######## bt_hdr_tx_seq_flat ########
Fig. 1: bt_hdr_tx_seq_flat, register map, names as in the netlist
Other sequential cells in the stronger grey, the rest of the logic in the fainter grey.
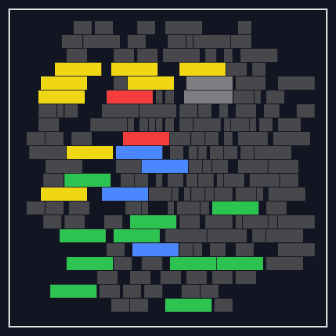

**config.mk**
```make
export PLATFORM = sky130hd
export DESIGN_NAME = bt_hdr_tx_seq_flat
export DESIGN_NICKNAME = d
export VERILOG_FILES = /design/src/rtl/bt_hdr_tx_seq_pkg.sv /design/src/rtl/bt_hdr_tx_seq_if.sv /design/src/rtl/bt_rep_bitcnt.sv /design/src/rtl/bt_hdr_tx_seq.sv /design/src/flat_wrapper.sv
export SDC_FILE = /design/constraint.sdc
export NUM_CORES = 1
export LEC_CHECK = 0
export CORE_MARGIN = 2
export CORE_UTILIZATION = 39
export DETAILED_ROUTE_END_ITERATION = 16
export PLACE_DENSITY = 0.74
export SLEW_MARGIN = 25
export SYNTH_ARGS = -nofsm -noshare
export SYNTH_HDL_FRONTEND = slang
export SYNTH_SLANG_ARGS = --single-unit
export TNS_END_PERCENT = 20
```
**constraint.sdc**
```tcl
create_clock -name clk_6M -period 1.5 [get_ports clk_6M]
set_input_delay 0.15 -clock clk_6M [delete_from_list [all_inputs] [get_ports clk_6M]]
set_output_delay 0.15 -clock clk_6M [all_outputs]
set_load 0.1 [all_outputs]
```
**src/rtl/bt_hdr_tx_seq_pkg.sv**
```systemverilog
// ----------------------------------------------------------------------------
// bt_hdr_tx_seq_pkg
// Shared constants and types for the Bluetooth packet-header transmit
// sequencer.
//   HDR_BITS : header payload bits (LT_ADDR, TYPE, FLOW, ARQN, SEQN)
//   HEC_BITS : header error check bits
//   REP      : rate-1/3 repetition factor per logical bit
//   state_t  : sequencer FSM states
// ----------------------------------------------------------------------------
package bt_hdr_tx_seq_pkg;

    localparam int HDR_BITS = 10;
    localparam int HEC_BITS = 8;
    localparam int REP      = 3;

    // The bit index must cover the longer of the two phases (header).
    localparam int IDX_W = $clog2(HDR_BITS);
    localparam int REP_W = $clog2(REP);

    typedef enum logic [1:0] {
        IDLE = 2'd0,
        LOAD = 2'd1,
        HDR  = 2'd2,
        HEC  = 2'd3
    } state_t;

endpackage

```
**src/rtl/bt_hdr_tx_seq_if.sv**
```systemverilog
// ----------------------------------------------------------------------------
// bt_hdr_tx_seq_if
// Link between the header sequencer and the HEC LFSR stage.
//   loadini_p  : load pulse, stage takes hecremini as its initial value
//   hecremini  : HEC initial value (latched UAP)
//   shift_in   : stage feeds hec_datin into the LFSR
//   shift_out  : stage shifts its remainder one place towards the MSB
//   datvalid_p : qualifier for either shift
//   hec_datin  : data bit for shift_in
//   hecrem     : current stage remainder, read back by the sequencer
// Modports: master = sequencer, slave = HEC stage.
// ----------------------------------------------------------------------------
interface bt_hdr_tx_seq_if;
    import bt_hdr_tx_seq_pkg::*;

    logic                loadini_p;
    logic [HEC_BITS-1:0] hecremini;
    logic                shift_in;
    logic                shift_out;
    logic                datvalid_p;
    logic                hec_datin;
    logic [HEC_BITS-1:0] hecrem;

    modport master (
        output loadini_p, hecremini, shift_in, shift_out, datvalid_p, hec_datin,
        input  hecrem
    );

    modport slave (
        input  loadini_p, hecremini, shift_in, shift_out, datvalid_p, hec_datin,
        output hecrem
    );

endinterface

```
**src/rtl/bt_rep_bitcnt.sv**
```systemverilog
// ----------------------------------------------------------------------------
// bt_rep_bitcnt
// Repetition counter chained to a logical bit index.
//   clk_6M   in  : system clock
//   rst      in  : asynchronous reset, active-high
//   bit_p    in  : count enable, one per transmitted repetition
//   clear    in  : synchronous clear of both counters (wins over bit_p)
//   rep_last out : current repetition is the last of the logical bit
//   bit_idx  out : logical bit index within the current phase
// ----------------------------------------------------------------------------
module bt_rep_bitcnt
    import bt_hdr_tx_seq_pkg::*;
(
    input  logic             clk_6M,
    input  logic             rst,
    input  logic             bit_p,
    input  logic             clear,
    output logic             rep_last,
    output logic [IDX_W-1:0] bit_idx
);

    logic [REP_W-1:0] rep_cnt;

    assign rep_last = (rep_cnt == REP_W'(REP - 1));

    always_ff @(posedge clk_6M or posedge rst) begin
        if (rst) begin
            rep_cnt <= '0;
            bit_idx <= '0;
        end else if (clear) begin
            rep_cnt <= '0;
            bit_idx <= '0;
        end else if (bit_p) begin
            if (rep_last) begin
                rep_cnt <= '0;
                bit_idx <= bit_idx + IDX_W'(1);
            end else begin
                rep_cnt <= rep_cnt + REP_W'(1);
            end
        end
    end

endmodule

```
**src/rtl/bt_hdr_tx_seq.sv**
```systemverilog
// ----------------------------------------------------------------------------
// bt_hdr_tx_seq
// Transmit sequencer for the 18-bit Bluetooth packet header: 10 header bits
// (bit 0 first) followed by the 8-bit HEC (MSB first), each bit repeated
// REP times on the 1 Mbps bit strobe. It steers the external HEC LFSR stage
// through the hec interface and reads its remainder back.
//   clk_6M, rst     : 6 MHz clock, asynchronous active-high reset
//   start_p         : begin a sequence (ignored while busy)
//   abort_p         : abandon the running sequence (wins over everything)
//   bit_p           : 1 Mbps bit strobe
//   hdr_in, uap     : header word and HEC initial value, latched on start
//   hec             : master side of the HEC stage link
//   tx_bit          : current serial bit
//   tx_bit_valid_p  : tx_bit is sent in this bit period
//   busy            : sequence in progress
//   done_p          : last of the 54 repetitions sent
// ----------------------------------------------------------------------------
module bt_hdr_tx_seq
    import bt_hdr_tx_seq_pkg::*;
(
    input  logic                 clk_6M,
    input  logic                 rst,
    input  logic                 start_p,
    input  logic                 abort_p,
    input  logic                 bit_p,
    input  logic [HDR_BITS-1:0]  hdr_in,
    input  logic [HEC_BITS-1:0]  uap,
    bt_hdr_tx_seq_if.master      hec,
    output logic                 tx_bit,
    output logic                 tx_bit_valid_p,
    output logic                 busy,
    output logic                 done_p
);

    state_t              state;
    state_t              state_nxt;
    logic [HDR_BITS-1:0] hdr_reg;
    logic [HEC_BITS-1:0] uap_reg;

    logic                cnt_en;
    logic                cnt_clr;
    logic                rep_last;
    logic [IDX_W-1:0]    bit_idx;

    logic                loadini_c;
    logic                shift_in_c;
    logic                shift_out_c;
    logic                hec_datin_c;

    bt_rep_bitcnt u_cnt (
        .clk_6M   (clk_6M),
        .rst      (rst),
        .bit_p    (cnt_en),
        .clear    (cnt_clr),
        .rep_last (rep_last),
        .bit_idx  (bit_idx)
    );

    always_ff @(posedge clk_6M or posedge rst) begin
        if (rst) begin
            state <= IDLE;
        end else begin
            state <= state_nxt;
        end
    end

    // Header and UAP are captured only when a sequence actually starts, so a
    // start_p arriving mid-sequence cannot disturb the bits being sent.
    always_ff @(posedge clk_6M or posedge rst) begin
        if (rst) begin
            hdr_reg <= '0;
            uap_reg <= '0;
        end else if (state == IDLE && start_p && !abort_p) begin
            hdr_reg <= hdr_in;
            uap_reg <= uap;
        end
    end

    // The HEC stage controls are combinational on bit_p so the LFSR advances
    // on the very edge that closes the third repetition.
    always_comb begin
        state_nxt      = state;
        cnt_en         = 1'b0;
        cnt_clr        = 1'b0;
        loadini_c      = 1'b0;
        shift_in_c     = 1'b0;
        shift_out_c    = 1'b0;
        hec_datin_c    = 1'b0;
        tx_bit         = 1'b0;
        tx_bit_valid_p = 1'b0;
        done_p         = 1'b0;

        unique case (state)
            IDLE: begin
                cnt_clr = 1'b1;
                if (start_p && !abort_p) begin
                    state_nxt = LOAD;
                end
            end

            LOAD: begin
                cnt_clr   = 1'b1;
                loadini_c = 1'b1;
                state_nxt = abort_p ? IDLE : HDR;
            end

            HDR: begin
                tx_bit = hdr_reg[bit_idx];
                if (abort_p) begin
                    cnt_clr   = 1'b1;
                    state_nxt = IDLE;
                end else if (bit_p) begin
                    tx_bit_valid_p = 1'b1;
                    cnt_en         = 1'b1;
                    if (rep_last) begin
                        shift_in_c  = 1'b1;
                        hec_datin_c = hdr_reg[bit_idx];
                        if (bit_idx == IDX_W'(HDR_BITS - 1)) begin
                            cnt_clr   = 1'b1;
                            state_nxt = HEC;
                        end
                    end
                end
            end

            HEC: begin
                tx_bit = hec.hecrem[HEC_BITS-1];
                if (abort_p) begin
                    cnt_clr   = 1'b1;
                    state_nxt = IDLE;
                end else if (bit_p) begin
                    tx_bit_valid_p = 1'b1;
                    cnt_en         = 1'b1;
                    if (rep_last) begin
                        shift_out_c = 1'b1;
                        if (bit_idx == IDX_W'(HEC_BITS - 1)) begin
                            done_p    = 1'b1;
                            cnt_clr   = 1'b1;
                            state_nxt = IDLE;
                        end
                    end
                end
            end

            default: begin
                cnt_clr   = 1'b1;
                state_nxt = IDLE;
            end
        endcase
    end

    assign busy           = (state != IDLE);
    assign hec.loadini_p  = loadini_c;
    assign hec.hecremini  = uap_reg;
    assign hec.shift_in   = shift_in_c;
    assign hec.shift_out  = shift_out_c;
    assign hec.datvalid_p = shift_in_c | shift_out_c;
    assign hec.hec_datin  = hec_datin_c;

endmodule

```
**src/flat_wrapper.sv**
```systemverilog
// flat-port wrapper written by rule: the top's interface ports become plain ports
module bt_hdr_tx_seq_flat import bt_hdr_tx_seq_pkg::*;
  (clk_6M, rst, start_p, abort_p, bit_p, hdr_in, uap, tx_bit, tx_bit_valid_p, busy, done_p, hec_loadini_p, hec_hecremini, hec_shift_in, hec_shift_out, hec_datvalid_p, hec_hec_datin, hec_hecrem);
  bt_hdr_tx_seq_if hec_i ();
  input  logic clk_6M;
  input  logic rst;
  input  logic start_p;
  input  logic abort_p;
  input  logic bit_p;
  input  logic [HDR_BITS-1:0] hdr_in;
  input  logic [HEC_BITS-1:0] uap;
  output logic tx_bit;
  output logic tx_bit_valid_p;
  output logic busy;
  output logic done_p;
  output wire logic [$bits(hec_i.loadini_p)-1:0] hec_loadini_p;
  output wire logic [$bits(hec_i.hecremini)-1:0] hec_hecremini;
  output wire logic [$bits(hec_i.shift_in)-1:0] hec_shift_in;
  output wire logic [$bits(hec_i.shift_out)-1:0] hec_shift_out;
  output wire logic [$bits(hec_i.datvalid_p)-1:0] hec_datvalid_p;
  output wire logic [$bits(hec_i.hec_datin)-1:0] hec_hec_datin;
  input wire logic [$bits(hec_i.hecrem)-1:0] hec_hecrem;
  assign hec_loadini_p = hec_i.loadini_p;
  assign hec_hecremini = hec_i.hecremini;
  assign hec_shift_in = hec_i.shift_in;
  assign hec_shift_out = hec_i.shift_out;
  assign hec_datvalid_p = hec_i.datvalid_p;
  assign hec_hec_datin = hec_i.hec_datin;
  assign hec_i.hecrem = hec_hecrem;
  bt_hdr_tx_seq u_core (.clk_6M(clk_6M), .rst(rst), .start_p(start_p), .abort_p(abort_p), .bit_p(bit_p), .hdr_in(hdr_in), .uap(uap), .hec(hec_i), .tx_bit(tx_bit), .tx_bit_valid_p(tx_bit_valid_p), .busy(busy), .done_p(done_p));
endmodule
```
######## seq_detector_prog ########
$ cat src/rtl/seq_detector_prog.sv
// Runtime-programmable serial pattern detector: compares the most recent len
// accepted bits against a loadable pattern and counts matches (saturating).
module seq_detector_prog #(
  parameter int                 MAX_LEN     = 8,
  parameter int                 CNT_W       = 16,
  parameter logic [MAX_LEN-1:0] RST_PATTERN = MAX_LEN'(8'b0000_1010),
  parameter int                 RST_LEN     = 4,
  parameter bit                 RST_OVERLAP = 1'b1,
  parameter int                 LEN_W       = $clog2(MAX_LEN + 1)
) (
  input  logic               clk,
  input  logic               rst,
  input  logic               cfg_we,
  input  logic [MAX_LEN-1:0] cfg_pattern,
  input  logic [LEN_W-1:0]   cfg_len,
  input  logic               cfg_overlap,
  input  logic               in_valid,
  input  logic               in_bit,
  input  logic               clr_count,
  output logic               detected,
  output logic [CNT_W-1:0]   match_count,
  output logic               cfg_err
);

  localparam logic [LEN_W-1:0] MAX_LEN_W = LEN_W'(MAX_LEN);
  localparam logic [CNT_W-1:0] CNT_MAX   = '1;

  // Only MAX_LEN-1 previous bits are stored: with the incoming bit that gives
  // the full MAX_LEN window, and anything older can never be compared.
  logic [MAX_LEN-2:0] hist_reg;
  logic [MAX_LEN-1:0] hist_next;
  logic [LEN_W-1:0]   fill_reg;
  logic [LEN_W-1:0]   fill_next;
  logic [MAX_LEN-1:0] pattern_reg;
  logic [LEN_W-1:0]   len_reg;
  logic               overlap_reg;
  logic               detected_reg;
  logic [CNT_W-1:0]   count_reg;
  logic               cfg_err_reg;

  logic [MAX_LEN-1:0] len_mask;
  logic               accept;
  logic               match;
  logic               cfg_ok;

  generate
    for (genvar gi = 0; gi < MAX_LEN; gi++) begin : g_mask
      assign len_mask[gi] = (LEN_W'(gi) < len_reg);
    end
  endgenerate

  always_comb begin
    accept    = in_valid && !cfg_we;
    hist_next = {hist_reg, in_bit};
    fill_next = (fill_reg == MAX_LEN_W) ? fill_reg : fill_reg + LEN_W'(1);
    match     = accept && (fill_next >= len_reg) &&
                (((hist_next ^ pattern_reg) & len_mask) == '0);
    cfg_ok    = (cfg_len != '0) && (cfg_len <= MAX_LEN_W);
  end

  always_ff @(posedge clk or posedge rst) begin
    if (rst) begin
      hist_reg     <= '0;
      fill_reg     <= '0;
      pattern_reg  <= RST_PATTERN;
      len_reg      <= LEN_W'(RST_LEN);
      overlap_reg  <= RST_OVERLAP;
      detected_reg <= 1'b0;
      count_reg    <= '0;
      cfg_err_reg  <= 1'b0;
    end else begin
      detected_reg <= match;

      if (cfg_we) begin
        // A rejected write still flushes history so partial matches never
        // straddle a configuration attempt.
        hist_reg <= '0;
        fill_reg <= '0;
        if (cfg_ok) begin
          pattern_reg <= cfg_pattern;
          len_reg     <= cfg_len;
          overlap_reg <= cfg_overlap;
          cfg_err_reg <= 1'b0;
        end else begin
          cfg_err_reg <= 1'b1;
        end
      end else if (in_valid) begin
        hist_reg <= hist_next[MAX_LEN-2:0];
        fill_reg <= (match && !overlap_reg) ? '0 : fill_next;
      end

      if (clr_count) begin
        count_reg <= '0;
      end else if (match && (count_reg != CNT_MAX)) begin
        count_reg <= count_reg + CNT_W'(1);
      end
    end
  end

  assign detected    = detected_reg;
  assign match_count = count_reg;
  assign cfg_err     = cfg_err_reg;

endmodule

$ cat config.mk
export PLATFORM = sky130hd
export DESIGN_NAME = seq_detector_prog
export DESIGN_NICKNAME = d
export VERILOG_FILES = /design/src/rtl/seq_detector_prog.sv
export SDC_FILE = /design/constraint.sdc
export NUM_CORES = 1
export LEC_CHECK = 0
export CAP_MARGIN = 25
export CELL_PAD_IN_SITES_DETAIL_PLACEMENT = 1
export CELL_PAD_IN_SITES_GLOBAL_PLACEMENT = 1
export CORE_MARGIN = 2
export CORE_UTILIZATION = 45
export CTS_CLUSTER_DIAMETER = 120
export DETAILED_ROUTE_END_ITERATION = 8
export PLACE_DENSITY = 0.87
export SLEW_MARGIN = 0
export SYNTH_ARGS = -nofsm -noshare
export SYNTH_HDL_FRONTEND = slang
export SYNTH_SLANG_ARGS = --single-unit
$ cat constraint.sdc
create_clock -name clk -period 5.2 [get_ports clk]
set_input_delay 0.52 -clock clk [delete_from_list [all_inputs] [get_ports clk]]
set_output_delay 0.52 -clock clk [all_outputs]
set_load 0.1 [all_outputs]
######## piso_serializer ########
### config.mk
export PLATFORM = sky130hd
export DESIGN_NAME = piso_serializer
export DESIGN_NICKNAME = d
export VERILOG_FILES = /design/src/rtl/serial_pkg.sv /design/src/rtl/piso_shift_reg.sv /design/src/rtl/piso_serializer.sv
export SDC_FILE = /design/constraint.sdc
export NUM_CORES = 1
export LEC_CHECK = 0
export ABC_AREA = 1
export CAP_MARGIN = 5
export CORE_MARGIN = 5
export CORE_UTILIZATION = 52
export CTS_CLUSTER_SIZE = 24
export DETAILED_ROUTE_END_ITERATION = 16
export PLACE_DENSITY = 0.9
export SETUP_SLACK_MARGIN = 0.3
export SLEW_MARGIN = 20
export SYNTH_ARGS = -nofsm -noshare
export SYNTH_HDL_FRONTEND = slang
export SYNTH_SLANG_ARGS = --single-unit
### constraint.sdc
create_clock -name clk -period 2.4 [get_ports clk]
set_input_delay 0.36 -clock clk [delete_from_list [all_inputs] [get_ports clk]]
set_output_delay 0.36 -clock clk [all_outputs]
set_load 0.01 [all_outputs]
### src/rtl/serial_pkg.sv
// serial_pkg: state encoding and width helper shared by the serial transmit and capture sides.
package serial_pkg;
    typedef enum logic [1:0] {
        ST_IDLE   = 2'd0,
        ST_SHIFT  = 2'd1,
        ST_PARITY = 2'd2
    } state_t;

    function automatic int clog2(input int v);
        int r;
        r = 0;
        while ((1 << r) < v) r++;
        return r;
    endfunction
endpackage

### src/rtl/piso_shift_reg.sv
// piso_shift_reg: loadable shift register that also reports the bit it will present after the next edge.
module piso_shift_reg #(
    parameter int WIDTH     = 8,
    parameter bit MSB_FIRST = 1
) (
    input  logic             clk,
    input  logic             reset_n,
    input  logic             i_load,
    input  logic             i_shift,
    input  logic [WIDTH-1:0] i_data,
    output logic             o_next_bit
);
    logic [WIDTH-1:0] r_shreg;
    logic [WIDTH-1:0] w_next;

    always_comb begin
        w_next     = i_load ? i_data : i_shift ? (MSB_FIRST ? r_shreg << 1 : r_shreg >> 1) : r_shreg;
        o_next_bit = MSB_FIRST ? w_next[WIDTH-1] : w_next[0];
    end

    always_ff @(posedge clk or negedge reset_n)
        if (!reset_n) r_shreg <= '0;
        else          r_shreg <= w_next;
endmodule

### src/rtl/piso_serializer.sv
// piso_serializer: accepts a word over valid/ready and sends it one bit per clock,
// optionally followed by an even-parity bit, with gapless back-to-back frames.
module piso_serializer
    import serial_pkg::*;
#(
    parameter int WIDTH     = 8,
    parameter bit MSB_FIRST = 1,
    parameter bit PARITY_EN = 0
) (
    input  logic             clk,
    input  logic             reset_n,
    input  logic             load_valid,
    input  logic [WIDTH-1:0] load_data,
    output logic             load_ready,
    output logic             ser_out,
    output logic             ser_valid,
    output logic             frame_start,
    output logic             busy
);
    localparam int CW = clog2(WIDTH + 1);
    localparam logic [CW-1:0] LAST = CW'(WIDTH - 1);

    state_t        r_state, w_state_nxt;
    logic [CW-1:0] r_cnt, w_cnt_nxt;
    logic          r_par, r_ser_out, r_ser_valid, r_frame_start;
    logic          w_last_data, w_accept, w_next_bit;

    always_comb begin
        w_last_data = (r_state == ST_SHIFT) && (r_cnt == LAST);
        load_ready  = (r_state == ST_IDLE) || (PARITY_EN ? (r_state == ST_PARITY) : w_last_data);
        w_accept    = load_valid && load_ready;
        w_cnt_nxt   = (r_state == ST_SHIFT && !w_last_data) ? r_cnt + CW'(1) : '0;
        w_state_nxt = w_accept ? ST_SHIFT
                    : (w_last_data && PARITY_EN) ? ST_PARITY
                    : (w_last_data || r_state == ST_PARITY) ? ST_IDLE
                    : r_state;
    end

    always_ff @(posedge clk or negedge reset_n) begin
        if (!reset_n) begin
            r_state       <= ST_IDLE;
            r_cnt         <= '0;
            r_par         <= 1'b0;
            r_ser_out     <= 1'b0;
            r_ser_valid   <= 1'b0;
            r_frame_start <= 1'b0;
        end else begin
            r_state       <= w_state_nxt;
            r_cnt         <= w_cnt_nxt;
            if (w_accept) r_par <= ^load_data;
            // the output flop captures the bit that belongs to the next cycle's state
            r_ser_out     <= (w_state_nxt == ST_SHIFT) ? w_next_bit : (w_state_nxt == ST_PARITY) && r_par;
            r_ser_valid   <= w_state_nxt != ST_IDLE;
            r_frame_start <= w_accept;
        end
    end

    piso_shift_reg #(.WIDTH(WIDTH), .MSB_FIRST(MSB_FIRST)) u_shreg (
        .clk        (clk),
        .reset_n    (reset_n),
        .i_load     (w_accept),
        .i_shift    (r_state == ST_SHIFT),
        .i_data     (load_data),
        .o_next_bit (w_next_bit)
    );

    assign ser_out     = r_ser_out;
    assign ser_valid   = r_ser_valid;
    assign frame_start = r_frame_start;
    assign busy        = r_ser_valid;
endmodule

Fig. 2: piso_serializer, register map, names as in the netlist
Other sequential cells in the stronger grey, the rest of the logic in the fainter grey.
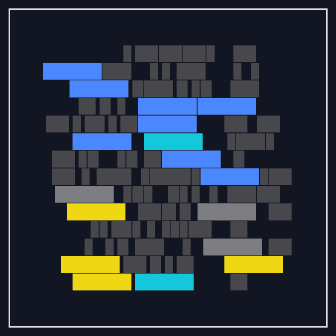
signal	colour	flops
`r_state`	cyan	2
`u_shreg.r_shreg`	blue	8
`r_cnt`	yellow	4
not coloured	3

==> impl_metrics.ini, piso_serializer <==
; implementation run metrics
[run_status]
status = finished, final reports clean

[cells_and_area]
area_growth_syn_to_layout_pct = 24.6
sh_seq_area_pct = 43.3
final_layout_size_suffix_gt1_share_pct = 18.6
fin_util_pct = 66.8
bufAreaShareNonClock_pct = 16.3
design_area_um2 = 982

[cts]
clk_pin_slew_ps = 100
cts_resized = 1
root_buffer = clkbuf_4
clock-sinks = 17

[setup_path]
path_max_fanout = 3
path_cells = ha_2, nand3_2, a21oi_1, dlymetal6s2s_1
worstReg2RegEnd = ser_out$_DFF_PN0_
end_kind = output port

[global_route]
first_global_vias = 548
use_met2_pct = 19.6
grt_usage_pct = 13.3
grtUsageMet1_pct = 16.1

[timing]
setup_viol = 0
finalCriticalPeriod_ps = 1680

[die]
initCoreUtil_pct = 53.6
row_count = 14

[placed_design]
numPortBuffers = 15

[logic_synthesis]
ys_cells = 79
synth_nets = 91
syn_avg_cell_area_um2 = 9.98

[drt]
via_per_inst = 5.10
firstDrtPassIters = 2

[pwr]
p_int_mw = 0.680
[piso_serializer: sequential cells by signal, summed over array words and instances, names as in the netlist]
name,cells
busy,1
frame_start,1
r_cnt,4
r_state,2
ser_out,1
u_shreg.r_shreg,8
[piso_serializer: layout by cell type, fill, tap and decap left out, types with 2 or more instances in the layout]
cell and n:
o211ai_2 6, o21ai_0 2, nor2_1 5, inv_1 14, nand3_1 8, nand3_2 2, nand2_1 14, dfrtp_1 17
clkdlybuf4s50_1 14, clkbuf_4 3
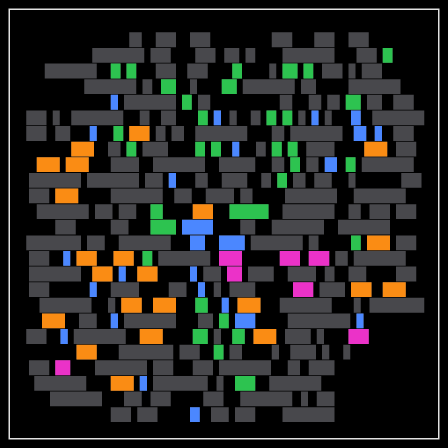
Fig. 3. Logic cells by family (seq_detector_prog).
family	colour	cells
aoi and oai cells	green	33
nor cells	blue	25
non-inverting ao/oa cells	magenta	7
mux cells	orange	22
Non-Filler Instances: 312
dominant logic cell type in the layout: dfrtp_1
Comb/total area: 40.3%

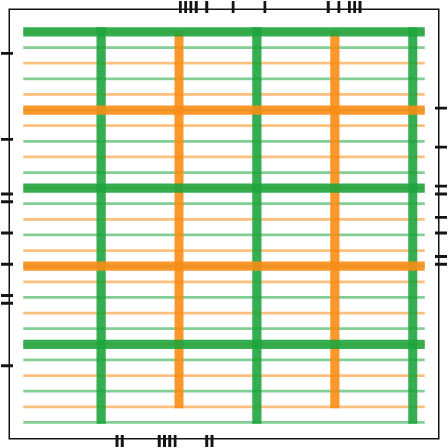
Fig. 4. PDN straps and rails (seq_detector_prog).
Pins as bars on the die edge.
net	colour
VSS	green
VDD	orange
met4 straps	5
met1 rails	26
VDD IR-drop max: 0.161 mV
die width: 74.5 µm
Die Y: 74.5 µm
core area: 0.00475 mm²

==> impl_metrics.ini, seq_detector_prog <==
; implementation run metrics
[timing]
tns_ps = 0
skew_ps = 3.33

[logic_synthesis]
edf_count = 0
syn_avg_cell_area_um2 = 10.8

[drt]
highest_layer = met4
via_per_inst = 5.61
drt-total-wl_um = 5210
drc = 0

[cells_and_area]
design_area_mm2 = 0.00275
n_antenna_cell = 0
layout_top_cells = 38 x dfrtp_1, 36 x clkdlybuf4s50_1, 17 x nor2_1
clkCellAreaFrac_pct = 3.86
n_all_buffers = 37
bufAreaShareNonClock_pct = 13.4
area_growth_syn_to_layout_pct = 22.9
nMultiInputCombCells = 150

[pwr]
pg_comb_mw = 0.135
power_leader = registers
swShare_pct = 26.8
p_seq_mw = 0.376

[global_route]
grt_usage_pct = 20.9

[setup_path]
cpMostUsedCell = ha_1
worstSetupPathType = reg -> reg
crit_required_ps = 5410
critPathBufInv = 1
crit_slowest_cell = or4_1

[placed_design]
placed_cells = 304
place_ws_ps = 2170

[run_status]
status = finished, final reports clean

[die]
io_pins = 37

[cts]
tritoncts = built
==> seq_detector_prog: logic make-up after synthesis <==
kind of cell	share of synthesized area (%)
XOR/XNOR	5.47
buffers and inverters	3.35
adder cells (fa/ha/maj)	3.91
flip-flops	47.2
AND/OR/NAND/NOR	17.3
multiplexers	10.6
AND-OR/OR-AND	12.2
==> seq_detector_prog: layer usage <==
metal	vias up	GRT usage [%]
met5	-	0
met4	0	5.95
met3	5	3.66
met2	32	34.7
met1	883	28.3
li1	830	-
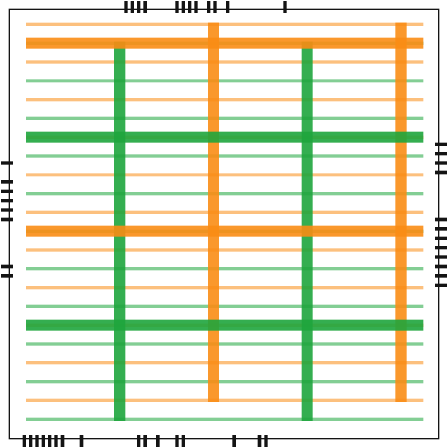
Fig. 5. PDN straps and rails (bt_hdr_tx_seq_flat).
Pins as bars on the die edge.
net	colour
VDD	orange
VSS	green
met4 straps	4
signal pins	48
met5 straps	4

Notes on Fig. 1 above:
signal	colour	flops
`u_core.hdr_reg`	green	10
`u_core.hec.hecremini`	yellow	8
`u_core.u_cnt.bit_idx`	blue	4
`u_core.u_cnt.rep_cnt`	red	2
not coloured	2
final design utilization: 67.0%
Seq power: 0.907 mW
sequential share of cell area: 29.6%
Seq. cell area: 652 µm²

==> impl_metrics.ini, bt_hdr_tx_seq_flat <==
; implementation run metrics
[logic_synthesis]
synth-simple-area-share_pct = 15.6
area_leaders = dfrtp_1 50%, mux2_2 15%, mux2i_1 3.1%, nor3_1 2.7%, nor2_1 2.6%
ys_warn_count = 0
yosys-top-cells-count = 26 x dfrtp_1, 18 x mux2_2, 9 x nor2_1
synth_flops = 26
ys_cells = 113
yosys.stat.seqShare_pct = 49.7
synth-xor-area-share_pct = 2.01

[setup_path]
worstSetupPathType = reg -> out

[pwr]
p_switching_mw = 0.883

[run_status]
violations = setup timing
status = finished, violations left

[cts]
postCtsSetupRepairBufs = 0
htreeDepth = 1

[timing]
hold_viol_final = 0
setup_ws_ps = -572
setup_viol = 8
worstMarginPinSlew_ps = 365
rsz0062_at_grt = yes

[cells_and_area]
fillers = 252
n_antenna_cell = 0
final_layout_size_suffix_gt1_share_pct = 46.7

[global_route]
first_global_vias = 1090
antenna_found_initial = 0
[bt_hdr_tx_seq_flat: per-stage QoR]
stage / hold WS [ps] / instances / setup TNS, ps
floorplan: 190 / 113 / -8780
global placement: 488 / 210 / -2790
detailed placement: 496 / 210 / -2950
CTS: 163 / 214 / -2130
global route: 202 / 215 / -2880
finish: 167 / 215 / -1960
[bt_hdr_tx_seq_flat: kinds of logic after synthesis]
group / after synthesis
simple gates: 36
flops: 26
mux: 23
compound gates: 12
buf+inv: 11
xor+xnor: 3
fa+ha+maj: 2

######## sigma_delta_adc ########
Fig. 6: sigma_delta_adc, layout detail
Window x 0 to 50, y 43 to 93 µm. Cells in grey, sequential cells in the stronger grey; small squares are vias.
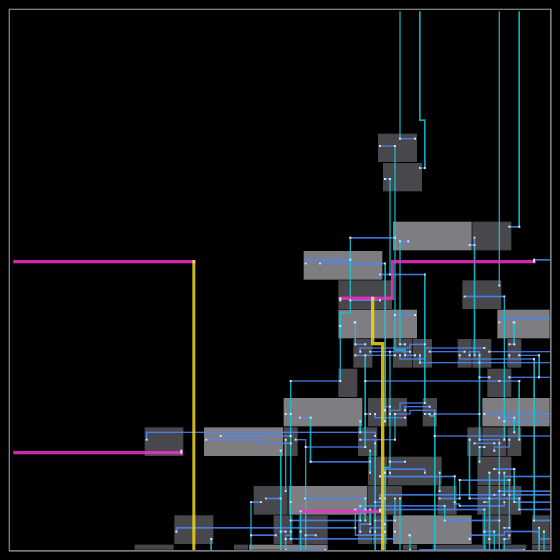

$ cat src/rtl/sigma_delta_adc.sv
// First-order sigma-delta ADC back end: synchronizes the external comparator,
// drives the 1-bit feedback stream, and box-car decimates it into 15-bit excess-2^14 samples.
module sigma_delta_adc #(
    parameter int unsigned OSR_LOG2 = 8,
    parameter logic [14:0] HYST_HI  = 15'h5000,
    parameter logic [14:0] HYST_LO  = 15'h3000
) (
    input  logic        Clk,
    input  logic        Reset,
    input  logic        CompIn,
    output logic        FbOut,
    output logic [14:0] Sample,
    output logic        SampleValid,
    output logic        Ear
);

    localparam logic [OSR_LOG2-1:0] WIN_LAST   = '1;
    localparam logic [OSR_LOG2:0]   FULL_SCALE = {1'b1, {OSR_LOG2{1'b0}}};
    localparam int                  SHIFT      = 15 - OSR_LOG2;

    // A window of all ones would wrap to zero once shifted into 15 bits; clamp it to full scale.
    function automatic logic [14:0] scale_sat(input logic [OSR_LOG2:0] total);
        logic [14:0] shifted;
        shifted = 15'(total) << SHIFT;
        if (total == FULL_SCALE)
            return 15'h7FFF;
        return shifted;
    endfunction

    function automatic logic ear_hyst(input logic [14:0] smp, input logic cur);
        if (smp >= HYST_HI)
            return 1'b1;
        if (smp <= HYST_LO)
            return 1'b0;
        return cur;
    endfunction

    logic                r_s1;
    logic                r_s2;
    logic                r_fb;
    logic [OSR_LOG2-1:0] r_win_cnt;
    logic [OSR_LOG2:0]   r_acc;
    logic [14:0]         r_sample;
    logic                r_valid;
    logic                r_ear;

    logic                w_terminal;
    logic [OSR_LOG2:0]   w_total;
    logic [14:0]         w_sample_new;
    logic                w_ear_new;

    assign w_terminal   = (r_win_cnt == WIN_LAST);
    assign w_total      = r_acc + {{OSR_LOG2{1'b0}}, r_fb};
    assign w_sample_new = scale_sat(w_total);
    assign w_ear_new    = ear_hyst(w_sample_new, r_ear);

    always_ff @(posedge Clk) begin
        if (Reset) begin
            r_s1      <= 1'b0;
            r_s2      <= 1'b0;
            r_fb      <= 1'b0;
            r_win_cnt <= '0;
            r_acc     <= '0;
            r_sample  <= 15'h4000;
            r_valid   <= 1'b0;
            r_ear     <= 1'b0;
        end else begin
            r_s1      <= CompIn;
            r_s2      <= r_s1;
            r_fb      <= r_s2;
            r_win_cnt <= r_win_cnt + 1'b1;
            if (w_terminal) begin
                r_acc    <= '0;
                r_valid  <= 1'b1;
                r_sample <= w_sample_new;
                r_ear    <= w_ear_new;
            end else begin
                r_acc    <= w_total;
                r_valid  <= 1'b0;
            end
        end
    end

    assign FbOut       = r_fb;
    assign Sample      = r_sample;
    assign SampleValid = r_valid;
    assign Ear         = r_ear;

endmodule
$ cat config.mk
export PLATFORM = sky130hd
export DESIGN_NAME = sigma_delta_adc
export DESIGN_NICKNAME = d
export VERILOG_FILES = /design/src/rtl/sigma_delta_adc.sv
export SDC_FILE = /design/constraint.sdc
export NUM_CORES = 1
export LEC_CHECK = 0
export CAP_MARGIN = 20
export CORE_MARGIN = 10
export CORE_UTILIZATION = 25
export CTS_CLUSTER_SIZE = 24
export DETAILED_ROUTE_END_ITERATION = 8
export PLACE_DENSITY = 0.53
export SYNTH_ARGS = -nofsm -noshare
export SYNTH_HDL_FRONTEND = slang
export SYNTH_SLANG_ARGS = --single-unit
$ cat constraint.sdc
create_clock -name Clk -period 3 [get_ports Clk]
set_input_delay 0.3 -clock Clk [delete_from_list [all_inputs] [get_ports Clk]]
set_output_delay 0.3 -clock Clk [all_outputs]
set_load 0.01 [all_outputs]
######## fetch_unit ########
<file path="config.mk">
export PLATFORM = sky130hd
export DESIGN_NAME = fetch_unit
export DESIGN_NICKNAME = d
export VERILOG_FILES = /design/src/rtl/fetch_unit.sv
export SDC_FILE = /design/constraint.sdc
export NUM_CORES = 1
export LEC_CHECK = 0
export ABC_AREA = 1
export CORE_MARGIN = 5
export CORE_UTILIZATION = 43
export CTS_CLUSTER_SIZE = 28
export DETAILED_ROUTE_END_ITERATION = 12
export PLACE_DENSITY = 0.85
export REMOVE_ABC_BUFFERS = 1
export SYNTH_ARGS = -nofsm -noshare
export SYNTH_HDL_FRONTEND = slang
export SYNTH_SLANG_ARGS = --single-unit
</file>
<file path="constraint.sdc">
create_clock -name clk -period 2.3 [get_ports clk]
set_clock_uncertainty 0.05 [all_clocks]
set_input_delay 0.23 -clock clk [delete_from_list [all_inputs] [get_ports clk]]
set_output_delay 0.23 -clock clk [all_outputs]
set_load 0.1 [all_outputs]
</file>
<file path="src/rtl/fetch_unit.sv">
// Instruction-fetch stage: owns the PC and instruction register, drives the
// synchronous instruction RAM and hands one instruction per request to the FSM.
module fetch_unit #(
  parameter int                    ADDR_WIDTH = 10,
  parameter int                    DATA_WIDTH = 16,
  parameter logic [ADDR_WIDTH-1:0] RESET_PC   = '0
) (
  input  logic                  clk,
  input  logic                  reset,
  input  logic                  fetch_req,
  input  logic                  pc_ld,
  input  logic                  br_en,
  input  logic [15:0]           target,
  input  logic [7:0]            disp,
  output logic [ADDR_WIDTH-1:0] mem_addr,
  input  logic [DATA_WIDTH-1:0] mem_rdata,
  output logic [DATA_WIDTH-1:0] instr,
  output logic                  instr_valid,
  output logic [ADDR_WIDTH-1:0] pc_ins,
  output logic                  busy,
  output logic                  halted
);

  localparam logic [1:0] S_IDLE = 2'd0;
  localparam logic [1:0] S_WAIT = 2'd1;
  localparam logic [1:0] S_DONE = 2'd2;

  logic [1:0]            r_state;
  logic [ADDR_WIDTH-1:0] r_pc;
  logic [DATA_WIDTH-1:0] r_instr;
  logic                  r_valid;
  logic                  r_halted;

  logic                  w_redirect;
  logic [ADDR_WIDTH-1:0] w_disp_ext;
  logic [ADDR_WIDTH-1:0] w_redir_pc;

  // Relative base is the already-incremented PC, i.e. the address after the branch.
  assign w_redirect = pc_ld | br_en;
  assign w_disp_ext = {{(ADDR_WIDTH-8){disp[7]}}, disp};
  assign w_redir_pc = pc_ld ? target[ADDR_WIDTH-1:0] : r_pc + w_disp_ext;

  always_ff @(posedge clk or negedge reset) begin
    if (!reset) begin
      r_state  <= S_IDLE;
      r_pc     <= RESET_PC;
      r_instr  <= '0;
      r_valid  <= 1'b0;
      r_halted <= 1'b0;
    end else begin
      r_valid <= 1'b0;
      case (r_state)
        S_IDLE, S_DONE: begin
          if (w_redirect) begin
            r_pc    <= w_redir_pc;
            r_state <= S_IDLE;
          end else if (fetch_req && !r_halted) begin
            r_state <= S_WAIT;
          end else begin
            r_state <= S_IDLE;
          end
        end
        S_WAIT: begin
          // A redirect in flight drops the read data; nothing is delivered.
          if (w_redirect) begin
            r_pc    <= w_redir_pc;
            r_state <= S_IDLE;
          end else begin
            r_instr <= mem_rdata;
            r_pc    <= r_pc + 1'b1;
            r_valid <= 1'b1;
            r_state <= S_DONE;
            if (mem_rdata == '0) r_halted <= 1'b1;
          end
        end
        default: r_state <= S_IDLE;
      endcase
    end
  end

  assign mem_addr    = r_pc;
  assign pc_ins      = r_pc;
  assign instr       = r_instr;
  assign instr_valid = r_valid;
  assign busy        = (r_state == S_WAIT);
  assign halted      = r_halted;

endmodule

</file>
######## wb_arbiter ########
[config.mk]
export PLATFORM = sky130hd
export DESIGN_NAME = wb_arbiter
export DESIGN_NICKNAME = d
export VERILOG_FILES = /design/src/rtl/wb_arbiter.sv
export SDC_FILE = /design/constraint.sdc
export NUM_CORES = 1
export LEC_CHECK = 0
export CORE_MARGIN = 3
export CORE_UTILIZATION = 41
export CTS_CLUSTER_SIZE = 20
export DETAILED_ROUTE_END_ITERATION = 8
export GPL_TIMING_DRIVEN = 0
export PLACE_DENSITY_LB_ADDON = 0.25
export REMOVE_ABC_BUFFERS = 1
export SLEW_MARGIN = 20
export SYNTH_ARGS = -nofsm -noshare
export SYNTH_HDL_FRONTEND = slang
export SYNTH_SLANG_ARGS = --single-unit
[constraint.sdc]
create_clock -name Clk -period 2.4 [get_ports Clk]
set_input_delay 0.48 -clock Clk [delete_from_list [all_inputs] [get_ports Clk]]
set_output_delay 0.48 -clock Clk [all_outputs]
set_load 0.01 [all_outputs]
[src/rtl/wb_arbiter.sv]
// Write-back arbiter: merges pipeline (A) and long-latency (B) results into one registered RF write per cycle.
// Optional retired-write counter output enabled by defining WB_RETIRE_CNT_EN.
module wb_arbiter #(
    parameter int DATA_W     = 64,
    parameter int ADDR_W     = 5,
    parameter int STARVE_MAX = 4
) (
    input  logic              Clk,
    input  logic              Rst,
    input  logic              ExcStop,
    input  logic              A_Valid,
    output logic              A_Ready,
    input  logic              A_WriteEn,
    input  logic [ADDR_W-1:0] A_Addr,
    input  logic [DATA_W-1:0] A_Data,
    input  logic              B_Valid,
    output logic              B_Ready,
    input  logic [ADDR_W-1:0] B_Addr,
    input  logic [DATA_W-1:0] B_Data,
    output logic [DATA_W-1:0] RdWriteData,
    output logic [ADDR_W-1:0] RdWriteAddr,
    output logic              RdWriteEnable,
`ifdef WB_RETIRE_CNT_EN
    output logic [63:0]       RetireCount,
`endif
    output logic [3:0]        StarveCnt
);

    localparam logic [3:0] STARVE_LIM = 4'(STARVE_MAX);

    logic a_starved;
    logic a_xfer;
    logic b_xfer;

    // B holds priority (older instruction) until A has waited STARVE_MAX cycles.
    always_comb begin
        a_starved = (StarveCnt == STARVE_LIM);
        A_Ready   = A_Valid && (!B_Valid || a_starved);
        B_Ready   = B_Valid && !A_Ready;
        a_xfer    = A_Valid && A_Ready;
        b_xfer    = B_Valid && B_Ready;
    end

    always_ff @(posedge Clk) begin
        if (!Rst) begin
            StarveCnt <= '0;
        end else if (a_xfer || ExcStop) begin
            StarveCnt <= '0;
        end else if (A_Valid && !A_Ready && !a_starved) begin
            StarveCnt <= StarveCnt + 4'd1;
        end
    end

    always_ff @(posedge Clk) begin
        if (!Rst) begin
            RdWriteEnable <= 1'b0;
            RdWriteAddr   <= '0;
            RdWriteData   <= '0;
        end else if (a_xfer) begin
            RdWriteEnable <= A_WriteEn && (A_Addr != '0) && !ExcStop;
            RdWriteAddr   <= A_Addr;
            RdWriteData   <= A_Data;
        end else if (b_xfer) begin
            RdWriteEnable <= (B_Addr != '0);
            RdWriteAddr   <= B_Addr;
            RdWriteData   <= B_Data;
        end else begin
            RdWriteEnable <= 1'b0;
        end
    end

`ifdef WB_RETIRE_CNT_EN
    always_ff @(posedge Clk) begin
        if (!Rst) begin
            RetireCount <= '0;
        end else if (RdWriteEnable) begin
            RetireCount <= RetireCount + 64'd1;
        end
    end
`endif

endmodule

######## riscv_bus_fabric_flat ########
==> src/rtl/riscv_bus_pkg.sv <==
// riscv_bus_pkg: shared state encoding, defaults and helpers for the bus fabric
// Contents: bus_state_t (IDLE/ACCESS/RESP), DEFAULT_ERR_RDATA, clog2(),
//           RISCV_BUS_PACK3 macro to build base/mask vectors (slave 0 in LSBs).
package riscv_bus_pkg;
`define RISCV_BUS_PACK3(s0, s1, s2) {s2, s1, s0}
  typedef enum logic [1:0] {
    IDLE   = 2'd0,
    ACCESS = 2'd1,
    RESP   = 2'd2
  } bus_state_t;
  localparam logic [31:0] DEFAULT_ERR_RDATA = 32'h0000_0000;
  function automatic int clog2(input int v);
    int r;
    r = 0;
    for (int i = 0; i < 31; i++) if ((1 << i) < v) r = i + 1;
    return r;
  endfunction
endpackage

==> src/rtl/riscv_bus_fabric_if.sv <==
// riscv_bus_fabric_if: core-side and slave-side bus bundle of the fabric
// Core side : m_req, m_addr, m_wdata, m_write_w/h/b -> fabric; m_rdata, m_ack,
//             m_err, err_addr <- fabric.
// Slave side: s_cs, s_addr, s_wdata, s_write_w/h/b <- fabric; s_rdata (packed,
//             slave 0 in LSBs), s_ready -> fabric.
// Modport slave is the fabric's view; modport master is the core/slaves view.
interface riscv_bus_fabric_if #(
  parameter int ADDR_BUS_WIDTH = 16,
  parameter int NR_OF_SLAVES   = 4
);
  logic                         m_req;
  logic [ADDR_BUS_WIDTH-1:0]    m_addr;
  logic [31:0]                  m_wdata;
  logic                         m_write_w;
  logic                         m_write_h;
  logic                         m_write_b;
  logic [31:0]                  m_rdata;
  logic                         m_ack;
  logic                         m_err;
  logic [ADDR_BUS_WIDTH-1:0]    err_addr;
  logic [NR_OF_SLAVES-1:0]      s_cs;
  logic [ADDR_BUS_WIDTH-1:0]    s_addr;
  logic [31:0]                  s_wdata;
  logic                         s_write_w;
  logic                         s_write_h;
  logic                         s_write_b;
  logic [NR_OF_SLAVES*32-1:0]   s_rdata;
  logic [NR_OF_SLAVES-1:0]      s_ready;
  modport slave (
    input  m_req, m_addr, m_wdata, m_write_w, m_write_h, m_write_b,
    output m_rdata, m_ack, m_err, err_addr,
    output s_cs, s_addr, s_wdata, s_write_w, s_write_h, s_write_b,
    input  s_rdata, s_ready
  );
  modport master (
    output m_req, m_addr, m_wdata, m_write_w, m_write_h, m_write_b,
    input  m_rdata, m_ack, m_err, err_addr,
    input  s_cs, s_addr, s_wdata, s_write_w, s_write_h, s_write_b,
    output s_rdata, s_ready
  );
endinterface

==> src/rtl/bus_addr_decode.sv <==
// bus_addr_decode: combinational first-match base/mask address decoder
// Ports: addr, base/mask (packed, slave 0 in LSBs) in; hit, sel (index of the
//        lowest matching slave) and onehot out.
module bus_addr_decode #(
  parameter int AW    = 16,
  parameter int N     = 4,
  parameter int SEL_W = 2
) (
  input  logic [AW-1:0]   addr,
  input  logic [N*AW-1:0] base,
  input  logic [N*AW-1:0] mask,
  output logic            hit,
  output logic [SEL_W-1:0] sel,
  output logic [N-1:0]    onehot
);
  // Scan from the top index down so the lowest matching index is written last.
  always_comb begin
    hit    = 1'b0;
    sel    = '0;
    onehot = '0;
    for (int i = N - 1; i >= 0; i--)
      if ((addr & mask[i*AW +: AW]) == base[i*AW +: AW]) begin
        hit       = 1'b1;
        sel       = SEL_W'(i);
        onehot    = '0;
        onehot[i] = 1'b1;
      end
  end
endmodule

==> src/rtl/riscv_bus_fabric.sv <==
// riscv_bus_fabric: table-decoded single-master bus fabric with wait states and timeout
// Ports: clk, rst (async active-low) and bus (riscv_bus_fabric_if.slave) carrying
//        the core request/response and the shared slave-side select/data signals.
module riscv_bus_fabric
  import riscv_bus_pkg::*;
#(
  parameter int ADDR_BUS_WIDTH    = 16,
  parameter int NR_OF_SLAVES      = 4,
  parameter logic [NR_OF_SLAVES*ADDR_BUS_WIDTH-1:0] SLAVE_BASE = '0,
  parameter logic [NR_OF_SLAVES*ADDR_BUS_WIDTH-1:0] SLAVE_MASK = '0,
  parameter int TIMEOUT_CNT_WIDTH = 4,
  parameter logic [31:0] ERR_RDATA = DEFAULT_ERR_RDATA
) (
  input logic               clk,
  input logic               rst,
  riscv_bus_fabric_if.slave bus
);
  localparam int SEL_W = (clog2(NR_OF_SLAVES) > 0) ? clog2(NR_OF_SLAVES) : 1;
  // Counter value on the last ACCESS cycle before the timeout fires.
  localparam logic [TIMEOUT_CNT_WIDTH-1:0] CNT_LAST =
    TIMEOUT_CNT_WIDTH'((1 << TIMEOUT_CNT_WIDTH) - 2);
  bus_state_t                    state, state_nx;
  logic                          dec_hit;
  logic [SEL_W-1:0]              dec_sel, sel_q;
  logic [NR_OF_SLAVES-1:0]       dec_onehot, cs_q, cs_act;
  logic [ADDR_BUS_WIDTH-1:0]     addr_q, err_addr_q;
  logic [31:0]                   wdata_q, rdata_q, rdata_sel;
  logic [2:0]                    wr_q;
  logic                          err_q;
  logic [TIMEOUT_CNT_WIDTH-1:0]  cnt_q;
  logic                          start, ready, tmo;
  bus_addr_decode #(
    .AW   (ADDR_BUS_WIDTH),
    .N    (NR_OF_SLAVES),
    .SEL_W(SEL_W)
  ) u_dec (
    .addr  (bus.m_addr),
    .base  (SLAVE_BASE),
    .mask  (SLAVE_MASK),
    .hit   (dec_hit),
    .sel   (dec_sel),
    .onehot(dec_onehot)
  );
  assign start     = (state == IDLE) && bus.m_req;
  assign ready     = (state == ACCESS) && bus.s_ready[sel_q];
  assign tmo       = (state == ACCESS) && (cnt_q == CNT_LAST);
  assign rdata_sel = bus.s_rdata[int'(sel_q)*32 +: 32];
  always_comb begin
    state_nx = IDLE;
    if (state == IDLE) state_nx = bus.m_req ? (dec_hit ? ACCESS : RESP) : IDLE;
    else if (state == ACCESS) state_nx = (ready || tmo) ? RESP : ACCESS;
  end
  always_ff @(posedge clk or negedge rst)
    if (!rst) state <= IDLE;
    else state <= state_nx;
  always_ff @(posedge clk or negedge rst)
    if (!rst) begin
      addr_q     <= '0;
      wdata_q    <= '0;
      wr_q       <= '0;
      sel_q      <= '0;
      cs_q       <= '0;
      cnt_q      <= '0;
      rdata_q    <= '0;
      err_q      <= 1'b0;
      err_addr_q <= '0;
    end else begin
      // Counter sits at zero outside ACCESS, so it is clear on every entry.
      cnt_q <= (state == ACCESS) ? cnt_q + 1'b1 : '0;
      if (start) begin
        addr_q  <= bus.m_addr;
        wdata_q <= bus.m_wdata;
        wr_q    <= {bus.m_write_w, bus.m_write_h, bus.m_write_b};
        sel_q   <= dec_sel;
        cs_q    <= dec_onehot;
        err_q   <= !dec_hit;
        if (!dec_hit) begin
          rdata_q    <= ERR_RDATA;
          err_addr_q <= bus.m_addr;
        end
      end
      // Ready wins over a timeout landing in the same cycle.
      if (ready || tmo) begin
        rdata_q <= ready ? rdata_sel : ERR_RDATA;
        err_q   <= !ready;
        if (!ready) err_addr_q <= addr_q;
      end
    end
  assign cs_act        = (state == ACCESS) ? cs_q : '0;
  assign bus.s_cs      = cs_act;
  assign bus.s_addr    = addr_q;
  assign bus.s_wdata   = wdata_q;
  assign bus.s_write_w = wr_q[2] & |cs_act;
  assign bus.s_write_h = wr_q[1] & |cs_act;
  assign bus.s_write_b = wr_q[0] & |cs_act;
  assign bus.m_rdata   = rdata_q;
  assign bus.m_ack     = (state == RESP);
  assign bus.m_err     = (state == RESP) & err_q;
  assign bus.err_addr  = err_addr_q;
endmodule

==> src/flat_wrapper.sv <==
// flat-port wrapper written by rule: the top's interface ports become plain ports
module riscv_bus_fabric_flat import riscv_bus_pkg::*;
#(
  parameter int ADDR_BUS_WIDTH    = 16,
  parameter int NR_OF_SLAVES      = 4,
  parameter logic [NR_OF_SLAVES*ADDR_BUS_WIDTH-1:0] SLAVE_BASE = '0,
  parameter logic [NR_OF_SLAVES*ADDR_BUS_WIDTH-1:0] SLAVE_MASK = '0,
  parameter int TIMEOUT_CNT_WIDTH = 4,
  parameter logic [31:0] ERR_RDATA = DEFAULT_ERR_RDATA
)
  (clk, rst, bus_m_req, bus_m_addr, bus_m_wdata, bus_m_write_w, bus_m_write_h, bus_m_write_b, bus_m_rdata, bus_m_ack, bus_m_err, bus_err_addr, bus_s_cs, bus_s_addr, bus_s_wdata, bus_s_write_w, bus_s_write_h, bus_s_write_b, bus_s_rdata, bus_s_ready);
  riscv_bus_fabric_if #(.ADDR_BUS_WIDTH(ADDR_BUS_WIDTH), .NR_OF_SLAVES(NR_OF_SLAVES)) bus_i ();
  input logic clk;
  input logic rst;
  input wire logic [$bits(bus_i.m_req)-1:0] bus_m_req;
  input wire logic [$bits(bus_i.m_addr)-1:0] bus_m_addr;
  input wire logic [$bits(bus_i.m_wdata)-1:0] bus_m_wdata;
  input wire logic [$bits(bus_i.m_write_w)-1:0] bus_m_write_w;
  input wire logic [$bits(bus_i.m_write_h)-1:0] bus_m_write_h;
  input wire logic [$bits(bus_i.m_write_b)-1:0] bus_m_write_b;
  output wire logic [$bits(bus_i.m_rdata)-1:0] bus_m_rdata;
  output wire logic [$bits(bus_i.m_ack)-1:0] bus_m_ack;
  output wire logic [$bits(bus_i.m_err)-1:0] bus_m_err;
  output wire logic [$bits(bus_i.err_addr)-1:0] bus_err_addr;
  output wire logic [$bits(bus_i.s_cs)-1:0] bus_s_cs;
  output wire logic [$bits(bus_i.s_addr)-1:0] bus_s_addr;
  output wire logic [$bits(bus_i.s_wdata)-1:0] bus_s_wdata;
  output wire logic [$bits(bus_i.s_write_w)-1:0] bus_s_write_w;
  output wire logic [$bits(bus_i.s_write_h)-1:0] bus_s_write_h;
  output wire logic [$bits(bus_i.s_write_b)-1:0] bus_s_write_b;
  input wire logic [$bits(bus_i.s_rdata)-1:0] bus_s_rdata;
  input wire logic [$bits(bus_i.s_ready)-1:0] bus_s_ready;
  assign bus_i.m_req = bus_m_req;
  assign bus_i.m_addr = bus_m_addr;
  assign bus_i.m_wdata = bus_m_wdata;
  assign bus_i.m_write_w = bus_m_write_w;
  assign bus_i.m_write_h = bus_m_write_h;
  assign bus_i.m_write_b = bus_m_write_b;
  assign bus_m_rdata = bus_i.m_rdata;
  assign bus_m_ack = bus_i.m_ack;
  assign bus_m_err = bus_i.m_err;
  assign bus_err_addr = bus_i.err_addr;
  assign bus_s_cs = bus_i.s_cs;
  assign bus_s_addr = bus_i.s_addr;
  assign bus_s_wdata = bus_i.s_wdata;
  assign bus_s_write_w = bus_i.s_write_w;
  assign bus_s_write_h = bus_i.s_write_h;
  assign bus_s_write_b = bus_i.s_write_b;
  assign bus_i.s_rdata = bus_s_rdata;
  assign bus_i.s_ready = bus_s_ready;
  riscv_bus_fabric #(.ADDR_BUS_WIDTH(ADDR_BUS_WIDTH), .NR_OF_SLAVES(NR_OF_SLAVES), .SLAVE_BASE(SLAVE_BASE), .SLAVE_MASK(SLAVE_MASK), .TIMEOUT_CNT_WIDTH(TIMEOUT_CNT_WIDTH), .ERR_RDATA(ERR_RDATA)) u_core (.clk(clk), .rst(rst), .bus(bus_i));
endmodule
==> config.mk <==
export PLATFORM = sky130hd
export DESIGN_NAME = riscv_bus_fabric_flat
export DESIGN_NICKNAME = d
export VERILOG_FILES = /design/src/rtl/riscv_bus_pkg.sv /design/src/rtl/riscv_bus_fabric_if.sv /design/src/rtl/bus_addr_decode.sv /design/src/rtl/riscv_bus_fabric.sv /design/src/flat_wrapper.sv
export SDC_FILE = /design/constraint.sdc
export NUM_CORES = 1
export LEC_CHECK = 0
export CORE_ASPECT_RATIO = 0.5
export CORE_MARGIN = 1.5
export CORE_UTILIZATION = 35
export DETAILED_ROUTE_END_ITERATION = 10
export PLACE_DENSITY = 0.81
export SYNTH_ARGS = -nofsm -noshare
export SYNTH_HDL_FRONTEND = slang
export SYNTH_SLANG_ARGS = --single-unit
export TNS_END_PERCENT = 30
==> constraint.sdc <==
create_clock -name clk -period 2.3 [get_ports clk]
set_input_delay 0.345 -clock clk [delete_from_list [all_inputs] [get_ports clk]]
set_output_delay 0.345 -clock clk [all_outputs]
set_load 0.01 [all_outputs]
Fig. 7: sigma_delta_adc, PDN straps and rails
Pins as bars on the die edge.
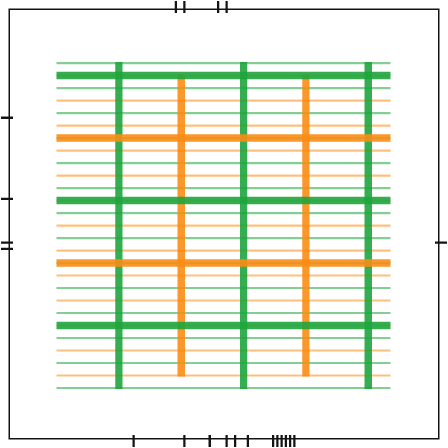
net	colour
VSS	green
VDD	orange
met5 straps	5
rows	26
die width: 93.1 µm
VDD IR-drop max: 0.335 mV
core area: 0.00514 mm²
Die Y: 93.1 µm

Notes on Fig. 6 above:
layer	colour
M1	blue
M4	yellow
M2	cyan
M3	magenta
netlist names of flops here include	`Sample` (6)
sequential cells in the window	9
cells with their middle in the window	45
most frequent	dfxtp_1 (9), o21ai_0 (6), clkdlybuf4s50_1 (6)

==> impl_metrics.ini, sigma_delta_adc <==
; implementation run metrics
[cells_and_area]
stdcell_count = 236
layout_top_cell = dfxtp_1

[cts]
clkLatencyLatePin_ps = 280

[timing]
tns_ps = 0
finalMaxSlewViolations = 0
period_used_pct = 76.1
max-slew-margin-rel_pct = 68.1

[logic_synthesis]
top_area_cell = dfxtp_1
syn_inst = 147

[setup_path]
path_cells = ha_1, ha_1, nor3_1, a31oi_1, or4b_4, nand4bb_1, nand2b_4, o21ai_0
path_depth = 8
critPathBufInv = 0

[drt]
highest_layer = met4

[pwr]
pg_comb_mw = 0.0218

[die]
die-area_mm2 = 0.00868

[global_route]
use_met2_pct = 11.5
grtUsageMet1_pct = 8.44

[run_status]
status = finished, final reports clean
-- sigma_delta_adc: area by class of cell --
class                      count  area (µm²)  area share (%)
tap                           70        87.6            5.29
clock inverter                 3        15.0           0.906
clock buffer                   5        68.8            4.15
timing repair buffer          22         215            13.0
multi-input combinational    105         649            39.2
sequential                    31         621            37.5
-- sigma_delta_adc: Yosys cell counts, drive strengths merged (3+ instances only) --
master	number
nor3	6
nor2	20
xnor2	8
and2	3
nand3	8
dfxtp	31
buf	7
o21ai	9
nand2	14
xor2	6
clkbuf	4
ha	3
nor2b	6
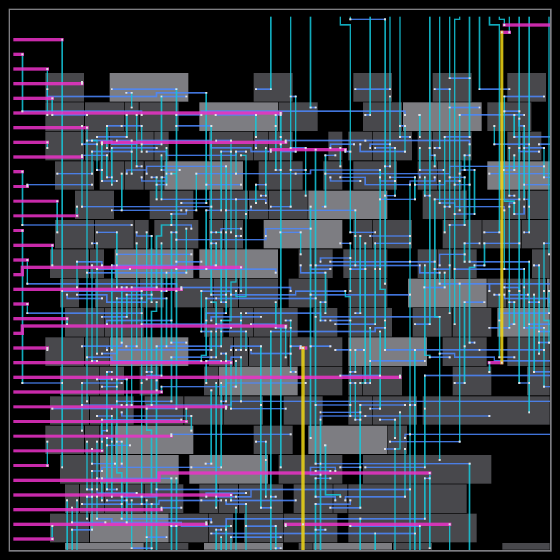
Fig. 8. Layout detail (wb_arbiter).
Window x 0 to 50, y 51 to 101 µm. Cells in grey, sequential cells in the stronger grey; small squares are vias.
layer	colour
M2	cyan
M3	magenta
M1	blue
M4	yellow
sequential cells in the window	19
cells with their middle in the window	153
most frequent	clkdlybuf4s50_1 (54)
netlist names of flops here include	`RdWriteData` (19)

==> impl_metrics.ini, wb_arbiter <==
; implementation run metrics
[timing]
period_used_pct = 96.9
max-slew-margin-rel_pct = 50.3
hold_viol_final = 0
finalCriticalPeriod_ps = 2320

[cells_and_area]
n_all_buffers = 230
layout_top_cell = clkdlybuf4s50_1
top_register = RdWriteData
design_area_mm2 = 0.00635
layout_top_cells = 214 x clkdlybuf4s50_1, 74 x nor2_1, 73 x o21ai_0
nClkBuffers = 11
sh_seq_area_pct = 23.4

[setup_path]
reg2regPathDepth = 9
worstSetupPathType = reg -> out
cpMostUsedCell = inv_1
end_kind = output port
crit_end = B_Ready
path_depth = 8

[logic_synthesis]
synthTopLogicFamily = AND-OR/OR-AND gates
async_flop_share_pct = 0
ff_type = dfxtp_1
top_area_cell = dfxtp_1

[min_path]
min_path_cells = 2
hold_end = StarveCnt[1]$_SDFFE_PP0P_
hold_path.class = reg -> reg

[die]
io_pins = 220
die_x_um = 101
die-area_mm2 = 0.0101

[pwr]
irDropWorstVdd_mv = 0.401
power_density_mw_per_mm2 = 521

[flow_run]
log.warning_count = 27

[drt]
firstDrtPassIters = 4

[placed_design]
numPortBuffers = 219
placed_cells = 712

[cts]
clock-sinks = 74
cts_buffer_depth = 2
htreeDepth = 3
cts.hold.buffers_added = 0
numCtsBuffers = 9

[run_status]
status = finished, final reports clean

[global_route]
grt_max_degree = 76
grt_usage_pct = 26.6
[wb_arbiter: layer usage]
metal | track usage [%] | vias to the layer above | wire, µm
met5 | 0 | - | 0
met4 | 7.98 | 0 | 229
met3 | 10.4 | 19 | 1390
met2 | 47.4 | 172 | 6920
met1 | 28.8 | 1933 | 5080
li1 | - | 1969 | -
[wb_arbiter: where the power goes]
| group | switching (mW) | internal [mW] |
|---|---|---|
| combinational | 0.310 | 0.528 |
| sequential | 0.0427 | 1.32 |
| clock | 0.469 | 0.639 |
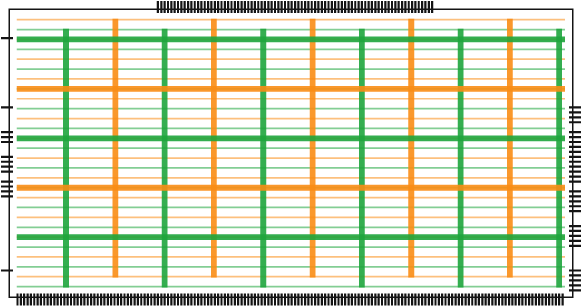
Fig. 9. PDN straps and rails (riscv_bus_fabric_flat).
Pins as bars on the die edge.
net	colour
VDD	orange
VSS	green
met5 straps	5
met4 straps	11
signal pins	291
Die Y: 78.8 µm
core area: 0.0111 mm²
die width: 155 µm
VDD IR-drop max: 0.430 mV

==> impl_metrics.ini, riscv_bus_fabric_flat <==
; implementation run metrics
[setup_path]
crit_end = bus_s_write_b
end_kind = output port
critPathBufInv = 1
crit_slowest_cell = clkdlybuf4s50_1
path_depth = 3
path_max_fanout = 6

[drt]
num_vias = 2775
firstDrtPassIters = 6
drt-wirelength-per-cell_um = 17.4

[logic_synthesis]
synth-adder-area-share_pct = 0.622
area_leaders = dfrtp_1 67%, mux2_2 19%, a22o_1 7.0%, buf_2 1.2%, ha_1 0.62%
synthTopLogicFamily = multiplexers
ys_cells = 254
syn_inst = 254
yosys.stat.seqShare_pct = 66.5

[cells_and_area]
final_layout_size_suffix_gt1_share_pct = 20.9
fin_util_pct = 57.9

[timing]
tns_ps = 0
finalMaxSlewViolations = 0
worstMarginPinSlew_ps = 675

[pwr]
p_seq_mw = 3.00
clock_power_share_pct = 21.0
p_switching_mw = 2.16
pg_clk_mw = 1.58
power_density_mw_per_mm2 = 1170

[cts]
clkLatencyLatePin_ps = 340
cts_buffer_depth = 2
htreeDepth = 3

[global_route]
top_usage_layer = met2
use_met2_pct = 32.7
grt_max_degree = 50
grtUsageMet1_pct = 19.6
first_global_vias = 2915

[placed_design]
globalplace.congestion = 0.719
placed_cells = 579

[run_status]
status = finished, final reports clean

[die]
die-area_mm2 = 0.0122
[riscv_bus_fabric_flat: worst register-to-register path: stages, from the launching register on]
cell,delay (ps)
dfrtp_1,410
inv_1,70
ha_1,160
nand3_1,130
nor3_4,120
buf_4,290
mux2_2,380
[riscv_bus_fabric_flat: cell type report]
| class | count | area (µm²) |
|---|---|---|
| timing repair buffer | 195 | 1980 |
| clock inverter | 3 | 46.3 |
| multi-input combinational | 130 | 1260 |
| inverter | 2 | 7.51 |
| clock buffer | 13 | 260 |
| fill | 890 | 4670 |
| tap | 145 | 181 |
| sequential | 107 | 2680 |
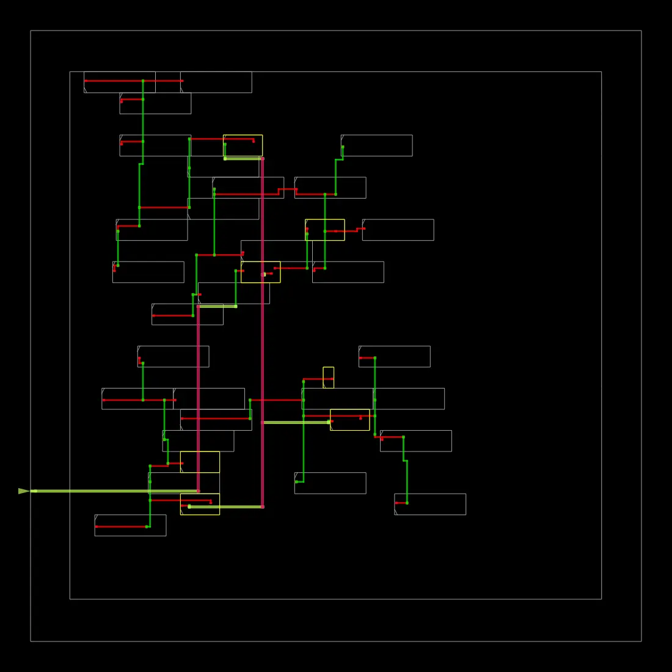
Fig. 10. Clock wiring as the flow saved it (fetch_unit).
# clk buffers: 7
power in the clock group: 0.416 mW
flop count: 29
number of buffers created by CTS: 5
Latency at later pin: 270 ps

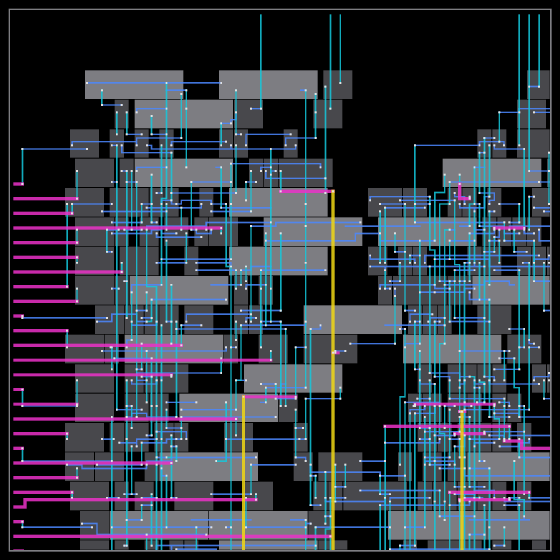
Fig. 11. Layout detail (fetch_unit).
Window x 0 to 50, y 29 to 79 µm. Cells in grey, sequential cells in the stronger grey; small squares are vias.
layer	colour
M1	blue
M4	yellow
M3	magenta
M2	cyan
most frequent	nand2_1 (48), dfrtp_1 (22)
cells with their middle in the window	154
sequential cells in the window	22
netlist names of flops here include	`instr` (12), `mem_addr` (7), `r_state` (2)

==> impl_metrics.ini, fetch_unit <==
; implementation run metrics
[cts]
htreeDepth = 2
cts_buffer_depth = 2

[setup_path]
end_kind = flip-flop
path_depth = 9
path_max_fanout = 7
worstReg2RegEnd = mem_addr[7]$_DFFE_PN0P_
critPathLaunchType = flip-flop
path_cells = ha_1, a21oi_1, nor2_1, nor2_1, nand3b_1, nand3_1, nand2_1, nand2_1, nand2_1
worstSetupPathType = reg -> reg

[pwr]
swShare_pct = 52.9
irDropWorstVdd_mv = 0.378
power_leader = combinational cells

[global_route]
antenna_found_initial = 0
use_met3_pct = 6.24
grt_pass1_wl_um = 9150

[logic_synthesis]
synth-adder-area-share_pct = 7.14
synth_area_mm2 = 0.00203
area_leaders = dfrtp_1 36%, nand2_1 18%, ha_1 6.2%, a21oi_1 5.9%, buf_4 4.8%
yosys-top-cells-count = 99 x nand2_1, 29 x dfrtp_1, 24 x a21oi_1
yosys.stat.seqShare_pct = 35.7
edf_count = 0
ys_warn_count = 0
synthDistinctLibCells = 29
async_flop_share_pct = 100

[drt]
drc = 0
met2_length_um = 2640
drt-initial-drc-count = 84

[timing]
whs_ps = 288
hold_viol_final = 0
worstMarginPinSlew_ps = 371
setup_viol = 0
period_used_pct = 82.5
finalCriticalPeriod_ps = 1900
rsz0062_at_grt = no
finalMaxSlewViolations = 0

[die]
io_pins = 84
dieHeight_um = 78.7
die-area_mm2 = 0.00620

[cells_and_area]
n_antenna_cell = 0
fin_util_pct = 59.2
final_layout_size_suffix_gt1_share_pct = 17.5
layout_top_cells = 99 x nand2_1, 43 x buf_4, 38 x clkdlybuf4s50_1

[run_status]
status = finished, final reports clean
fetch_unit: per-stage QoR:
| stage | setup WS [ps] | power (mW) |
|---|---|---|
| after floorplan | -676 | 1.66 |
| after global placement | 245 | 1.98 |
| after detailed placement | 209 | 2.00 |
| after CTS | 429 | 2.43 |
| after global routing | 236 | 2.55 |
| final | 402 | 2.41 |
fetch_unit: layout make-up:
type | count | area, µm²
Fill cell | 437 | 1900
Inverter | 26 | 97.6
Timing Repair Buffer | 81 | 703
Multi-Input combinational cell | 212 | 1080
Sequential cell | 29 | 726
Clock buffer | 7 | 86.3
Tap cell | 54 | 67.6

######## uart_tx_cfg_flat ########
`src/rtl/uart_tx_cfg_if.sv`:
```
// Producer-side word handshake for the configurable UART transmitter.
interface uart_tx_cfg_if #(
  parameter int DATA_WIDTH = 8
);
  logic [DATA_WIDTH-1:0] P_DATA;
  logic                  Data_valid;
  logic                  Data_ready;

  modport master (
    output P_DATA,
    output Data_valid,
    input  Data_ready
  );

  modport slave (
    input  P_DATA,
    input  Data_valid,
    output Data_ready
  );
endinterface

```
`src/rtl/uart_tx_cfg.sv`:
```
// Configurable UART transmitter: baud divider, one-deep holding buffer,
// optional parity, one or two stop bits, frame-done pulse.
module uart_tx_cfg #(
  parameter int DATA_WIDTH = 8,
  parameter int DIV_WIDTH  = 16
) (
  input  logic                 CLK,
  input  logic                 RST,
  uart_tx_cfg_if.slave         bus,
  input  logic                 PAR_EN,
  input  logic                 PAR_TYP,
  input  logic                 STOP2,
  input  logic [DIV_WIDTH-1:0] BAUD_DIV,
  output logic                 TX_OUT,
  output logic                 busy,
  output logic                 tx_done
);

  localparam int IDX_W = (DATA_WIDTH > 1) ? $clog2(DATA_WIDTH) : 1;
  localparam logic [IDX_W-1:0] LAST_IDX = IDX_W'(DATA_WIDTH - 1);

  typedef enum logic [2:0] {
    S_IDLE, S_START, S_DATA, S_PARITY, S_STOP1, S_STOP2
  } state_t;

  state_t                state, state_n;
  logic [DIV_WIDTH-1:0]  baud_cnt;
  logic [IDX_W-1:0]      bit_idx;
  logic [DATA_WIDTH-1:0] hold;
  logic [DATA_WIDTH-1:0] shifter, shifter_n;
  logic                  hold_full;
  logic                  par_en_q, stop2_q, par_bit;
  logic [DIV_WIDTH-1:0]  div_q;
  logic                  bit_end, last_stop, load, accept, tx_n;

  assign bus.Data_ready = ~hold_full;
  assign accept         = bus.Data_valid & ~hold_full;
  assign busy           = (state != S_IDLE);

  // Next state, next shift value and next line level; a pending word
  // preempts the IDLE return at the end of the final stop bit.
  always_comb begin
    state_n   = state;
    shifter_n = shifter;
    tx_n      = 1'b1;
    bit_end   = (baud_cnt == div_q);
    last_stop = bit_end && (((state == S_STOP1) && !stop2_q) || (state == S_STOP2));
    load      = hold_full && ((state == S_IDLE) || last_stop);
    case (state)
      S_IDLE:   state_n = S_IDLE;
      S_START:  if (bit_end) state_n = S_DATA;
      S_DATA:   if (bit_end && (bit_idx == LAST_IDX)) state_n = par_en_q ? S_PARITY : S_STOP1;
      S_PARITY: if (bit_end) state_n = S_STOP1;
      S_STOP1:  if (bit_end) state_n = stop2_q ? S_STOP2 : S_IDLE;
      S_STOP2:  if (bit_end) state_n = S_IDLE;
      default:  state_n = S_IDLE;
    endcase
    if (load) begin
      state_n   = S_START;
      shifter_n = hold;
    end else if ((state == S_DATA) && bit_end) begin
      shifter_n = shifter >> 1;
    end
    case (state_n)
      S_START:  tx_n = 1'b0;
      S_DATA:   tx_n = shifter_n[0];
      S_PARITY: tx_n = par_bit;
      default:  tx_n = 1'b1;
    endcase
  end

  // Control state: FSM, counters, buffer flag, per-frame config and line.
  always_ff @(posedge CLK or posedge RST) begin
    if (RST) begin
      state     <= S_IDLE;
      baud_cnt  <= '0;
      bit_idx   <= '0;
      hold_full <= 1'b0;
      par_en_q  <= 1'b0;
      stop2_q   <= 1'b0;
      div_q     <= '0;
      par_bit   <= 1'b0;
      TX_OUT    <= 1'b1;
      tx_done   <= 1'b0;
    end else begin
      state   <= state_n;
      TX_OUT  <= tx_n;
      tx_done <= last_stop;
      if ((state == S_IDLE) || bit_end) baud_cnt <= '0;
      else                              baud_cnt <= baud_cnt + DIV_WIDTH'(1);
      if (load) begin
        bit_idx  <= '0;
        par_en_q <= PAR_EN;
        stop2_q  <= STOP2;
        div_q    <= BAUD_DIV;
        par_bit  <= PAR_TYP ? ~^hold : ^hold;
      end else if ((state == S_DATA) && bit_end) begin
        bit_idx <= (bit_idx == LAST_IDX) ? '0 : bit_idx + IDX_W'(1);
      end
      if (accept)    hold_full <= 1'b1;
      else if (load) hold_full <= 1'b0;
    end
  end

  // Word storage: holding register and output shifter carry no reset.
  always_ff @(posedge CLK) begin
    if (accept) hold <= bus.P_DATA;
    shifter <= shifter_n;
  end

endmodule

```
`src/flat_wrapper.sv`:
```
// flat-port wrapper written by rule: the top's interface ports become plain ports
module uart_tx_cfg_flat 
#(
  parameter int DATA_WIDTH = 8,
  parameter int DIV_WIDTH  = 16
)
  (CLK, RST, PAR_EN, PAR_TYP, STOP2, BAUD_DIV, TX_OUT, busy, tx_done, bus_P_DATA, bus_Data_valid, bus_Data_ready);
  uart_tx_cfg_if #(.DATA_WIDTH(DATA_WIDTH)) bus_i ();
  input  logic CLK;
  input  logic RST;
  input  logic PAR_EN;
  input  logic PAR_TYP;
  input  logic STOP2;
  input  logic [DIV_WIDTH-1:0] BAUD_DIV;
  output logic TX_OUT;
  output logic busy;
  output logic tx_done;
  input wire logic [$bits(bus_i.P_DATA)-1:0] bus_P_DATA;
  input wire logic [$bits(bus_i.Data_valid)-1:0] bus_Data_valid;
  output wire logic [$bits(bus_i.Data_ready)-1:0] bus_Data_ready;
  assign bus_i.P_DATA = bus_P_DATA;
  assign bus_i.Data_valid = bus_Data_valid;
  assign bus_Data_ready = bus_i.Data_ready;
  uart_tx_cfg #(.DATA_WIDTH(DATA_WIDTH), .DIV_WIDTH(DIV_WIDTH)) u_core (.CLK(CLK), .RST(RST), .bus(bus_i), .PAR_EN(PAR_EN), .PAR_TYP(PAR_TYP), .STOP2(STOP2), .BAUD_DIV(BAUD_DIV), .TX_OUT(TX_OUT), .busy(busy), .tx_done(tx_done));
endmodule
```
`config.mk`:
```
export PLATFORM = sky130hd
export DESIGN_NAME = uart_tx_cfg_flat
export DESIGN_NICKNAME = d
export VERILOG_FILES = /design/src/rtl/uart_tx_cfg_if.sv /design/src/rtl/uart_tx_cfg.sv /design/src/flat_wrapper.sv
export SDC_FILE = /design/constraint.sdc
export NUM_CORES = 1
export LEC_CHECK = 0
export CAP_MARGIN = 20
export CORE_ASPECT_RATIO = 0.75
export CORE_MARGIN = 2
export CORE_UTILIZATION = 59
export DETAILED_ROUTE_END_ITERATION = 6
export PLACE_DENSITY_LB_ADDON = 0.05
export SYNTH_ARGS = -nofsm -noshare
export SYNTH_HDL_FRONTEND = slang
export SYNTH_SLANG_ARGS = --single-unit
```
`constraint.sdc`:
```
create_clock -name CLK -period 4.7 [get_ports CLK]
set_clock_uncertainty 0.15 [all_clocks]
set_input_delay 0.705 -clock CLK [delete_from_list [all_inputs] [get_ports CLK]]
set_output_delay 0.705 -clock CLK [all_outputs]
set_load 0.01 [all_outputs]
```
######## algofoogle_product_host_flat ########
$ cat src/rtl/algofoogle_product_host_if.sv
// Bundle between control logic, the product host and the multiplier pins.
// The host uses the slave view; whatever drives requests and models the multiplier uses master.
interface algofoogle_product_host_if #(
    parameter int OP_NIBBLES = 2
);
    localparam int OP_BITS  = 4 * OP_NIBBLES;
    localparam int RES_BITS = 2 * OP_BITS;

    logic [OP_BITS-1:0]  a;
    logic [OP_BITS-1:0]  b;
    logic                start;
    logic                busy;
    logic                done;
    logic [RES_BITS-1:0] result;
    logic                link_reset;
    logic [3:0]          link_nibble;
    logic [7:0]          link_byte;

    modport slave (
        input  a, b, start, link_byte,
        output busy, done, result, link_reset, link_nibble
    );

    modport master (
        output a, b, start, link_byte,
        input  busy, done, result, link_reset, link_nibble
    );
endinterface

$ cat src/rtl/algofoogle_product_host.sv
// Host-side sequencer for the algofoogle_product nibble-serial multiplier:
// streams operand nibbles MS first, collects product bytes MS first, presents the product.
module algofoogle_product_host #(
    parameter int OP_NIBBLES = 2
) (
    input  logic                        clk,
    input  logic                        reset,
    algofoogle_product_host_if.slave    bus
);
    localparam int OP_BITS  = 4 * OP_NIBBLES;
    localparam int RES_BITS = 2 * OP_BITS;
    localparam logic [2:0] K_NIB_LAST  = 3'(2 * OP_NIBBLES - 1);
    localparam logic [2:0] K_BYTE_LAST = 3'(OP_NIBBLES - 1);

    typedef enum logic [1:0] {S_IDLE, S_NIB, S_CALC, S_BYTE} state_t;

    // NOTE: assert asynchronously, release on a clock edge so every flop leaves reset in the same cycle.
    logic [1:0] r_rst_sync;
    logic       w_rst;

    always_ff @(posedge clk or posedge reset) begin
        if (reset) r_rst_sync <= 2'b11;
        else       r_rst_sync <= {r_rst_sync[0], 1'b0};
    end
    assign w_rst = r_rst_sync[1];

    state_t              r_state, w_state_next;
    logic [2:0]          r_k, w_k_next;
    logic [RES_BITS-1:0] r_shift, w_shift_next;
    logic [RES_BITS-1:0] r_acc, w_acc_next;
    logic [RES_BITS-1:0] r_result;
    logic                r_busy, r_done, r_link_reset;
    logic [3:0]          r_link_nibble;
    logic                w_last_byte;

    // NOTE: every always_comb output gets a default first so no path leaves it unassigned (no latch).
    always_comb begin
        w_state_next = r_state;
        w_k_next     = r_k;
        w_shift_next = r_shift;
        w_acc_next   = r_acc;
        w_last_byte  = 1'b0;
        unique case (r_state)
            S_IDLE: begin
                if (bus.start) begin
                    w_state_next = S_NIB;
                    w_k_next     = 3'd0;
                    w_shift_next = {bus.a, bus.b};
                end
            end
            S_NIB: begin
                w_shift_next = r_shift << 4;
                if (r_k == K_NIB_LAST) begin
                    w_state_next = S_CALC;
                    w_k_next     = 3'd0;
                end else begin
                    w_k_next = r_k + 3'd1;
                end
            end
            S_CALC: begin
                w_state_next = S_BYTE;
                w_k_next     = 3'd0;
            end
            S_BYTE: begin
                w_acc_next[RES_BITS-1-8*int'(r_k) -: 8] = bus.link_byte;
                if (r_k == K_BYTE_LAST) begin
                    w_state_next = S_IDLE;
                    w_k_next     = 3'd0;
                    w_last_byte  = 1'b1;
                end else begin
                    w_k_next = r_k + 3'd1;
                end
            end
            default: w_state_next = S_IDLE;
        endcase
    end

    // Outputs are registered from the next state so they line up with the state they describe.
    // NOTE: sequential state uses non-blocking assignments so all flops update from pre-edge values.
    always_ff @(posedge clk or posedge w_rst) begin
        if (w_rst) begin
            r_state       <= S_IDLE;
            r_k           <= 3'd0;
            r_shift       <= '0;
            r_acc         <= '0;
            r_result      <= '0;
            r_busy        <= 1'b0;
            r_done        <= 1'b0;
            r_link_reset  <= 1'b1;
            r_link_nibble <= 4'd0;
        end else begin
            r_state       <= w_state_next;
            r_k           <= w_k_next;
            r_shift       <= w_shift_next;
            r_acc         <= w_acc_next;
            r_busy        <= (w_state_next != S_IDLE);
            r_done        <= w_last_byte;
            r_link_reset  <= (w_state_next == S_IDLE);
            r_link_nibble <= (w_state_next == S_NIB) ? w_shift_next[RES_BITS-1 -: 4] : 4'd0;
            if (w_last_byte) r_result <= w_acc_next;
        end
    end

    assign bus.busy        = r_busy;
    assign bus.done        = r_done;
    assign bus.result      = r_result;
    assign bus.link_reset  = r_link_reset;
    assign bus.link_nibble = r_link_nibble;
endmodule

$ cat src/flat_wrapper.sv
// flat-port wrapper written by rule: the top's interface ports become plain ports
module algofoogle_product_host_flat 
#(
    parameter int OP_NIBBLES = 2
)
  (clk, reset, bus_a, bus_b, bus_start, bus_link_byte, bus_busy, bus_done, bus_result, bus_link_reset, bus_link_nibble);
  algofoogle_product_host_if #(.OP_NIBBLES(OP_NIBBLES)) bus_i ();
  input  logic clk;
  input  logic reset;
  input wire logic [$bits(bus_i.a)-1:0] bus_a;
  input wire logic [$bits(bus_i.b)-1:0] bus_b;
  input wire logic [$bits(bus_i.start)-1:0] bus_start;
  input wire logic [$bits(bus_i.link_byte)-1:0] bus_link_byte;
  output wire logic [$bits(bus_i.busy)-1:0] bus_busy;
  output wire logic [$bits(bus_i.done)-1:0] bus_done;
  output wire logic [$bits(bus_i.result)-1:0] bus_result;
  output wire logic [$bits(bus_i.link_reset)-1:0] bus_link_reset;
  output wire logic [$bits(bus_i.link_nibble)-1:0] bus_link_nibble;
  assign bus_i.a = bus_a;
  assign bus_i.b = bus_b;
  assign bus_i.start = bus_start;
  assign bus_i.link_byte = bus_link_byte;
  assign bus_busy = bus_i.busy;
  assign bus_done = bus_i.done;
  assign bus_result = bus_i.result;
  assign bus_link_reset = bus_i.link_reset;
  assign bus_link_nibble = bus_i.link_nibble;
  algofoogle_product_host #(.OP_NIBBLES(OP_NIBBLES)) u_core (.clk(clk), .reset(reset), .bus(bus_i));
endmodule
$ cat config.mk
export PLATFORM = sky130hd
export DESIGN_NAME = algofoogle_product_host_flat
export DESIGN_NICKNAME = d
export VERILOG_FILES = /design/src/rtl/algofoogle_product_host_if.sv /design/src/rtl/algofoogle_product_host.sv /design/src/flat_wrapper.sv
export SDC_FILE = /design/constraint.sdc
export NUM_CORES = 1
export LEC_CHECK = 0
export ABC_AREA = 1
export CAP_MARGIN = 20
export CORE_ASPECT_RATIO = 1.25
export CORE_UTILIZATION = 35
export DETAILED_ROUTE_END_ITERATION = 10
export SETUP_SLACK_MARGIN = 0.4
export SYNTH_ARGS = -nofsm -noshare
export SYNTH_HDL_FRONTEND = slang
export SYNTH_SLANG_ARGS = --single-unit
$ cat constraint.sdc
create_clock -name clk -period 2.4 [get_ports clk]
set_input_delay 0.36 -clock clk [delete_from_list [all_inputs] [get_ports clk]]
set_output_delay 0.36 -clock clk [all_outputs]
set_load 0.01 [all_outputs]
Fig. 12: algofoogle_product_host_flat, logic cells by family
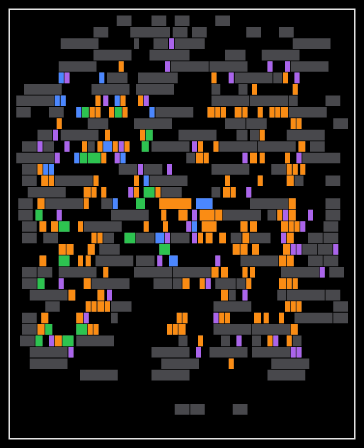
family	colour	cells
nand cells	orange	141
nor cells	blue	18
inv cells	purple	50
aoi and oai cells	green	18

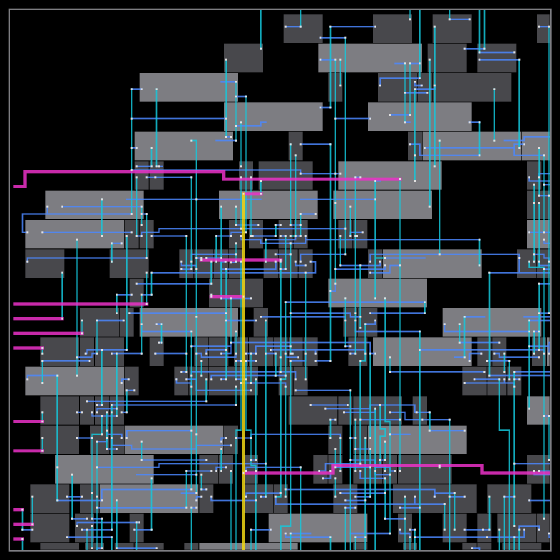
Fig. 13. Layout detail (algofoogle_product_host_flat).
Window x 0 to 50, y 51 to 101 µm. Cells in grey, sequential cells in the stronger grey; small squares are vias.
layer	colour
M4	yellow
M3	magenta
M2	cyan
M1	blue
netlist names of flops here include	`u_core.r_shift` (7), `u_core.bus.link_nibble` (4), `u_core.r_k` (2)
sequential cells in the window	22
cells with their middle in the window	131
most frequent	nand2_1 (31), dfrtp_1 (19)

==> impl_metrics.ini, algofoogle_product_host_flat <==
; implementation run metrics
[cells_and_area]
fin_nets = 408
sh_seq_area_pct = 43.7
flop-count = 62
fin_util_pct = 45.9

[pwr]
pg_clk_mw = 0.821
p_switching_mw = 1.70
combPwrFrac_pct = 41.7
power_leader = combinational cells

[global_route]
use_met2_pct = 27.3
first_global_vias = 2190
use_met3_pct = 3.66
grtUsageMet1_pct = 20.5
grt_usage_pct = 16.6
grt_max_degree = 34

[logic_synthesis]
synth-simple-area-share_pct = 28.9
ff_type = dfrtp_1
area_leaders = dfrtp_1 53%, nand2_1 12%, nand3_1 8.8%, inv_1 6.5%, and2_1 3.6%
ys_cells = 320
synth_area_mm2 = 0.00279
ys_chip_area_mm2 = 0.00279
top_cell = nand2_1
yosys.stat.seqShare_pct = 55.7

[drt]
wl_met1_um = 2610
drt-total-wl_um = 6040
highest_layer = met4

[cts]
clkLatencyLatePin_ps = 350
numCtsBuffers = 9

[timing]
whs_ps = 327
setup_ws_ps = 613
rsz0062_at_grt = no
setup_viol = 0

[setup_path]
path_max_fanout = 16
worstSetupPathType = reg -> reg

[die]
well_tap_count = 95

[flow_run]
maxCapViolations = 0

[placed_design]
place_area_mm2 = 0.00338
place_ws_ps = 602

[run_status]
status = finished, final reports clean
-- algofoogle_product_host_flat: worst max-delay path, stage by stage, from the launching register on --
cell and delay (ps):
dfrtp_1 450, inv_1 100, ha_1 320, inv_1 60, nand2_1 80, nor2_4 280, nand3_1 190, and2_1 210
-- algofoogle_product_host_flat: logic make-up (layout without fill, tap and decap cells) --
logic type | Yosys count | in the layout
and+or+nand+nor | 175 | 175
DFF | 62 | 62
buffers and inverters | 58 | 118
AOI/OAI and AO/OA | 18 | 18
adders and majority gates | 6 | 6
other | 1 | 1
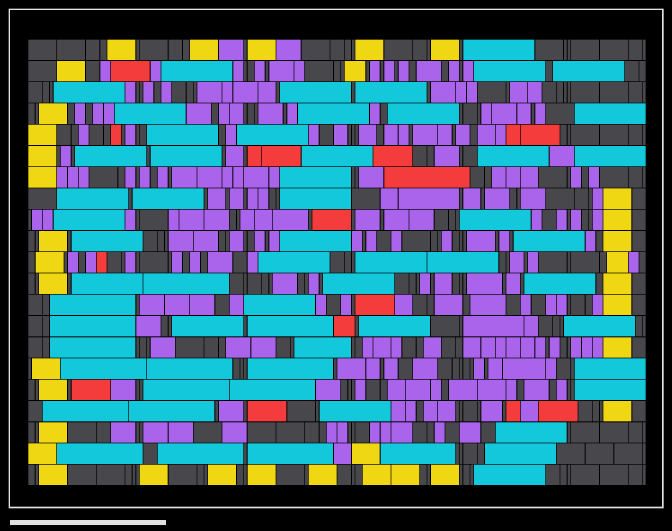
Fig. 14. Cell classes on the final placement (uart_tx_cfg_flat).
Scale bar: 20 µm. Fill, decap, tap and diode cells in grey.
class	colour	cells	share of their area
remaining logic cells	purple	199	36%
remaining buffers and delay cells	yellow	35	11%
registers	cyan	60	48%
clock drivers and dummy loads	red	16	5.6%
final design utilization: 73.9%
Site Rows: 21
sequential share of cell area: 47.1%
core area: 0.00452 mm²
cell area after layout: 0.00334 mm²

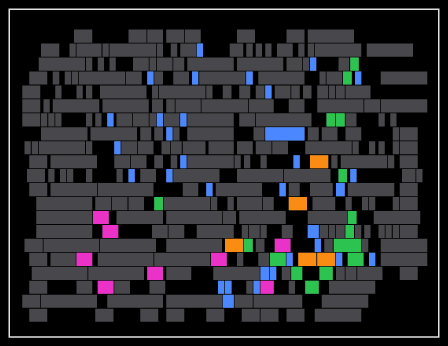
Fig. 15. Logic cells by family (uart_tx_cfg_flat).
family	colour	cells
nor cells	blue	32
non-inverting ao/oa cells	magenta	8
mux cells	orange	5
aoi and oai cells	green	15
dominant logic cell type in the layout: nand2_1
Comb/total area: 34.2%
Non-Filler Instances: 367

==> impl_metrics.ini, uart_tx_cfg_flat <==
; implementation run metrics
[run_status]
status = finished, final reports clean

[setup_path]
cp.arrival_ps = 3130
path_cells = xnor2_1, nand4_1, nor4_4, a31o_2, nand2_1, nand2_1
critPathLaunchType = flip-flop
path_max_fanout = 21
end_kind = flip-flop

[logic_synthesis]
synth_nets = 302
edf_count = 15
top_area_cell = dfrtp_1
syn_avg_cell_area_um2 = 10.4
ys_chip_area_mm2 = 0.00279
synthDistinctLibCells = 39
top_cell = nand2_1
ys_cells = 269
synth_flops = 60

[timing]
worstMarginPinSlew_ps = 767
tns_ps = 0
setup_ws_ps = 1430

[cells_and_area]
fillers = 321
clkCellAreaFrac_pct = 5.51
regArea_mm2 = 0.00157
inverters = 6
logic_area_mm2 = 0.00114
bufAreaShareNonClock_pct = 10.3

[global_route]
antenna_found_initial = 0
overflow = 0
use_met2_pct = 30.9

[cts]
htreeDepth = 3
clk_pin_slew_ps = 60

[drt]
via_per_inst = 5.20

[min_path]
hold_end = u_core.stop2_q$_DFFE_PP0P_
min_path_cells = 2
hold_path.class = reg -> reg

[pwr]
power_density_mw_per_mm2 = 372
seq_power_share_pct = 52.0
swShare_pct = 25.8
p_int_mw = 0.920
leakage_nw = 1.45

[placed_design]
place_area_mm2 = 0.00315
place_ws_ps = 1470
uart_tx_cfg_flat: cells by family (layout without fill, tap and decap cells):
| kind of cell | after synthesis | after routing | synth area share, % |
|---|---|---|---|
| flip-flops | 60 | 60 | 56.3 |
| AND-OR/OR-AND | 23 | 23 | 6.00 |
| AND/OR/NAND/NOR | 126 | 126 | 20.5 |
| XOR/XNOR | 36 | 36 | 11.3 |
| adder cells (fa/ha/maj) | 3 | 3 | 1.34 |
| buffers and inverters | 16 | 57 | 2.78 |
| multiplexers | 5 | 5 | 1.79 |

==> notes/layouts.md <==
Pictures saved along the way, in no particular order.

Register map, names as in the netlist.
Other sequential cells in the stronger grey, the rest of the logic in the fainter grey.
picture 1
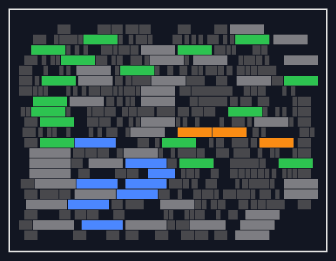
picture 2
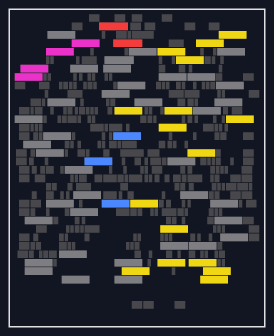
| picture | from |
|---|---|
| picture 2 | algofoogle_product_host_flat |
| picture 1 | uart_tx_cfg_flat |
Of these, most cells: picture 2


######## uart_rx_fifo_gen2 ########
[config.mk]
export PLATFORM = sky130hd
export DESIGN_NAME = uart_rx_fifo_gen2
export DESIGN_NICKNAME = d
export VERILOG_FILES = /design/src/rtl/uart_rx_fifo_gen2.sv
export SDC_FILE = /design/constraint.sdc
export NUM_CORES = 1
export LEC_CHECK = 0
export ABC_AREA = 0
export CAP_MARGIN = 20
export CORE_MARGIN = 4
export CORE_UTILIZATION = 56
export CTS_CLUSTER_SIZE = 10
export DETAILED_ROUTE_END_ITERATION = 12
export PLACE_DENSITY = 0.81
export SLEW_MARGIN = 15
export SYNTH_ARGS = -nofsm -noshare
export SYNTH_HDL_FRONTEND = slang
export SYNTH_SLANG_ARGS = --single-unit
[constraint.sdc]
create_clock -name CLK -period 3.7 [get_ports CLK]
set_input_delay 0.74 -clock CLK [delete_from_list [all_inputs] [get_ports CLK]]
set_output_delay 0.74 -clock CLK [all_outputs]
set_load 0.005 [all_outputs]
[src/rtl/uart_rx_fifo_gen2.sv]
// UART receiver with 16x oversampling baud generator, majority-vote bit
// sampling, break/framing/parity detection and a first-word-fall-through
// FIFO of {break, framing, parity, data[7:0]} entries.
module uart_rx_fifo_gen2 #(
    parameter int BAUD_W  = 13,
    parameter int ADDR_W  = 4,
    parameter int TO_BITS = 40
) (
    input  logic              CLK,
    input  logic              RESET_N,
    input  logic [BAUD_W-1:0] BAUD_VAL,
    input  logic [1:0]        DATA_BITS,
    input  logic              PARITY_EN,
    input  logic              ODD_N_EVEN,
    input  logic              TWO_STOP,
    input  logic              RX,
    input  logic              RD_EN,
    input  logic              CLR_OVERFLOW,
    output logic [7:0]        DATA_OUT,
    output logic              PARITY_ERR,
    output logic              FRAMING_ERR,
    output logic              BREAK,
    output logic              RXRDY,
    output logic [ADDR_W:0]   FIFO_LEVEL,
    output logic              OVERFLOW,
    output logic              TIMEOUT
);
    localparam int DEPTH    = 1 << ADDR_W;
    localparam int TO_TICKS = 16 * TO_BITS;
    localparam int TO_W     = $clog2(TO_TICKS + 1);

    typedef enum logic [2:0] {
        S_IDLE, S_START, S_DATA, S_PARITY, S_STOP1, S_STOP2, S_WAIT_HI
    } state_t;

    logic              r_rx_meta, r_rx_sync;
    logic [BAUD_W-1:0] r_baud_cnt, r_baud_lim;
    logic              w_tick;
    state_t            r_state, w_next;
    logic [3:0]        r_sub;
    logic [2:0]        r_bitcnt, r_samp;
    logic [7:0]        r_shift;
    logic              r_par, r_perr, r_frame, r_allzero;
    logic              w_bit_end, w_maj, w_last_data, w_fe_final;
    logic              w_push, w_start, w_brk;
    logic [10:0]       w_entry;
    logic [10:0]       r_mem [DEPTH];
    logic [ADDR_W-1:0] r_wptr, r_rptr;
    logic [ADDR_W:0]   r_level;
    logic              w_empty, w_full, w_pop, w_wr;
    logic              r_overflow, r_timeout;
    logic [TO_W-1:0]   r_to_cnt;
    logic [10:0]       w_head;

    assign w_tick      = (r_baud_cnt == r_baud_lim);
    assign w_bit_end   = w_tick && (r_sub == 4'd15);
    assign w_maj       = (r_samp[0] & r_samp[1]) | (r_samp[0] & r_samp[2]) | (r_samp[1] & r_samp[2]);
    assign w_last_data = (r_bitcnt == ({1'b0, DATA_BITS} + 3'd4));
    assign w_fe_final  = r_frame | ~w_maj;
    assign w_empty     = (r_level == {(ADDR_W+1){1'b0}});
    assign w_full      = (r_level == (ADDR_W+1)'(DEPTH));
    assign w_pop       = RD_EN && !w_empty;
    assign w_wr        = w_push && (!w_full || w_pop);
    assign w_head      = r_mem[r_rptr];

    // Two-flop synchroniser for the asynchronous serial line (idles high)
    always_ff @(posedge CLK or negedge RESET_N) begin
        if (!RESET_N) begin
            r_rx_meta <= 1'b1;
            r_rx_sync <= 1'b1;
        end else begin
            r_rx_meta <= RX;
            r_rx_sync <= r_rx_meta;
        end
    end

    // Free-running baud divider; the divisor is re-latched only at a wrap
    always_ff @(posedge CLK or negedge RESET_N) begin
        if (!RESET_N) begin
            r_baud_cnt <= {BAUD_W{1'b0}};
            r_baud_lim <= {BAUD_W{1'b0}};
        end else if (w_tick) begin
            r_baud_cnt <= {BAUD_W{1'b0}};
            r_baud_lim <= BAUD_VAL;
        end else begin
            r_baud_cnt <= r_baud_cnt + BAUD_W'(1);
        end
    end

    // Receive FSM state register
    always_ff @(posedge CLK or negedge RESET_N) begin
        if (!RESET_N) begin
            r_state <= S_IDLE;
        end else begin
            r_state <= w_next;
        end
    end

    // Receive FSM next-state logic; every bit decision is made at sub-count 15
    always_comb begin
        w_next = r_state;
        case (r_state)
            S_IDLE:    if (w_tick && !r_rx_sync) w_next = S_START; else w_next = S_IDLE;
            S_START:   if (w_bit_end) w_next = w_maj ? S_IDLE : S_DATA; else w_next = S_START;
            S_DATA:    if (w_bit_end && w_last_data) w_next = PARITY_EN ? S_PARITY : S_STOP1;
                       else w_next = S_DATA;
            S_PARITY:  if (w_bit_end) w_next = S_STOP1; else w_next = S_PARITY;
            S_STOP1:   if (w_bit_end) begin
                           if (TWO_STOP)        w_next = S_STOP2;
                           else if (w_fe_final) w_next = S_WAIT_HI;
                           else                 w_next = S_IDLE;
                       end else begin
                           w_next = S_STOP1;
                       end
            S_STOP2:   if (w_bit_end) w_next = w_fe_final ? S_WAIT_HI : S_IDLE; else w_next = S_STOP2;
            S_WAIT_HI: if (r_rx_sync) w_next = S_IDLE; else w_next = S_WAIT_HI;
            default:   w_next = S_IDLE;
        endcase
    end

    // Receive FSM outputs: frame start strobe, push strobe and the entry to store
    always_comb begin
        w_start = (r_state == S_IDLE) && w_tick && !r_rx_sync;
        w_push  = 1'b0;
        w_brk   = r_allzero && !w_maj;
        w_entry = 11'd0;
        if (w_bit_end && (((r_state == S_STOP1) && !TWO_STOP) || (r_state == S_STOP2))) begin
            w_push = 1'b1;
        end else begin
            w_push = 1'b0;
        end
        if (w_brk) begin
            w_entry = 11'h600;
        end else begin
            w_entry = {1'b0, w_fe_final, r_perr, r_shift};
        end
    end

    // Bit-timing sub-counter, majority samples and per-frame accumulators
    always_ff @(posedge CLK or negedge RESET_N) begin
        if (!RESET_N) begin
            r_sub     <= 4'd0;
            r_bitcnt  <= 3'd0;
            r_samp    <= 3'b111;
            r_shift   <= 8'd0;
            r_par     <= 1'b0;
            r_perr    <= 1'b0;
            r_frame   <= 1'b0;
            r_allzero <= 1'b0;
        end else if (w_start) begin
            r_sub     <= 4'd0;
            r_bitcnt  <= 3'd0;
            r_shift   <= 8'd0;
            r_par     <= 1'b0;
            r_perr    <= 1'b0;
            r_frame   <= 1'b0;
            r_allzero <= 1'b1;
        end else if (w_tick && (r_state != S_IDLE) && (r_state != S_WAIT_HI)) begin
            r_sub <= r_sub + 4'd1;
            if ((r_sub >= 4'd7) && (r_sub <= 4'd9)) begin
                r_samp <= {r_samp[1:0], r_rx_sync};
            end
            if (r_sub == 4'd15) begin
                case (r_state)
                    S_DATA: begin
                        r_shift[r_bitcnt] <= w_maj;
                        r_par             <= r_par ^ w_maj;
                        r_bitcnt          <= r_bitcnt + 3'd1;
                        if (w_maj) r_allzero <= 1'b0;
                    end
                    S_PARITY: begin
                        r_perr <= ((r_par ^ w_maj) != ODD_N_EVEN);
                        if (w_maj) r_allzero <= 1'b0;
                    end
                    S_STOP1: begin
                        r_frame <= ~w_maj;
                        if (w_maj) r_allzero <= 1'b0;
                    end
                    default: r_bitcnt <= r_bitcnt;
                endcase
            end
        end
    end

    // FIFO storage, pointers and fill level
    always_ff @(posedge CLK or negedge RESET_N) begin
        if (!RESET_N) begin
            for (int i = 0; i < DEPTH; i++) r_mem[i] <= 11'd0;
            r_wptr  <= {ADDR_W{1'b0}};
            r_rptr  <= {ADDR_W{1'b0}};
            r_level <= {(ADDR_W+1){1'b0}};
        end else begin
            if (w_wr) begin
                r_mem[r_wptr] <= w_entry;
                r_wptr        <= r_wptr + ADDR_W'(1);
            end
            if (w_pop) r_rptr <= r_rptr + ADDR_W'(1);
            case ({w_wr, w_pop})
                2'b10:   r_level <= r_level + (ADDR_W+1)'(1);
                2'b01:   r_level <= r_level - (ADDR_W+1)'(1);
                default: r_level <= r_level;
            endcase
        end
    end

    // Sticky overflow: a dropped frame beats a simultaneous clear
    always_ff @(posedge CLK or negedge RESET_N) begin
        if (!RESET_N) begin
            r_overflow <= 1'b0;
        end else if (w_push && w_full && !w_pop) begin
            r_overflow <= 1'b1;
        end else if (CLR_OVERFLOW) begin
            r_overflow <= 1'b0;
        end
    end

    // Idle timeout: counts ticks while data waits and the receiver is idle
    always_ff @(posedge CLK or negedge RESET_N) begin
        if (!RESET_N) begin
            r_to_cnt  <= {TO_W{1'b0}};
            r_timeout <= 1'b0;
        end else if (w_wr || w_pop || (r_state != S_IDLE) || w_empty) begin
            r_to_cnt  <= {TO_W{1'b0}};
            r_timeout <= 1'b0;
        end else if (w_tick && !r_timeout) begin
            if (r_to_cnt == TO_W'(TO_TICKS - 1)) r_timeout <= 1'b1;
            r_to_cnt <= r_to_cnt + TO_W'(1);
        end
    end

    assign RXRDY       = !w_empty;
    assign DATA_OUT    = RXRDY ? w_head[7:0] : 8'd0;
    assign PARITY_ERR  = RXRDY ? w_head[8]   : 1'b0;
    assign FRAMING_ERR = RXRDY ? w_head[9]   : 1'b0;
    assign BREAK       = RXRDY ? w_head[10]  : 1'b0;
    assign FIFO_LEVEL  = r_level;
    assign OVERFLOW    = r_overflow;
    assign TIMEOUT     = r_timeout;
endmodule

######## line_fill_ctrl ########
## src/rtl/line_fill_ctrl.sv

```systemverilog
// line_fill_ctrl
//   Data-memory port controller that sits directly behind the direct-mapped
//   data cache. It breaks one 128-bit line transaction (read-fill or
//   write-back) into four sequential 32-bit word accesses. An optional initial
//   wait models slow memory. The finished line is returned through a
//   valid/ack handshake.
//
// Ports
//   CLK, RST                 clock; asynchronous active-high reset
//   REQ_VALID/REQ_READY      line request handshake from the cache
//   REQ_WR                   1 = write line to memory, 0 = fill line from memory
//   REQ_ADDR[AW-1:0]         line byte address (bits [3:0] ignored)
//   REQ_WDATA[127:0]         write line, word0 in [127:96] ... word3 in [31:0]
//   RESP_VALID/RESP_ACK      completion handshake back to the cache
//   RESP_RDATA[127:0]        assembled fill line, same word ordering
//   BUSY                     high from acceptance until the response is acked
//   D_MEM_CSN, D_MEM_WEN     memory chip select / write enable, active-low
//   D_MEM_ADDR[AW-1:0]       word byte address
//   D_MEM_DOUT[31:0]         write data to memory
//   D_MEM_DI[31:0]           combinational read data from memory
module line_fill_ctrl #(
  parameter int unsigned LAT = 3,
  parameter int unsigned AW  = 12
) (
  input  logic          CLK,
  input  logic          RST,
  input  logic          REQ_VALID,
  output logic          REQ_READY,
  input  logic          REQ_WR,
  input  logic [AW-1:0] REQ_ADDR,
  input  logic [127:0]  REQ_WDATA,
  output logic          RESP_VALID,
  input  logic          RESP_ACK,
  output logic [127:0]  RESP_RDATA,
  output logic          BUSY,
  output logic          D_MEM_CSN,
  output logic          D_MEM_WEN,
  output logic [AW-1:0] D_MEM_ADDR,
  output logic [31:0]   D_MEM_DOUT,
  input  logic [31:0]   D_MEM_DI
);

  typedef enum logic [1:0] {
    S_IDLE,
    S_WAIT,
    S_XFER,
    S_RESP
  } state_e;

  localparam logic [3:0] LCNT_INIT = 4'(LAT - 1);

  state_e         state_q, state_d;
  logic           wr_q, wr_d;
  logic [AW-5:0]  line_q, line_d;
  logic [127:0]   wdata_q, wdata_d;
  logic [127:0]   rdata_q, rdata_d;
  logic [1:0]     wcnt_q, wcnt_d;
  logic [3:0]     lcnt_q, lcnt_d;

  assign REQ_READY  = (state_q == S_IDLE) && !RST;
  assign BUSY       = (state_q != S_IDLE);
  assign RESP_VALID = (state_q == S_RESP);
  assign RESP_RDATA = rdata_q;

  always_comb begin
    state_d    = state_q;
    wr_d       = wr_q;
    line_d     = line_q;
    wdata_d    = wdata_q;
    rdata_d    = rdata_q;
    wcnt_d     = wcnt_q;
    lcnt_d     = lcnt_q;
    D_MEM_CSN  = 1'b1;
    D_MEM_WEN  = 1'b1;
    D_MEM_ADDR = '0;
    D_MEM_DOUT = '0;

    case (state_q)
      S_IDLE: begin
        if (REQ_VALID && REQ_READY) begin
          wr_d    = REQ_WR;
          line_d  = REQ_ADDR[AW-1:4];
          wdata_d = REQ_WDATA;
          wcnt_d  = '0;
          lcnt_d  = LCNT_INIT;
          state_d = (LAT == 0) ? S_XFER : S_WAIT;
        end
      end

      S_WAIT: begin
        if (lcnt_q == '0) begin
          state_d = S_XFER;
        end else begin
          lcnt_d = lcnt_q - 4'd1;
        end
      end

      S_XFER: begin
        D_MEM_CSN  = 1'b0;
        D_MEM_ADDR = {line_q, wcnt_q, 2'b00};
        // Word n sits at bit offset (3-n)*32; for a 2-bit index, 3-n is ~n.
        if (wr_q) begin
          D_MEM_WEN  = 1'b0;
          D_MEM_DOUT = wdata_q[{~wcnt_q, 5'b00000} +: 32];
        end else begin
          rdata_d[{~wcnt_q, 5'b00000} +: 32] = D_MEM_DI;
        end
        wcnt_d = wcnt_q + 2'd1;
        if (wcnt_q == 2'd3) begin
          state_d = S_RESP;
        end
      end

      S_RESP: begin
        if (RESP_ACK) begin
          state_d = S_IDLE;
        end
      end

      default: state_d = S_IDLE;
    endcase
  end

  always_ff @(posedge CLK or posedge RST) begin
    if (RST) begin
      state_q <= S_IDLE;
      wr_q    <= 1'b0;
      line_q  <= '0;
      wdata_q <= '0;
      rdata_q <= '0;
      wcnt_q  <= '0;
      lcnt_q  <= '0;
    end else begin
      state_q <= state_d;
      wr_q    <= wr_d;
      line_q  <= line_d;
      wdata_q <= wdata_d;
      rdata_q <= rdata_d;
      wcnt_q  <= wcnt_d;
      lcnt_q  <= lcnt_d;
    end
  end

endmodule

```

## config.mk

```make
export PLATFORM = sky130hd
export DESIGN_NAME = line_fill_ctrl
export DESIGN_NICKNAME = d
export VERILOG_FILES = /design/src/rtl/line_fill_ctrl.sv
export SDC_FILE = /design/constraint.sdc
export NUM_CORES = 1
export LEC_CHECK = 0
export CAP_MARGIN = 20
export CORE_MARGIN = 5
export CORE_UTILIZATION = 52
export CTS_BUF_LIST = sky130_fd_sc_hd__clkbuf_2
export DETAILED_ROUTE_END_ITERATION = 16
export PLACE_DENSITY = 0.95
export SLEW_MARGIN = 20
export SYNTH_ARGS = -nofsm -noshare
export SYNTH_HDL_FRONTEND = slang
export SYNTH_SLANG_ARGS = --single-unit
```

## constraint.sdc

```tcl
create_clock -name CLK -period 25.1 [get_ports CLK]
set_input_delay 3.765 -clock CLK [delete_from_list [all_inputs] [get_ports CLK]]
set_output_delay 3.765 -clock CLK [all_outputs]
set_load 0.01 [all_outputs]
```

######## rns_mod_sub_seq ########
**config.mk**
```make
export PLATFORM = sky130hd
export DESIGN_NAME = rns_mod_sub_seq
export DESIGN_NICKNAME = d
export VERILOG_FILES = /design/src/rtl/rns_mod_sub_seq.sv
export SDC_FILE = /design/constraint.sdc
export NUM_CORES = 1
export LEC_CHECK = 0
export CORE_MARGIN = 8
export CORE_UTILIZATION = 35
export DETAILED_ROUTE_END_ITERATION = 6
export PLACE_DENSITY = 0.6
export SYNTH_ARGS = -nofsm -noshare
export SYNTH_HDL_FRONTEND = slang
export SYNTH_SLANG_ARGS = --single-unit
```
**constraint.sdc**
```tcl
create_clock -name clk -period 7.3 [get_ports clk]
set_input_delay 2.19 -clock clk [delete_from_list [all_inputs] [get_ports clk]]
set_output_delay 2.19 -clock clk [all_outputs]
set_load 0.05 [all_outputs]
```
**src/rtl/rns_mod_sub_seq.sv**
```systemverilog
// Digit-serial modular subtractor: R = (A - B) mod MODULUS, one nibble per cycle,
// LSB first, with a second nibble-serial pass adding MODULUS back when A < B.
module rns_mod_sub_seq #(
  parameter int              WIDTH   = 16,
  parameter longint unsigned MODULUS = 65521
) (
  input  logic             clk,
  input  logic             rst,
  input  logic             in_valid,
  output logic             in_ready,
  input  logic [WIDTH-1:0] a,
  input  logic [WIDTH-1:0] b,
  output logic             out_valid,
  input  logic             out_ready,
  output logic [WIDTH-1:0] result,
  output logic             wrapped
);

  localparam int N    = WIDTH / 4;
  localparam int IDXW = (N > 1) ? $clog2(N) : 1;
  localparam logic [IDXW-1:0]  LAST  = IDXW'(N - 1);
  localparam logic [WIDTH-1:0] MOD_W = WIDTH'(MODULUS);

  if ((WIDTH % 4) != 0 || WIDTH < 4) begin : g_bad_width
    $error("rns_mod_sub_seq: WIDTH must be a positive multiple of 4");
  end
  if (MODULUS < 2 || (WIDTH < 64 && MODULUS >= (64'd1 << WIDTH))) begin : g_bad_modulus
    $error("rns_mod_sub_seq: MODULUS must satisfy 2 <= MODULUS < 2**WIDTH");
  end

  typedef enum logic [1:0] {
    IDLE = 2'd0,
    SUB  = 2'd1,
    FIX  = 2'd2,
    DONE = 2'd3
  } state_t;

  state_t            state_reg;
  logic [WIDTH-1:0]  a_reg;
  logic [WIDTH-1:0]  b_reg;
  logic [IDXW-1:0]   idx_reg;
  logic              borrow_reg;
  logic              carry_reg;
  logic              in_ready_reg;
  logic              out_valid_reg;
  logic              wrapped_reg;

  logic [3:0] a_nibs   [N];
  logic [3:0] b_nibs   [N];
  logic [3:0] m_nibs   [N];
  logic [3:0] res_nibs [N];

  logic [3:0] a_nib;
  logic [3:0] b_nib;
  logic [3:0] m_nib;
  logic [3:0] r_nib;
  logic [4:0] diff5;
  logic [4:0] sum5;

  // Split the operands, the modulus and the result into nibble lanes.
  for (genvar gi = 0; gi < N; gi++) begin : g_split
    assign a_nibs[gi]           = a_reg[4*gi +: 4];
    assign b_nibs[gi]           = b_reg[4*gi +: 4];
    assign m_nibs[gi]           = MOD_W[4*gi +: 4];
    assign result[4*gi +: 4]    = res_nibs[gi];
  end

  assign a_nib = a_nibs[idx_reg];
  assign b_nib = b_nibs[idx_reg];
  assign m_nib = m_nibs[idx_reg];
  assign r_nib = res_nibs[idx_reg];

  // Bit 4 of the 5-bit difference is the borrow out; bit 4 of the sum is the carry out.
  assign diff5 = {1'b0, a_nib} - {1'b0, b_nib} - {4'b0000, borrow_reg};
  assign sum5  = {1'b0, r_nib} + {1'b0, m_nib} + {4'b0000, carry_reg};

  // Each result nibble is written only in the cycle its index is active.
  for (genvar gi = 0; gi < N; gi++) begin : g_res
    always_ff @(posedge clk or posedge rst) begin
      if (rst) begin
        res_nibs[gi] <= 4'h0;
      end else if (idx_reg == IDXW'(gi)) begin
        if (state_reg == SUB) begin
          res_nibs[gi] <= diff5[3:0];
        end else if (state_reg == FIX) begin
          res_nibs[gi] <= sum5[3:0];
        end
      end
    end
  end

  always_ff @(posedge clk or posedge rst) begin
    if (rst) begin
      state_reg     <= IDLE;
      a_reg         <= '0;
      b_reg         <= '0;
      idx_reg       <= '0;
      borrow_reg    <= 1'b0;
      carry_reg     <= 1'b0;
      in_ready_reg  <= 1'b1;
      out_valid_reg <= 1'b0;
      wrapped_reg   <= 1'b0;
    end else begin
      case (state_reg)
        IDLE: begin
          if (in_valid) begin
            a_reg        <= a;
            b_reg        <= b;
            borrow_reg   <= 1'b0;
            idx_reg      <= '0;
            in_ready_reg <= 1'b0;
            state_reg    <= SUB;
          end
        end
        SUB: begin
          borrow_reg <= diff5[4];
          if (idx_reg == LAST) begin
            idx_reg <= '0;
            if (diff5[4]) begin
              carry_reg   <= 1'b0;
              wrapped_reg <= 1'b1;
              state_reg   <= FIX;
            end else begin
              wrapped_reg   <= 1'b0;
              out_valid_reg <= 1'b1;
              state_reg     <= DONE;
            end
          end else begin
            idx_reg <= idx_reg + 1'b1;
          end
        end
        FIX: begin
          // Carry out of the top nibble falls off: the correction is mod 2**WIDTH.
          carry_reg <= sum5[4];
          if (idx_reg == LAST) begin
            idx_reg       <= '0;
            out_valid_reg <= 1'b1;
            state_reg     <= DONE;
          end else begin
            idx_reg <= idx_reg + 1'b1;
          end
        end
        DONE: begin
          if (out_ready) begin
            out_valid_reg <= 1'b0;
            in_ready_reg  <= 1'b1;
            state_reg     <= IDLE;
          end
        end
        default: state_reg <= IDLE;
      endcase
    end
  end

  assign in_ready  = in_ready_reg;
  assign out_valid = out_valid_reg;
  assign wrapped   = wrapped_reg;

endmodule

```
Fig. 16: rns_mod_sub_seq, clock wiring as the flow saved it
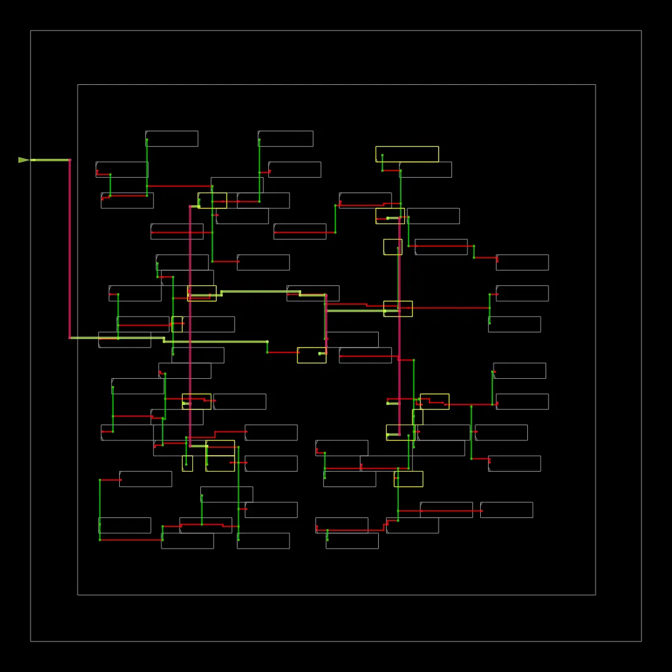
clk_skew: 6.58 ps
clock sink count: 57
flop count: 57

==> impl_metrics.ini, rns_mod_sub_seq <==
; implementation run metrics
[run_status]
status = finished, final reports clean

[global_route]
use_met2_pct = 17.7
top_usage_layer = met2

[placed_design]
globalplace.congestion = 0.743
dp_hpwl_um = 4380

[cells_and_area]
final_layout_size_suffix_gt1_share_pct = 23.1
fillers = 776
stdcell_count = 399
combAreaFraction_pct = 36.5

[setup_path]
reg2regPathDepth = 11
max_stage_delay_ps = 800
cp.arrival_ps = 1670
critPathLaunchType = flip-flop
reg2reg_from = idx_reg[0]$_DFFE_PP0P_

[min_path]
hold_path_startpoint = a_reg[3]$_DFFE_PP0P_
hold_path.class = reg -> reg

[timing]
timing.fmax_ghz = 0.259
whs_ps = 501
finalCriticalPeriod_ps = 3860

[logic_synthesis]
mux_area_share_pct = 25.1
ys_chip_area_mm2 = 0.00293

[drt]
via_per_inst = 4.78
met2_length_um = 2770
drt-initial-drc-count = 27
num_vias = 1909

[cts]
cts.hold.buffers_added = 0
numCtsBuffers = 9

[die]
die-area_mm2 = 0.0115
row_count = 33
initCoreUtil_pct = 35.8
die_x_um = 107
==> rns_mod_sub_seq: stage by stage <==
stage	util, %	worst slack [ps]
global placement	43.8	3610
detailed placement	43.8	3580
floorplan	-	3710
finish	46.3	3440
CTS	46.3	3410
global route	46.3	3380
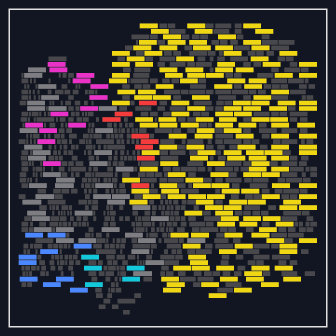
Fig. 17. Register map, names as in the netlist (uart_rx_fifo_gen2).
Other sequential cells in the stronger grey, the rest of the logic in the fainter grey.
signal	colour	flops
`r_mem`	yellow	176
`r_shift`	red	8
`r_to_cnt`	blue	10
`FIFO_LEVEL`	cyan	5
`r_baud_cnt`	magenta	13
not coloured	42

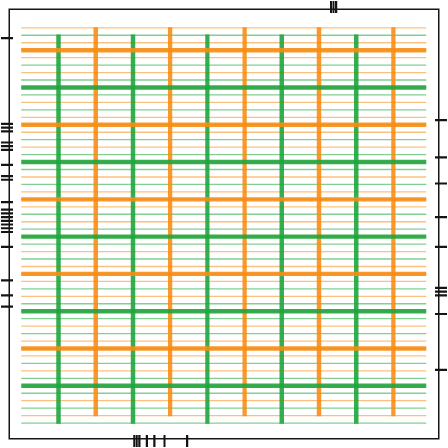
Fig. 18. PDN straps and rails (uart_rx_fifo_gen2).
Pins as bars on the die edge.
net	colour
VDD	orange
VSS	green
met4 straps	10
rows	53
signal pins	42
met1 rails	54
core area: 0.0213 mm²
die width: 156 µm

==> impl_metrics.ini, uart_rx_fifo_gen2 <==
; implementation run metrics
[run_status]
status = finished, final reports clean

[timing]
max-slew-margin-rel_pct = 32.5
tns_ps = 0
skew_ps = 9.26
period_used_pct = 97.8

[logic_synthesis]
top_cell = dfrtp_1
synth_flops = 254
ys_warn_count = 0
synth-xor-area-share_pct = 2.85
synth-simple-area-share_pct = 9.15
yosys.stat.seqShare_pct = 51.8
ys_sh_aoi_pct = 4.66
ys_cells = 932
syn_avg_cell_area_um2 = 13.2
ys_chip_area_mm2 = 0.0123

[drt]
drt-wirelength-per-cell_um = 21.0
drc = 0
dr_wl_met3_um = 1060
highest_layer = met4

[cells_and_area]
stdcell_count = 1264
logic_area_mm2 = 0.00560
combAreaFraction_pct = 40.1
reg.largest.list = r_mem (176), r_baud_cnt (13), r_baud_lim (13)
area_growth_syn_to_layout_pct = 13.6
n_all_buffers = 83

[flow_run]
maxCapViolations = 0

[setup_path]
crit_end = BREAK
reg2reg_from = r_baud_lim[12]$_DFFE_PN0N_
path_max_fanout = 13

[die]
initCoreUtil_pct = 57.7
## uart_rx_fifo_gen2: layer usage
layer	track usage, %	vias to the layer above
met5	0	-
met4	6.98	0
met3	3.33	55
met2	38.2	166
met1	29.3	4008
li1	-	3512
## uart_rx_fifo_gen2: timing repair
action / CTS / global route
buffers inserted: 0 / 4
gates resized: 0 / 0
setup endpoints to repair: 0 / 3
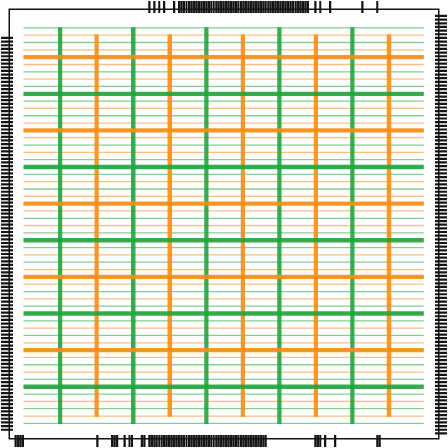
Fig. 19. PDN straps and rails (line_fill_ctrl).
Pins as bars on the die edge.
net	colour
VSS	green
VDD	orange
met5 straps	10
rows	54
signal pins	354
met1 rails	55

==> impl_metrics.ini, line_fill_ctrl <==
; implementation run metrics
[min_path]
min_path_cells = 2
hold_path_startpoint = RESP_RDATA[89]$_DFFE_PP0P_
hold_path.class = reg -> reg

[global_route]
overflow = 0
antenna_found_initial = 2
top_usage_layer = met2

[cells_and_area]
flop-count = 273
layout_top_cell = clkdlybuf4s50_1
clkCellAreaFrac_pct = 4.01

[die]
dieHeight_um = 159

[timing]
period_used_pct = 35.2
hold_viol_final = 0

[drt]
drt-wirelength-per-cell_um = 21.2
num_vias = 8672

[logic_synthesis]
mux_area_share_pct = 20.0
synth-adder-area-share_pct = 1.30
top_area_cell = dfrtp_1

[run_status]
status = finished, final reports clean

[cts]
root_buffer = clkbuf_2
cts.hold.buffers_added = 0
htreeDepth = 3

[setup_path]
critPathLaunch = RST
path_depth = 3
max_stage_delay_ps = 580
critPathLaunchType = input pin
crit_end = REQ_READY

[placed_design]
place_area_mm2 = 0.0151
numPortBuffers = 347

[flow_run]
maxCapViolations = 0
-- line_fill_ctrl: registers in the layout, indices dropped and copies added, names as in the netlist --
register	flops
wcnt_q	2
line_q	8
wr_q	1
lcnt_q	4
wdata_q	128
state_q	2
RESP_RDATA	128
-- line_fill_ctrl: metrics by stage --
step,cells,hold WS (ps),util [%]
floorplan,869,473,-
global placement,1445,461,69.3
detailed placement,1445,469,69.3
CTS,1570,488,72.2
global route,1571,517,72.3
finish,1571,485,72.3


## Gallery

Register map, names as in the netlist.
Other sequential cells in the stronger grey, the rest of the logic in the fainter grey.
image #1
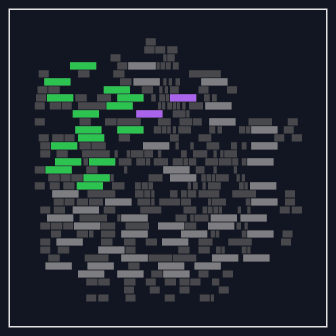
image #2
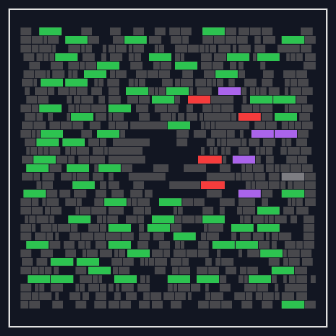
image #3
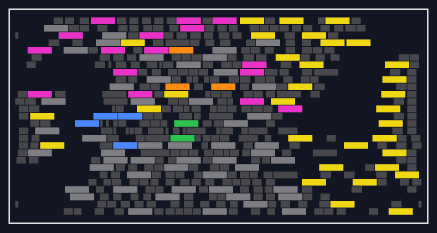
image #4
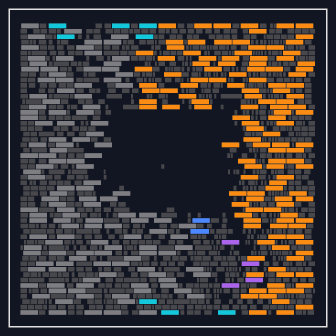
image #5
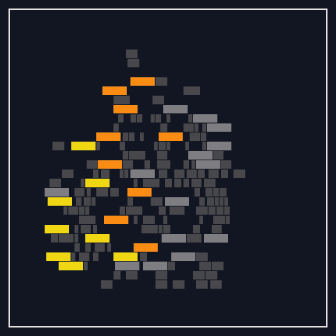
image #6
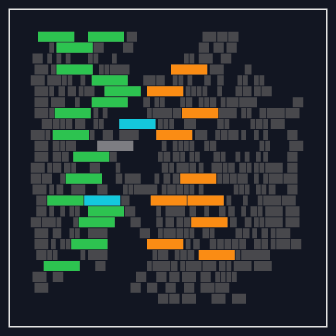
For riscv_bus_fabric_flat, see image #3.
For fetch_unit, see image #6.
For rns_mod_sub_seq, see image #1.
For wb_arbiter, see image #2.
For sigma_delta_adc, see image #5.
For line_fill_ctrl, see image #4.
- most sequential cells: image #4
- fewest cells: image #5


## Gallery

PDN straps and rails.
Pins as bars on the die edge.
(a)
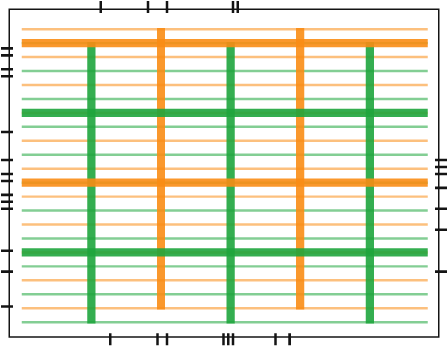
(b)
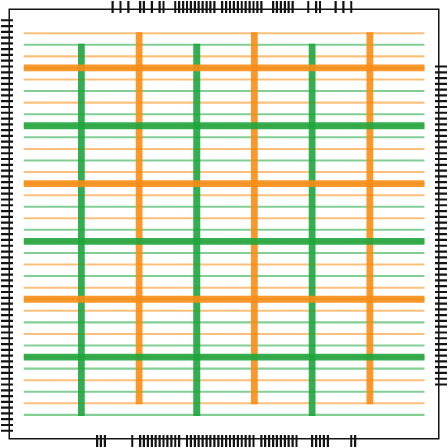
(c)
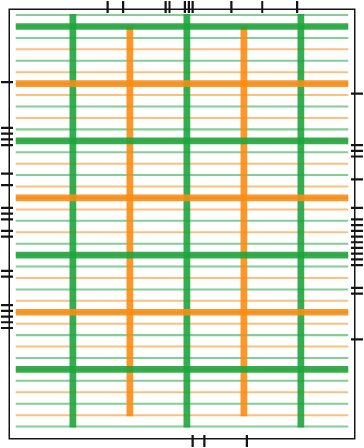
(d)
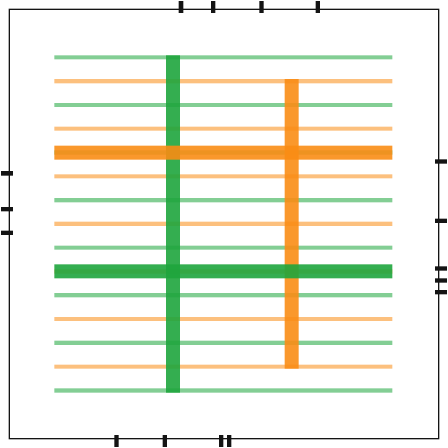
(e)
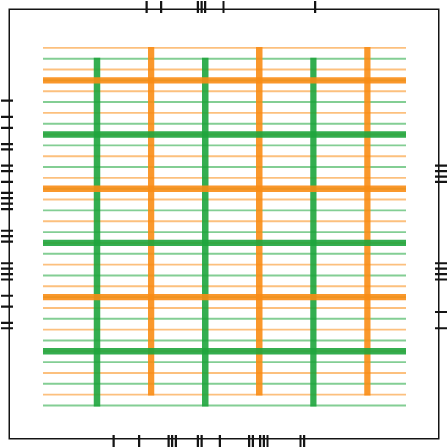
(f)
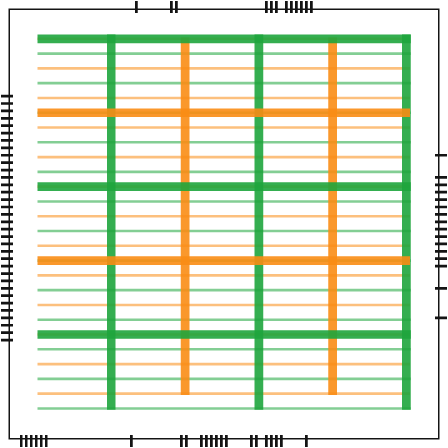
piso_serializer -> (d)
wb_arbiter -> (b)
uart_tx_cfg_flat -> (a)
algofoogle_product_host_flat -> (c)
rns_mod_sub_seq -> (e)
fetch_unit -> (f)
The one with the smallest die is (d).

Power is estimated from default activity; no workload was simulated.
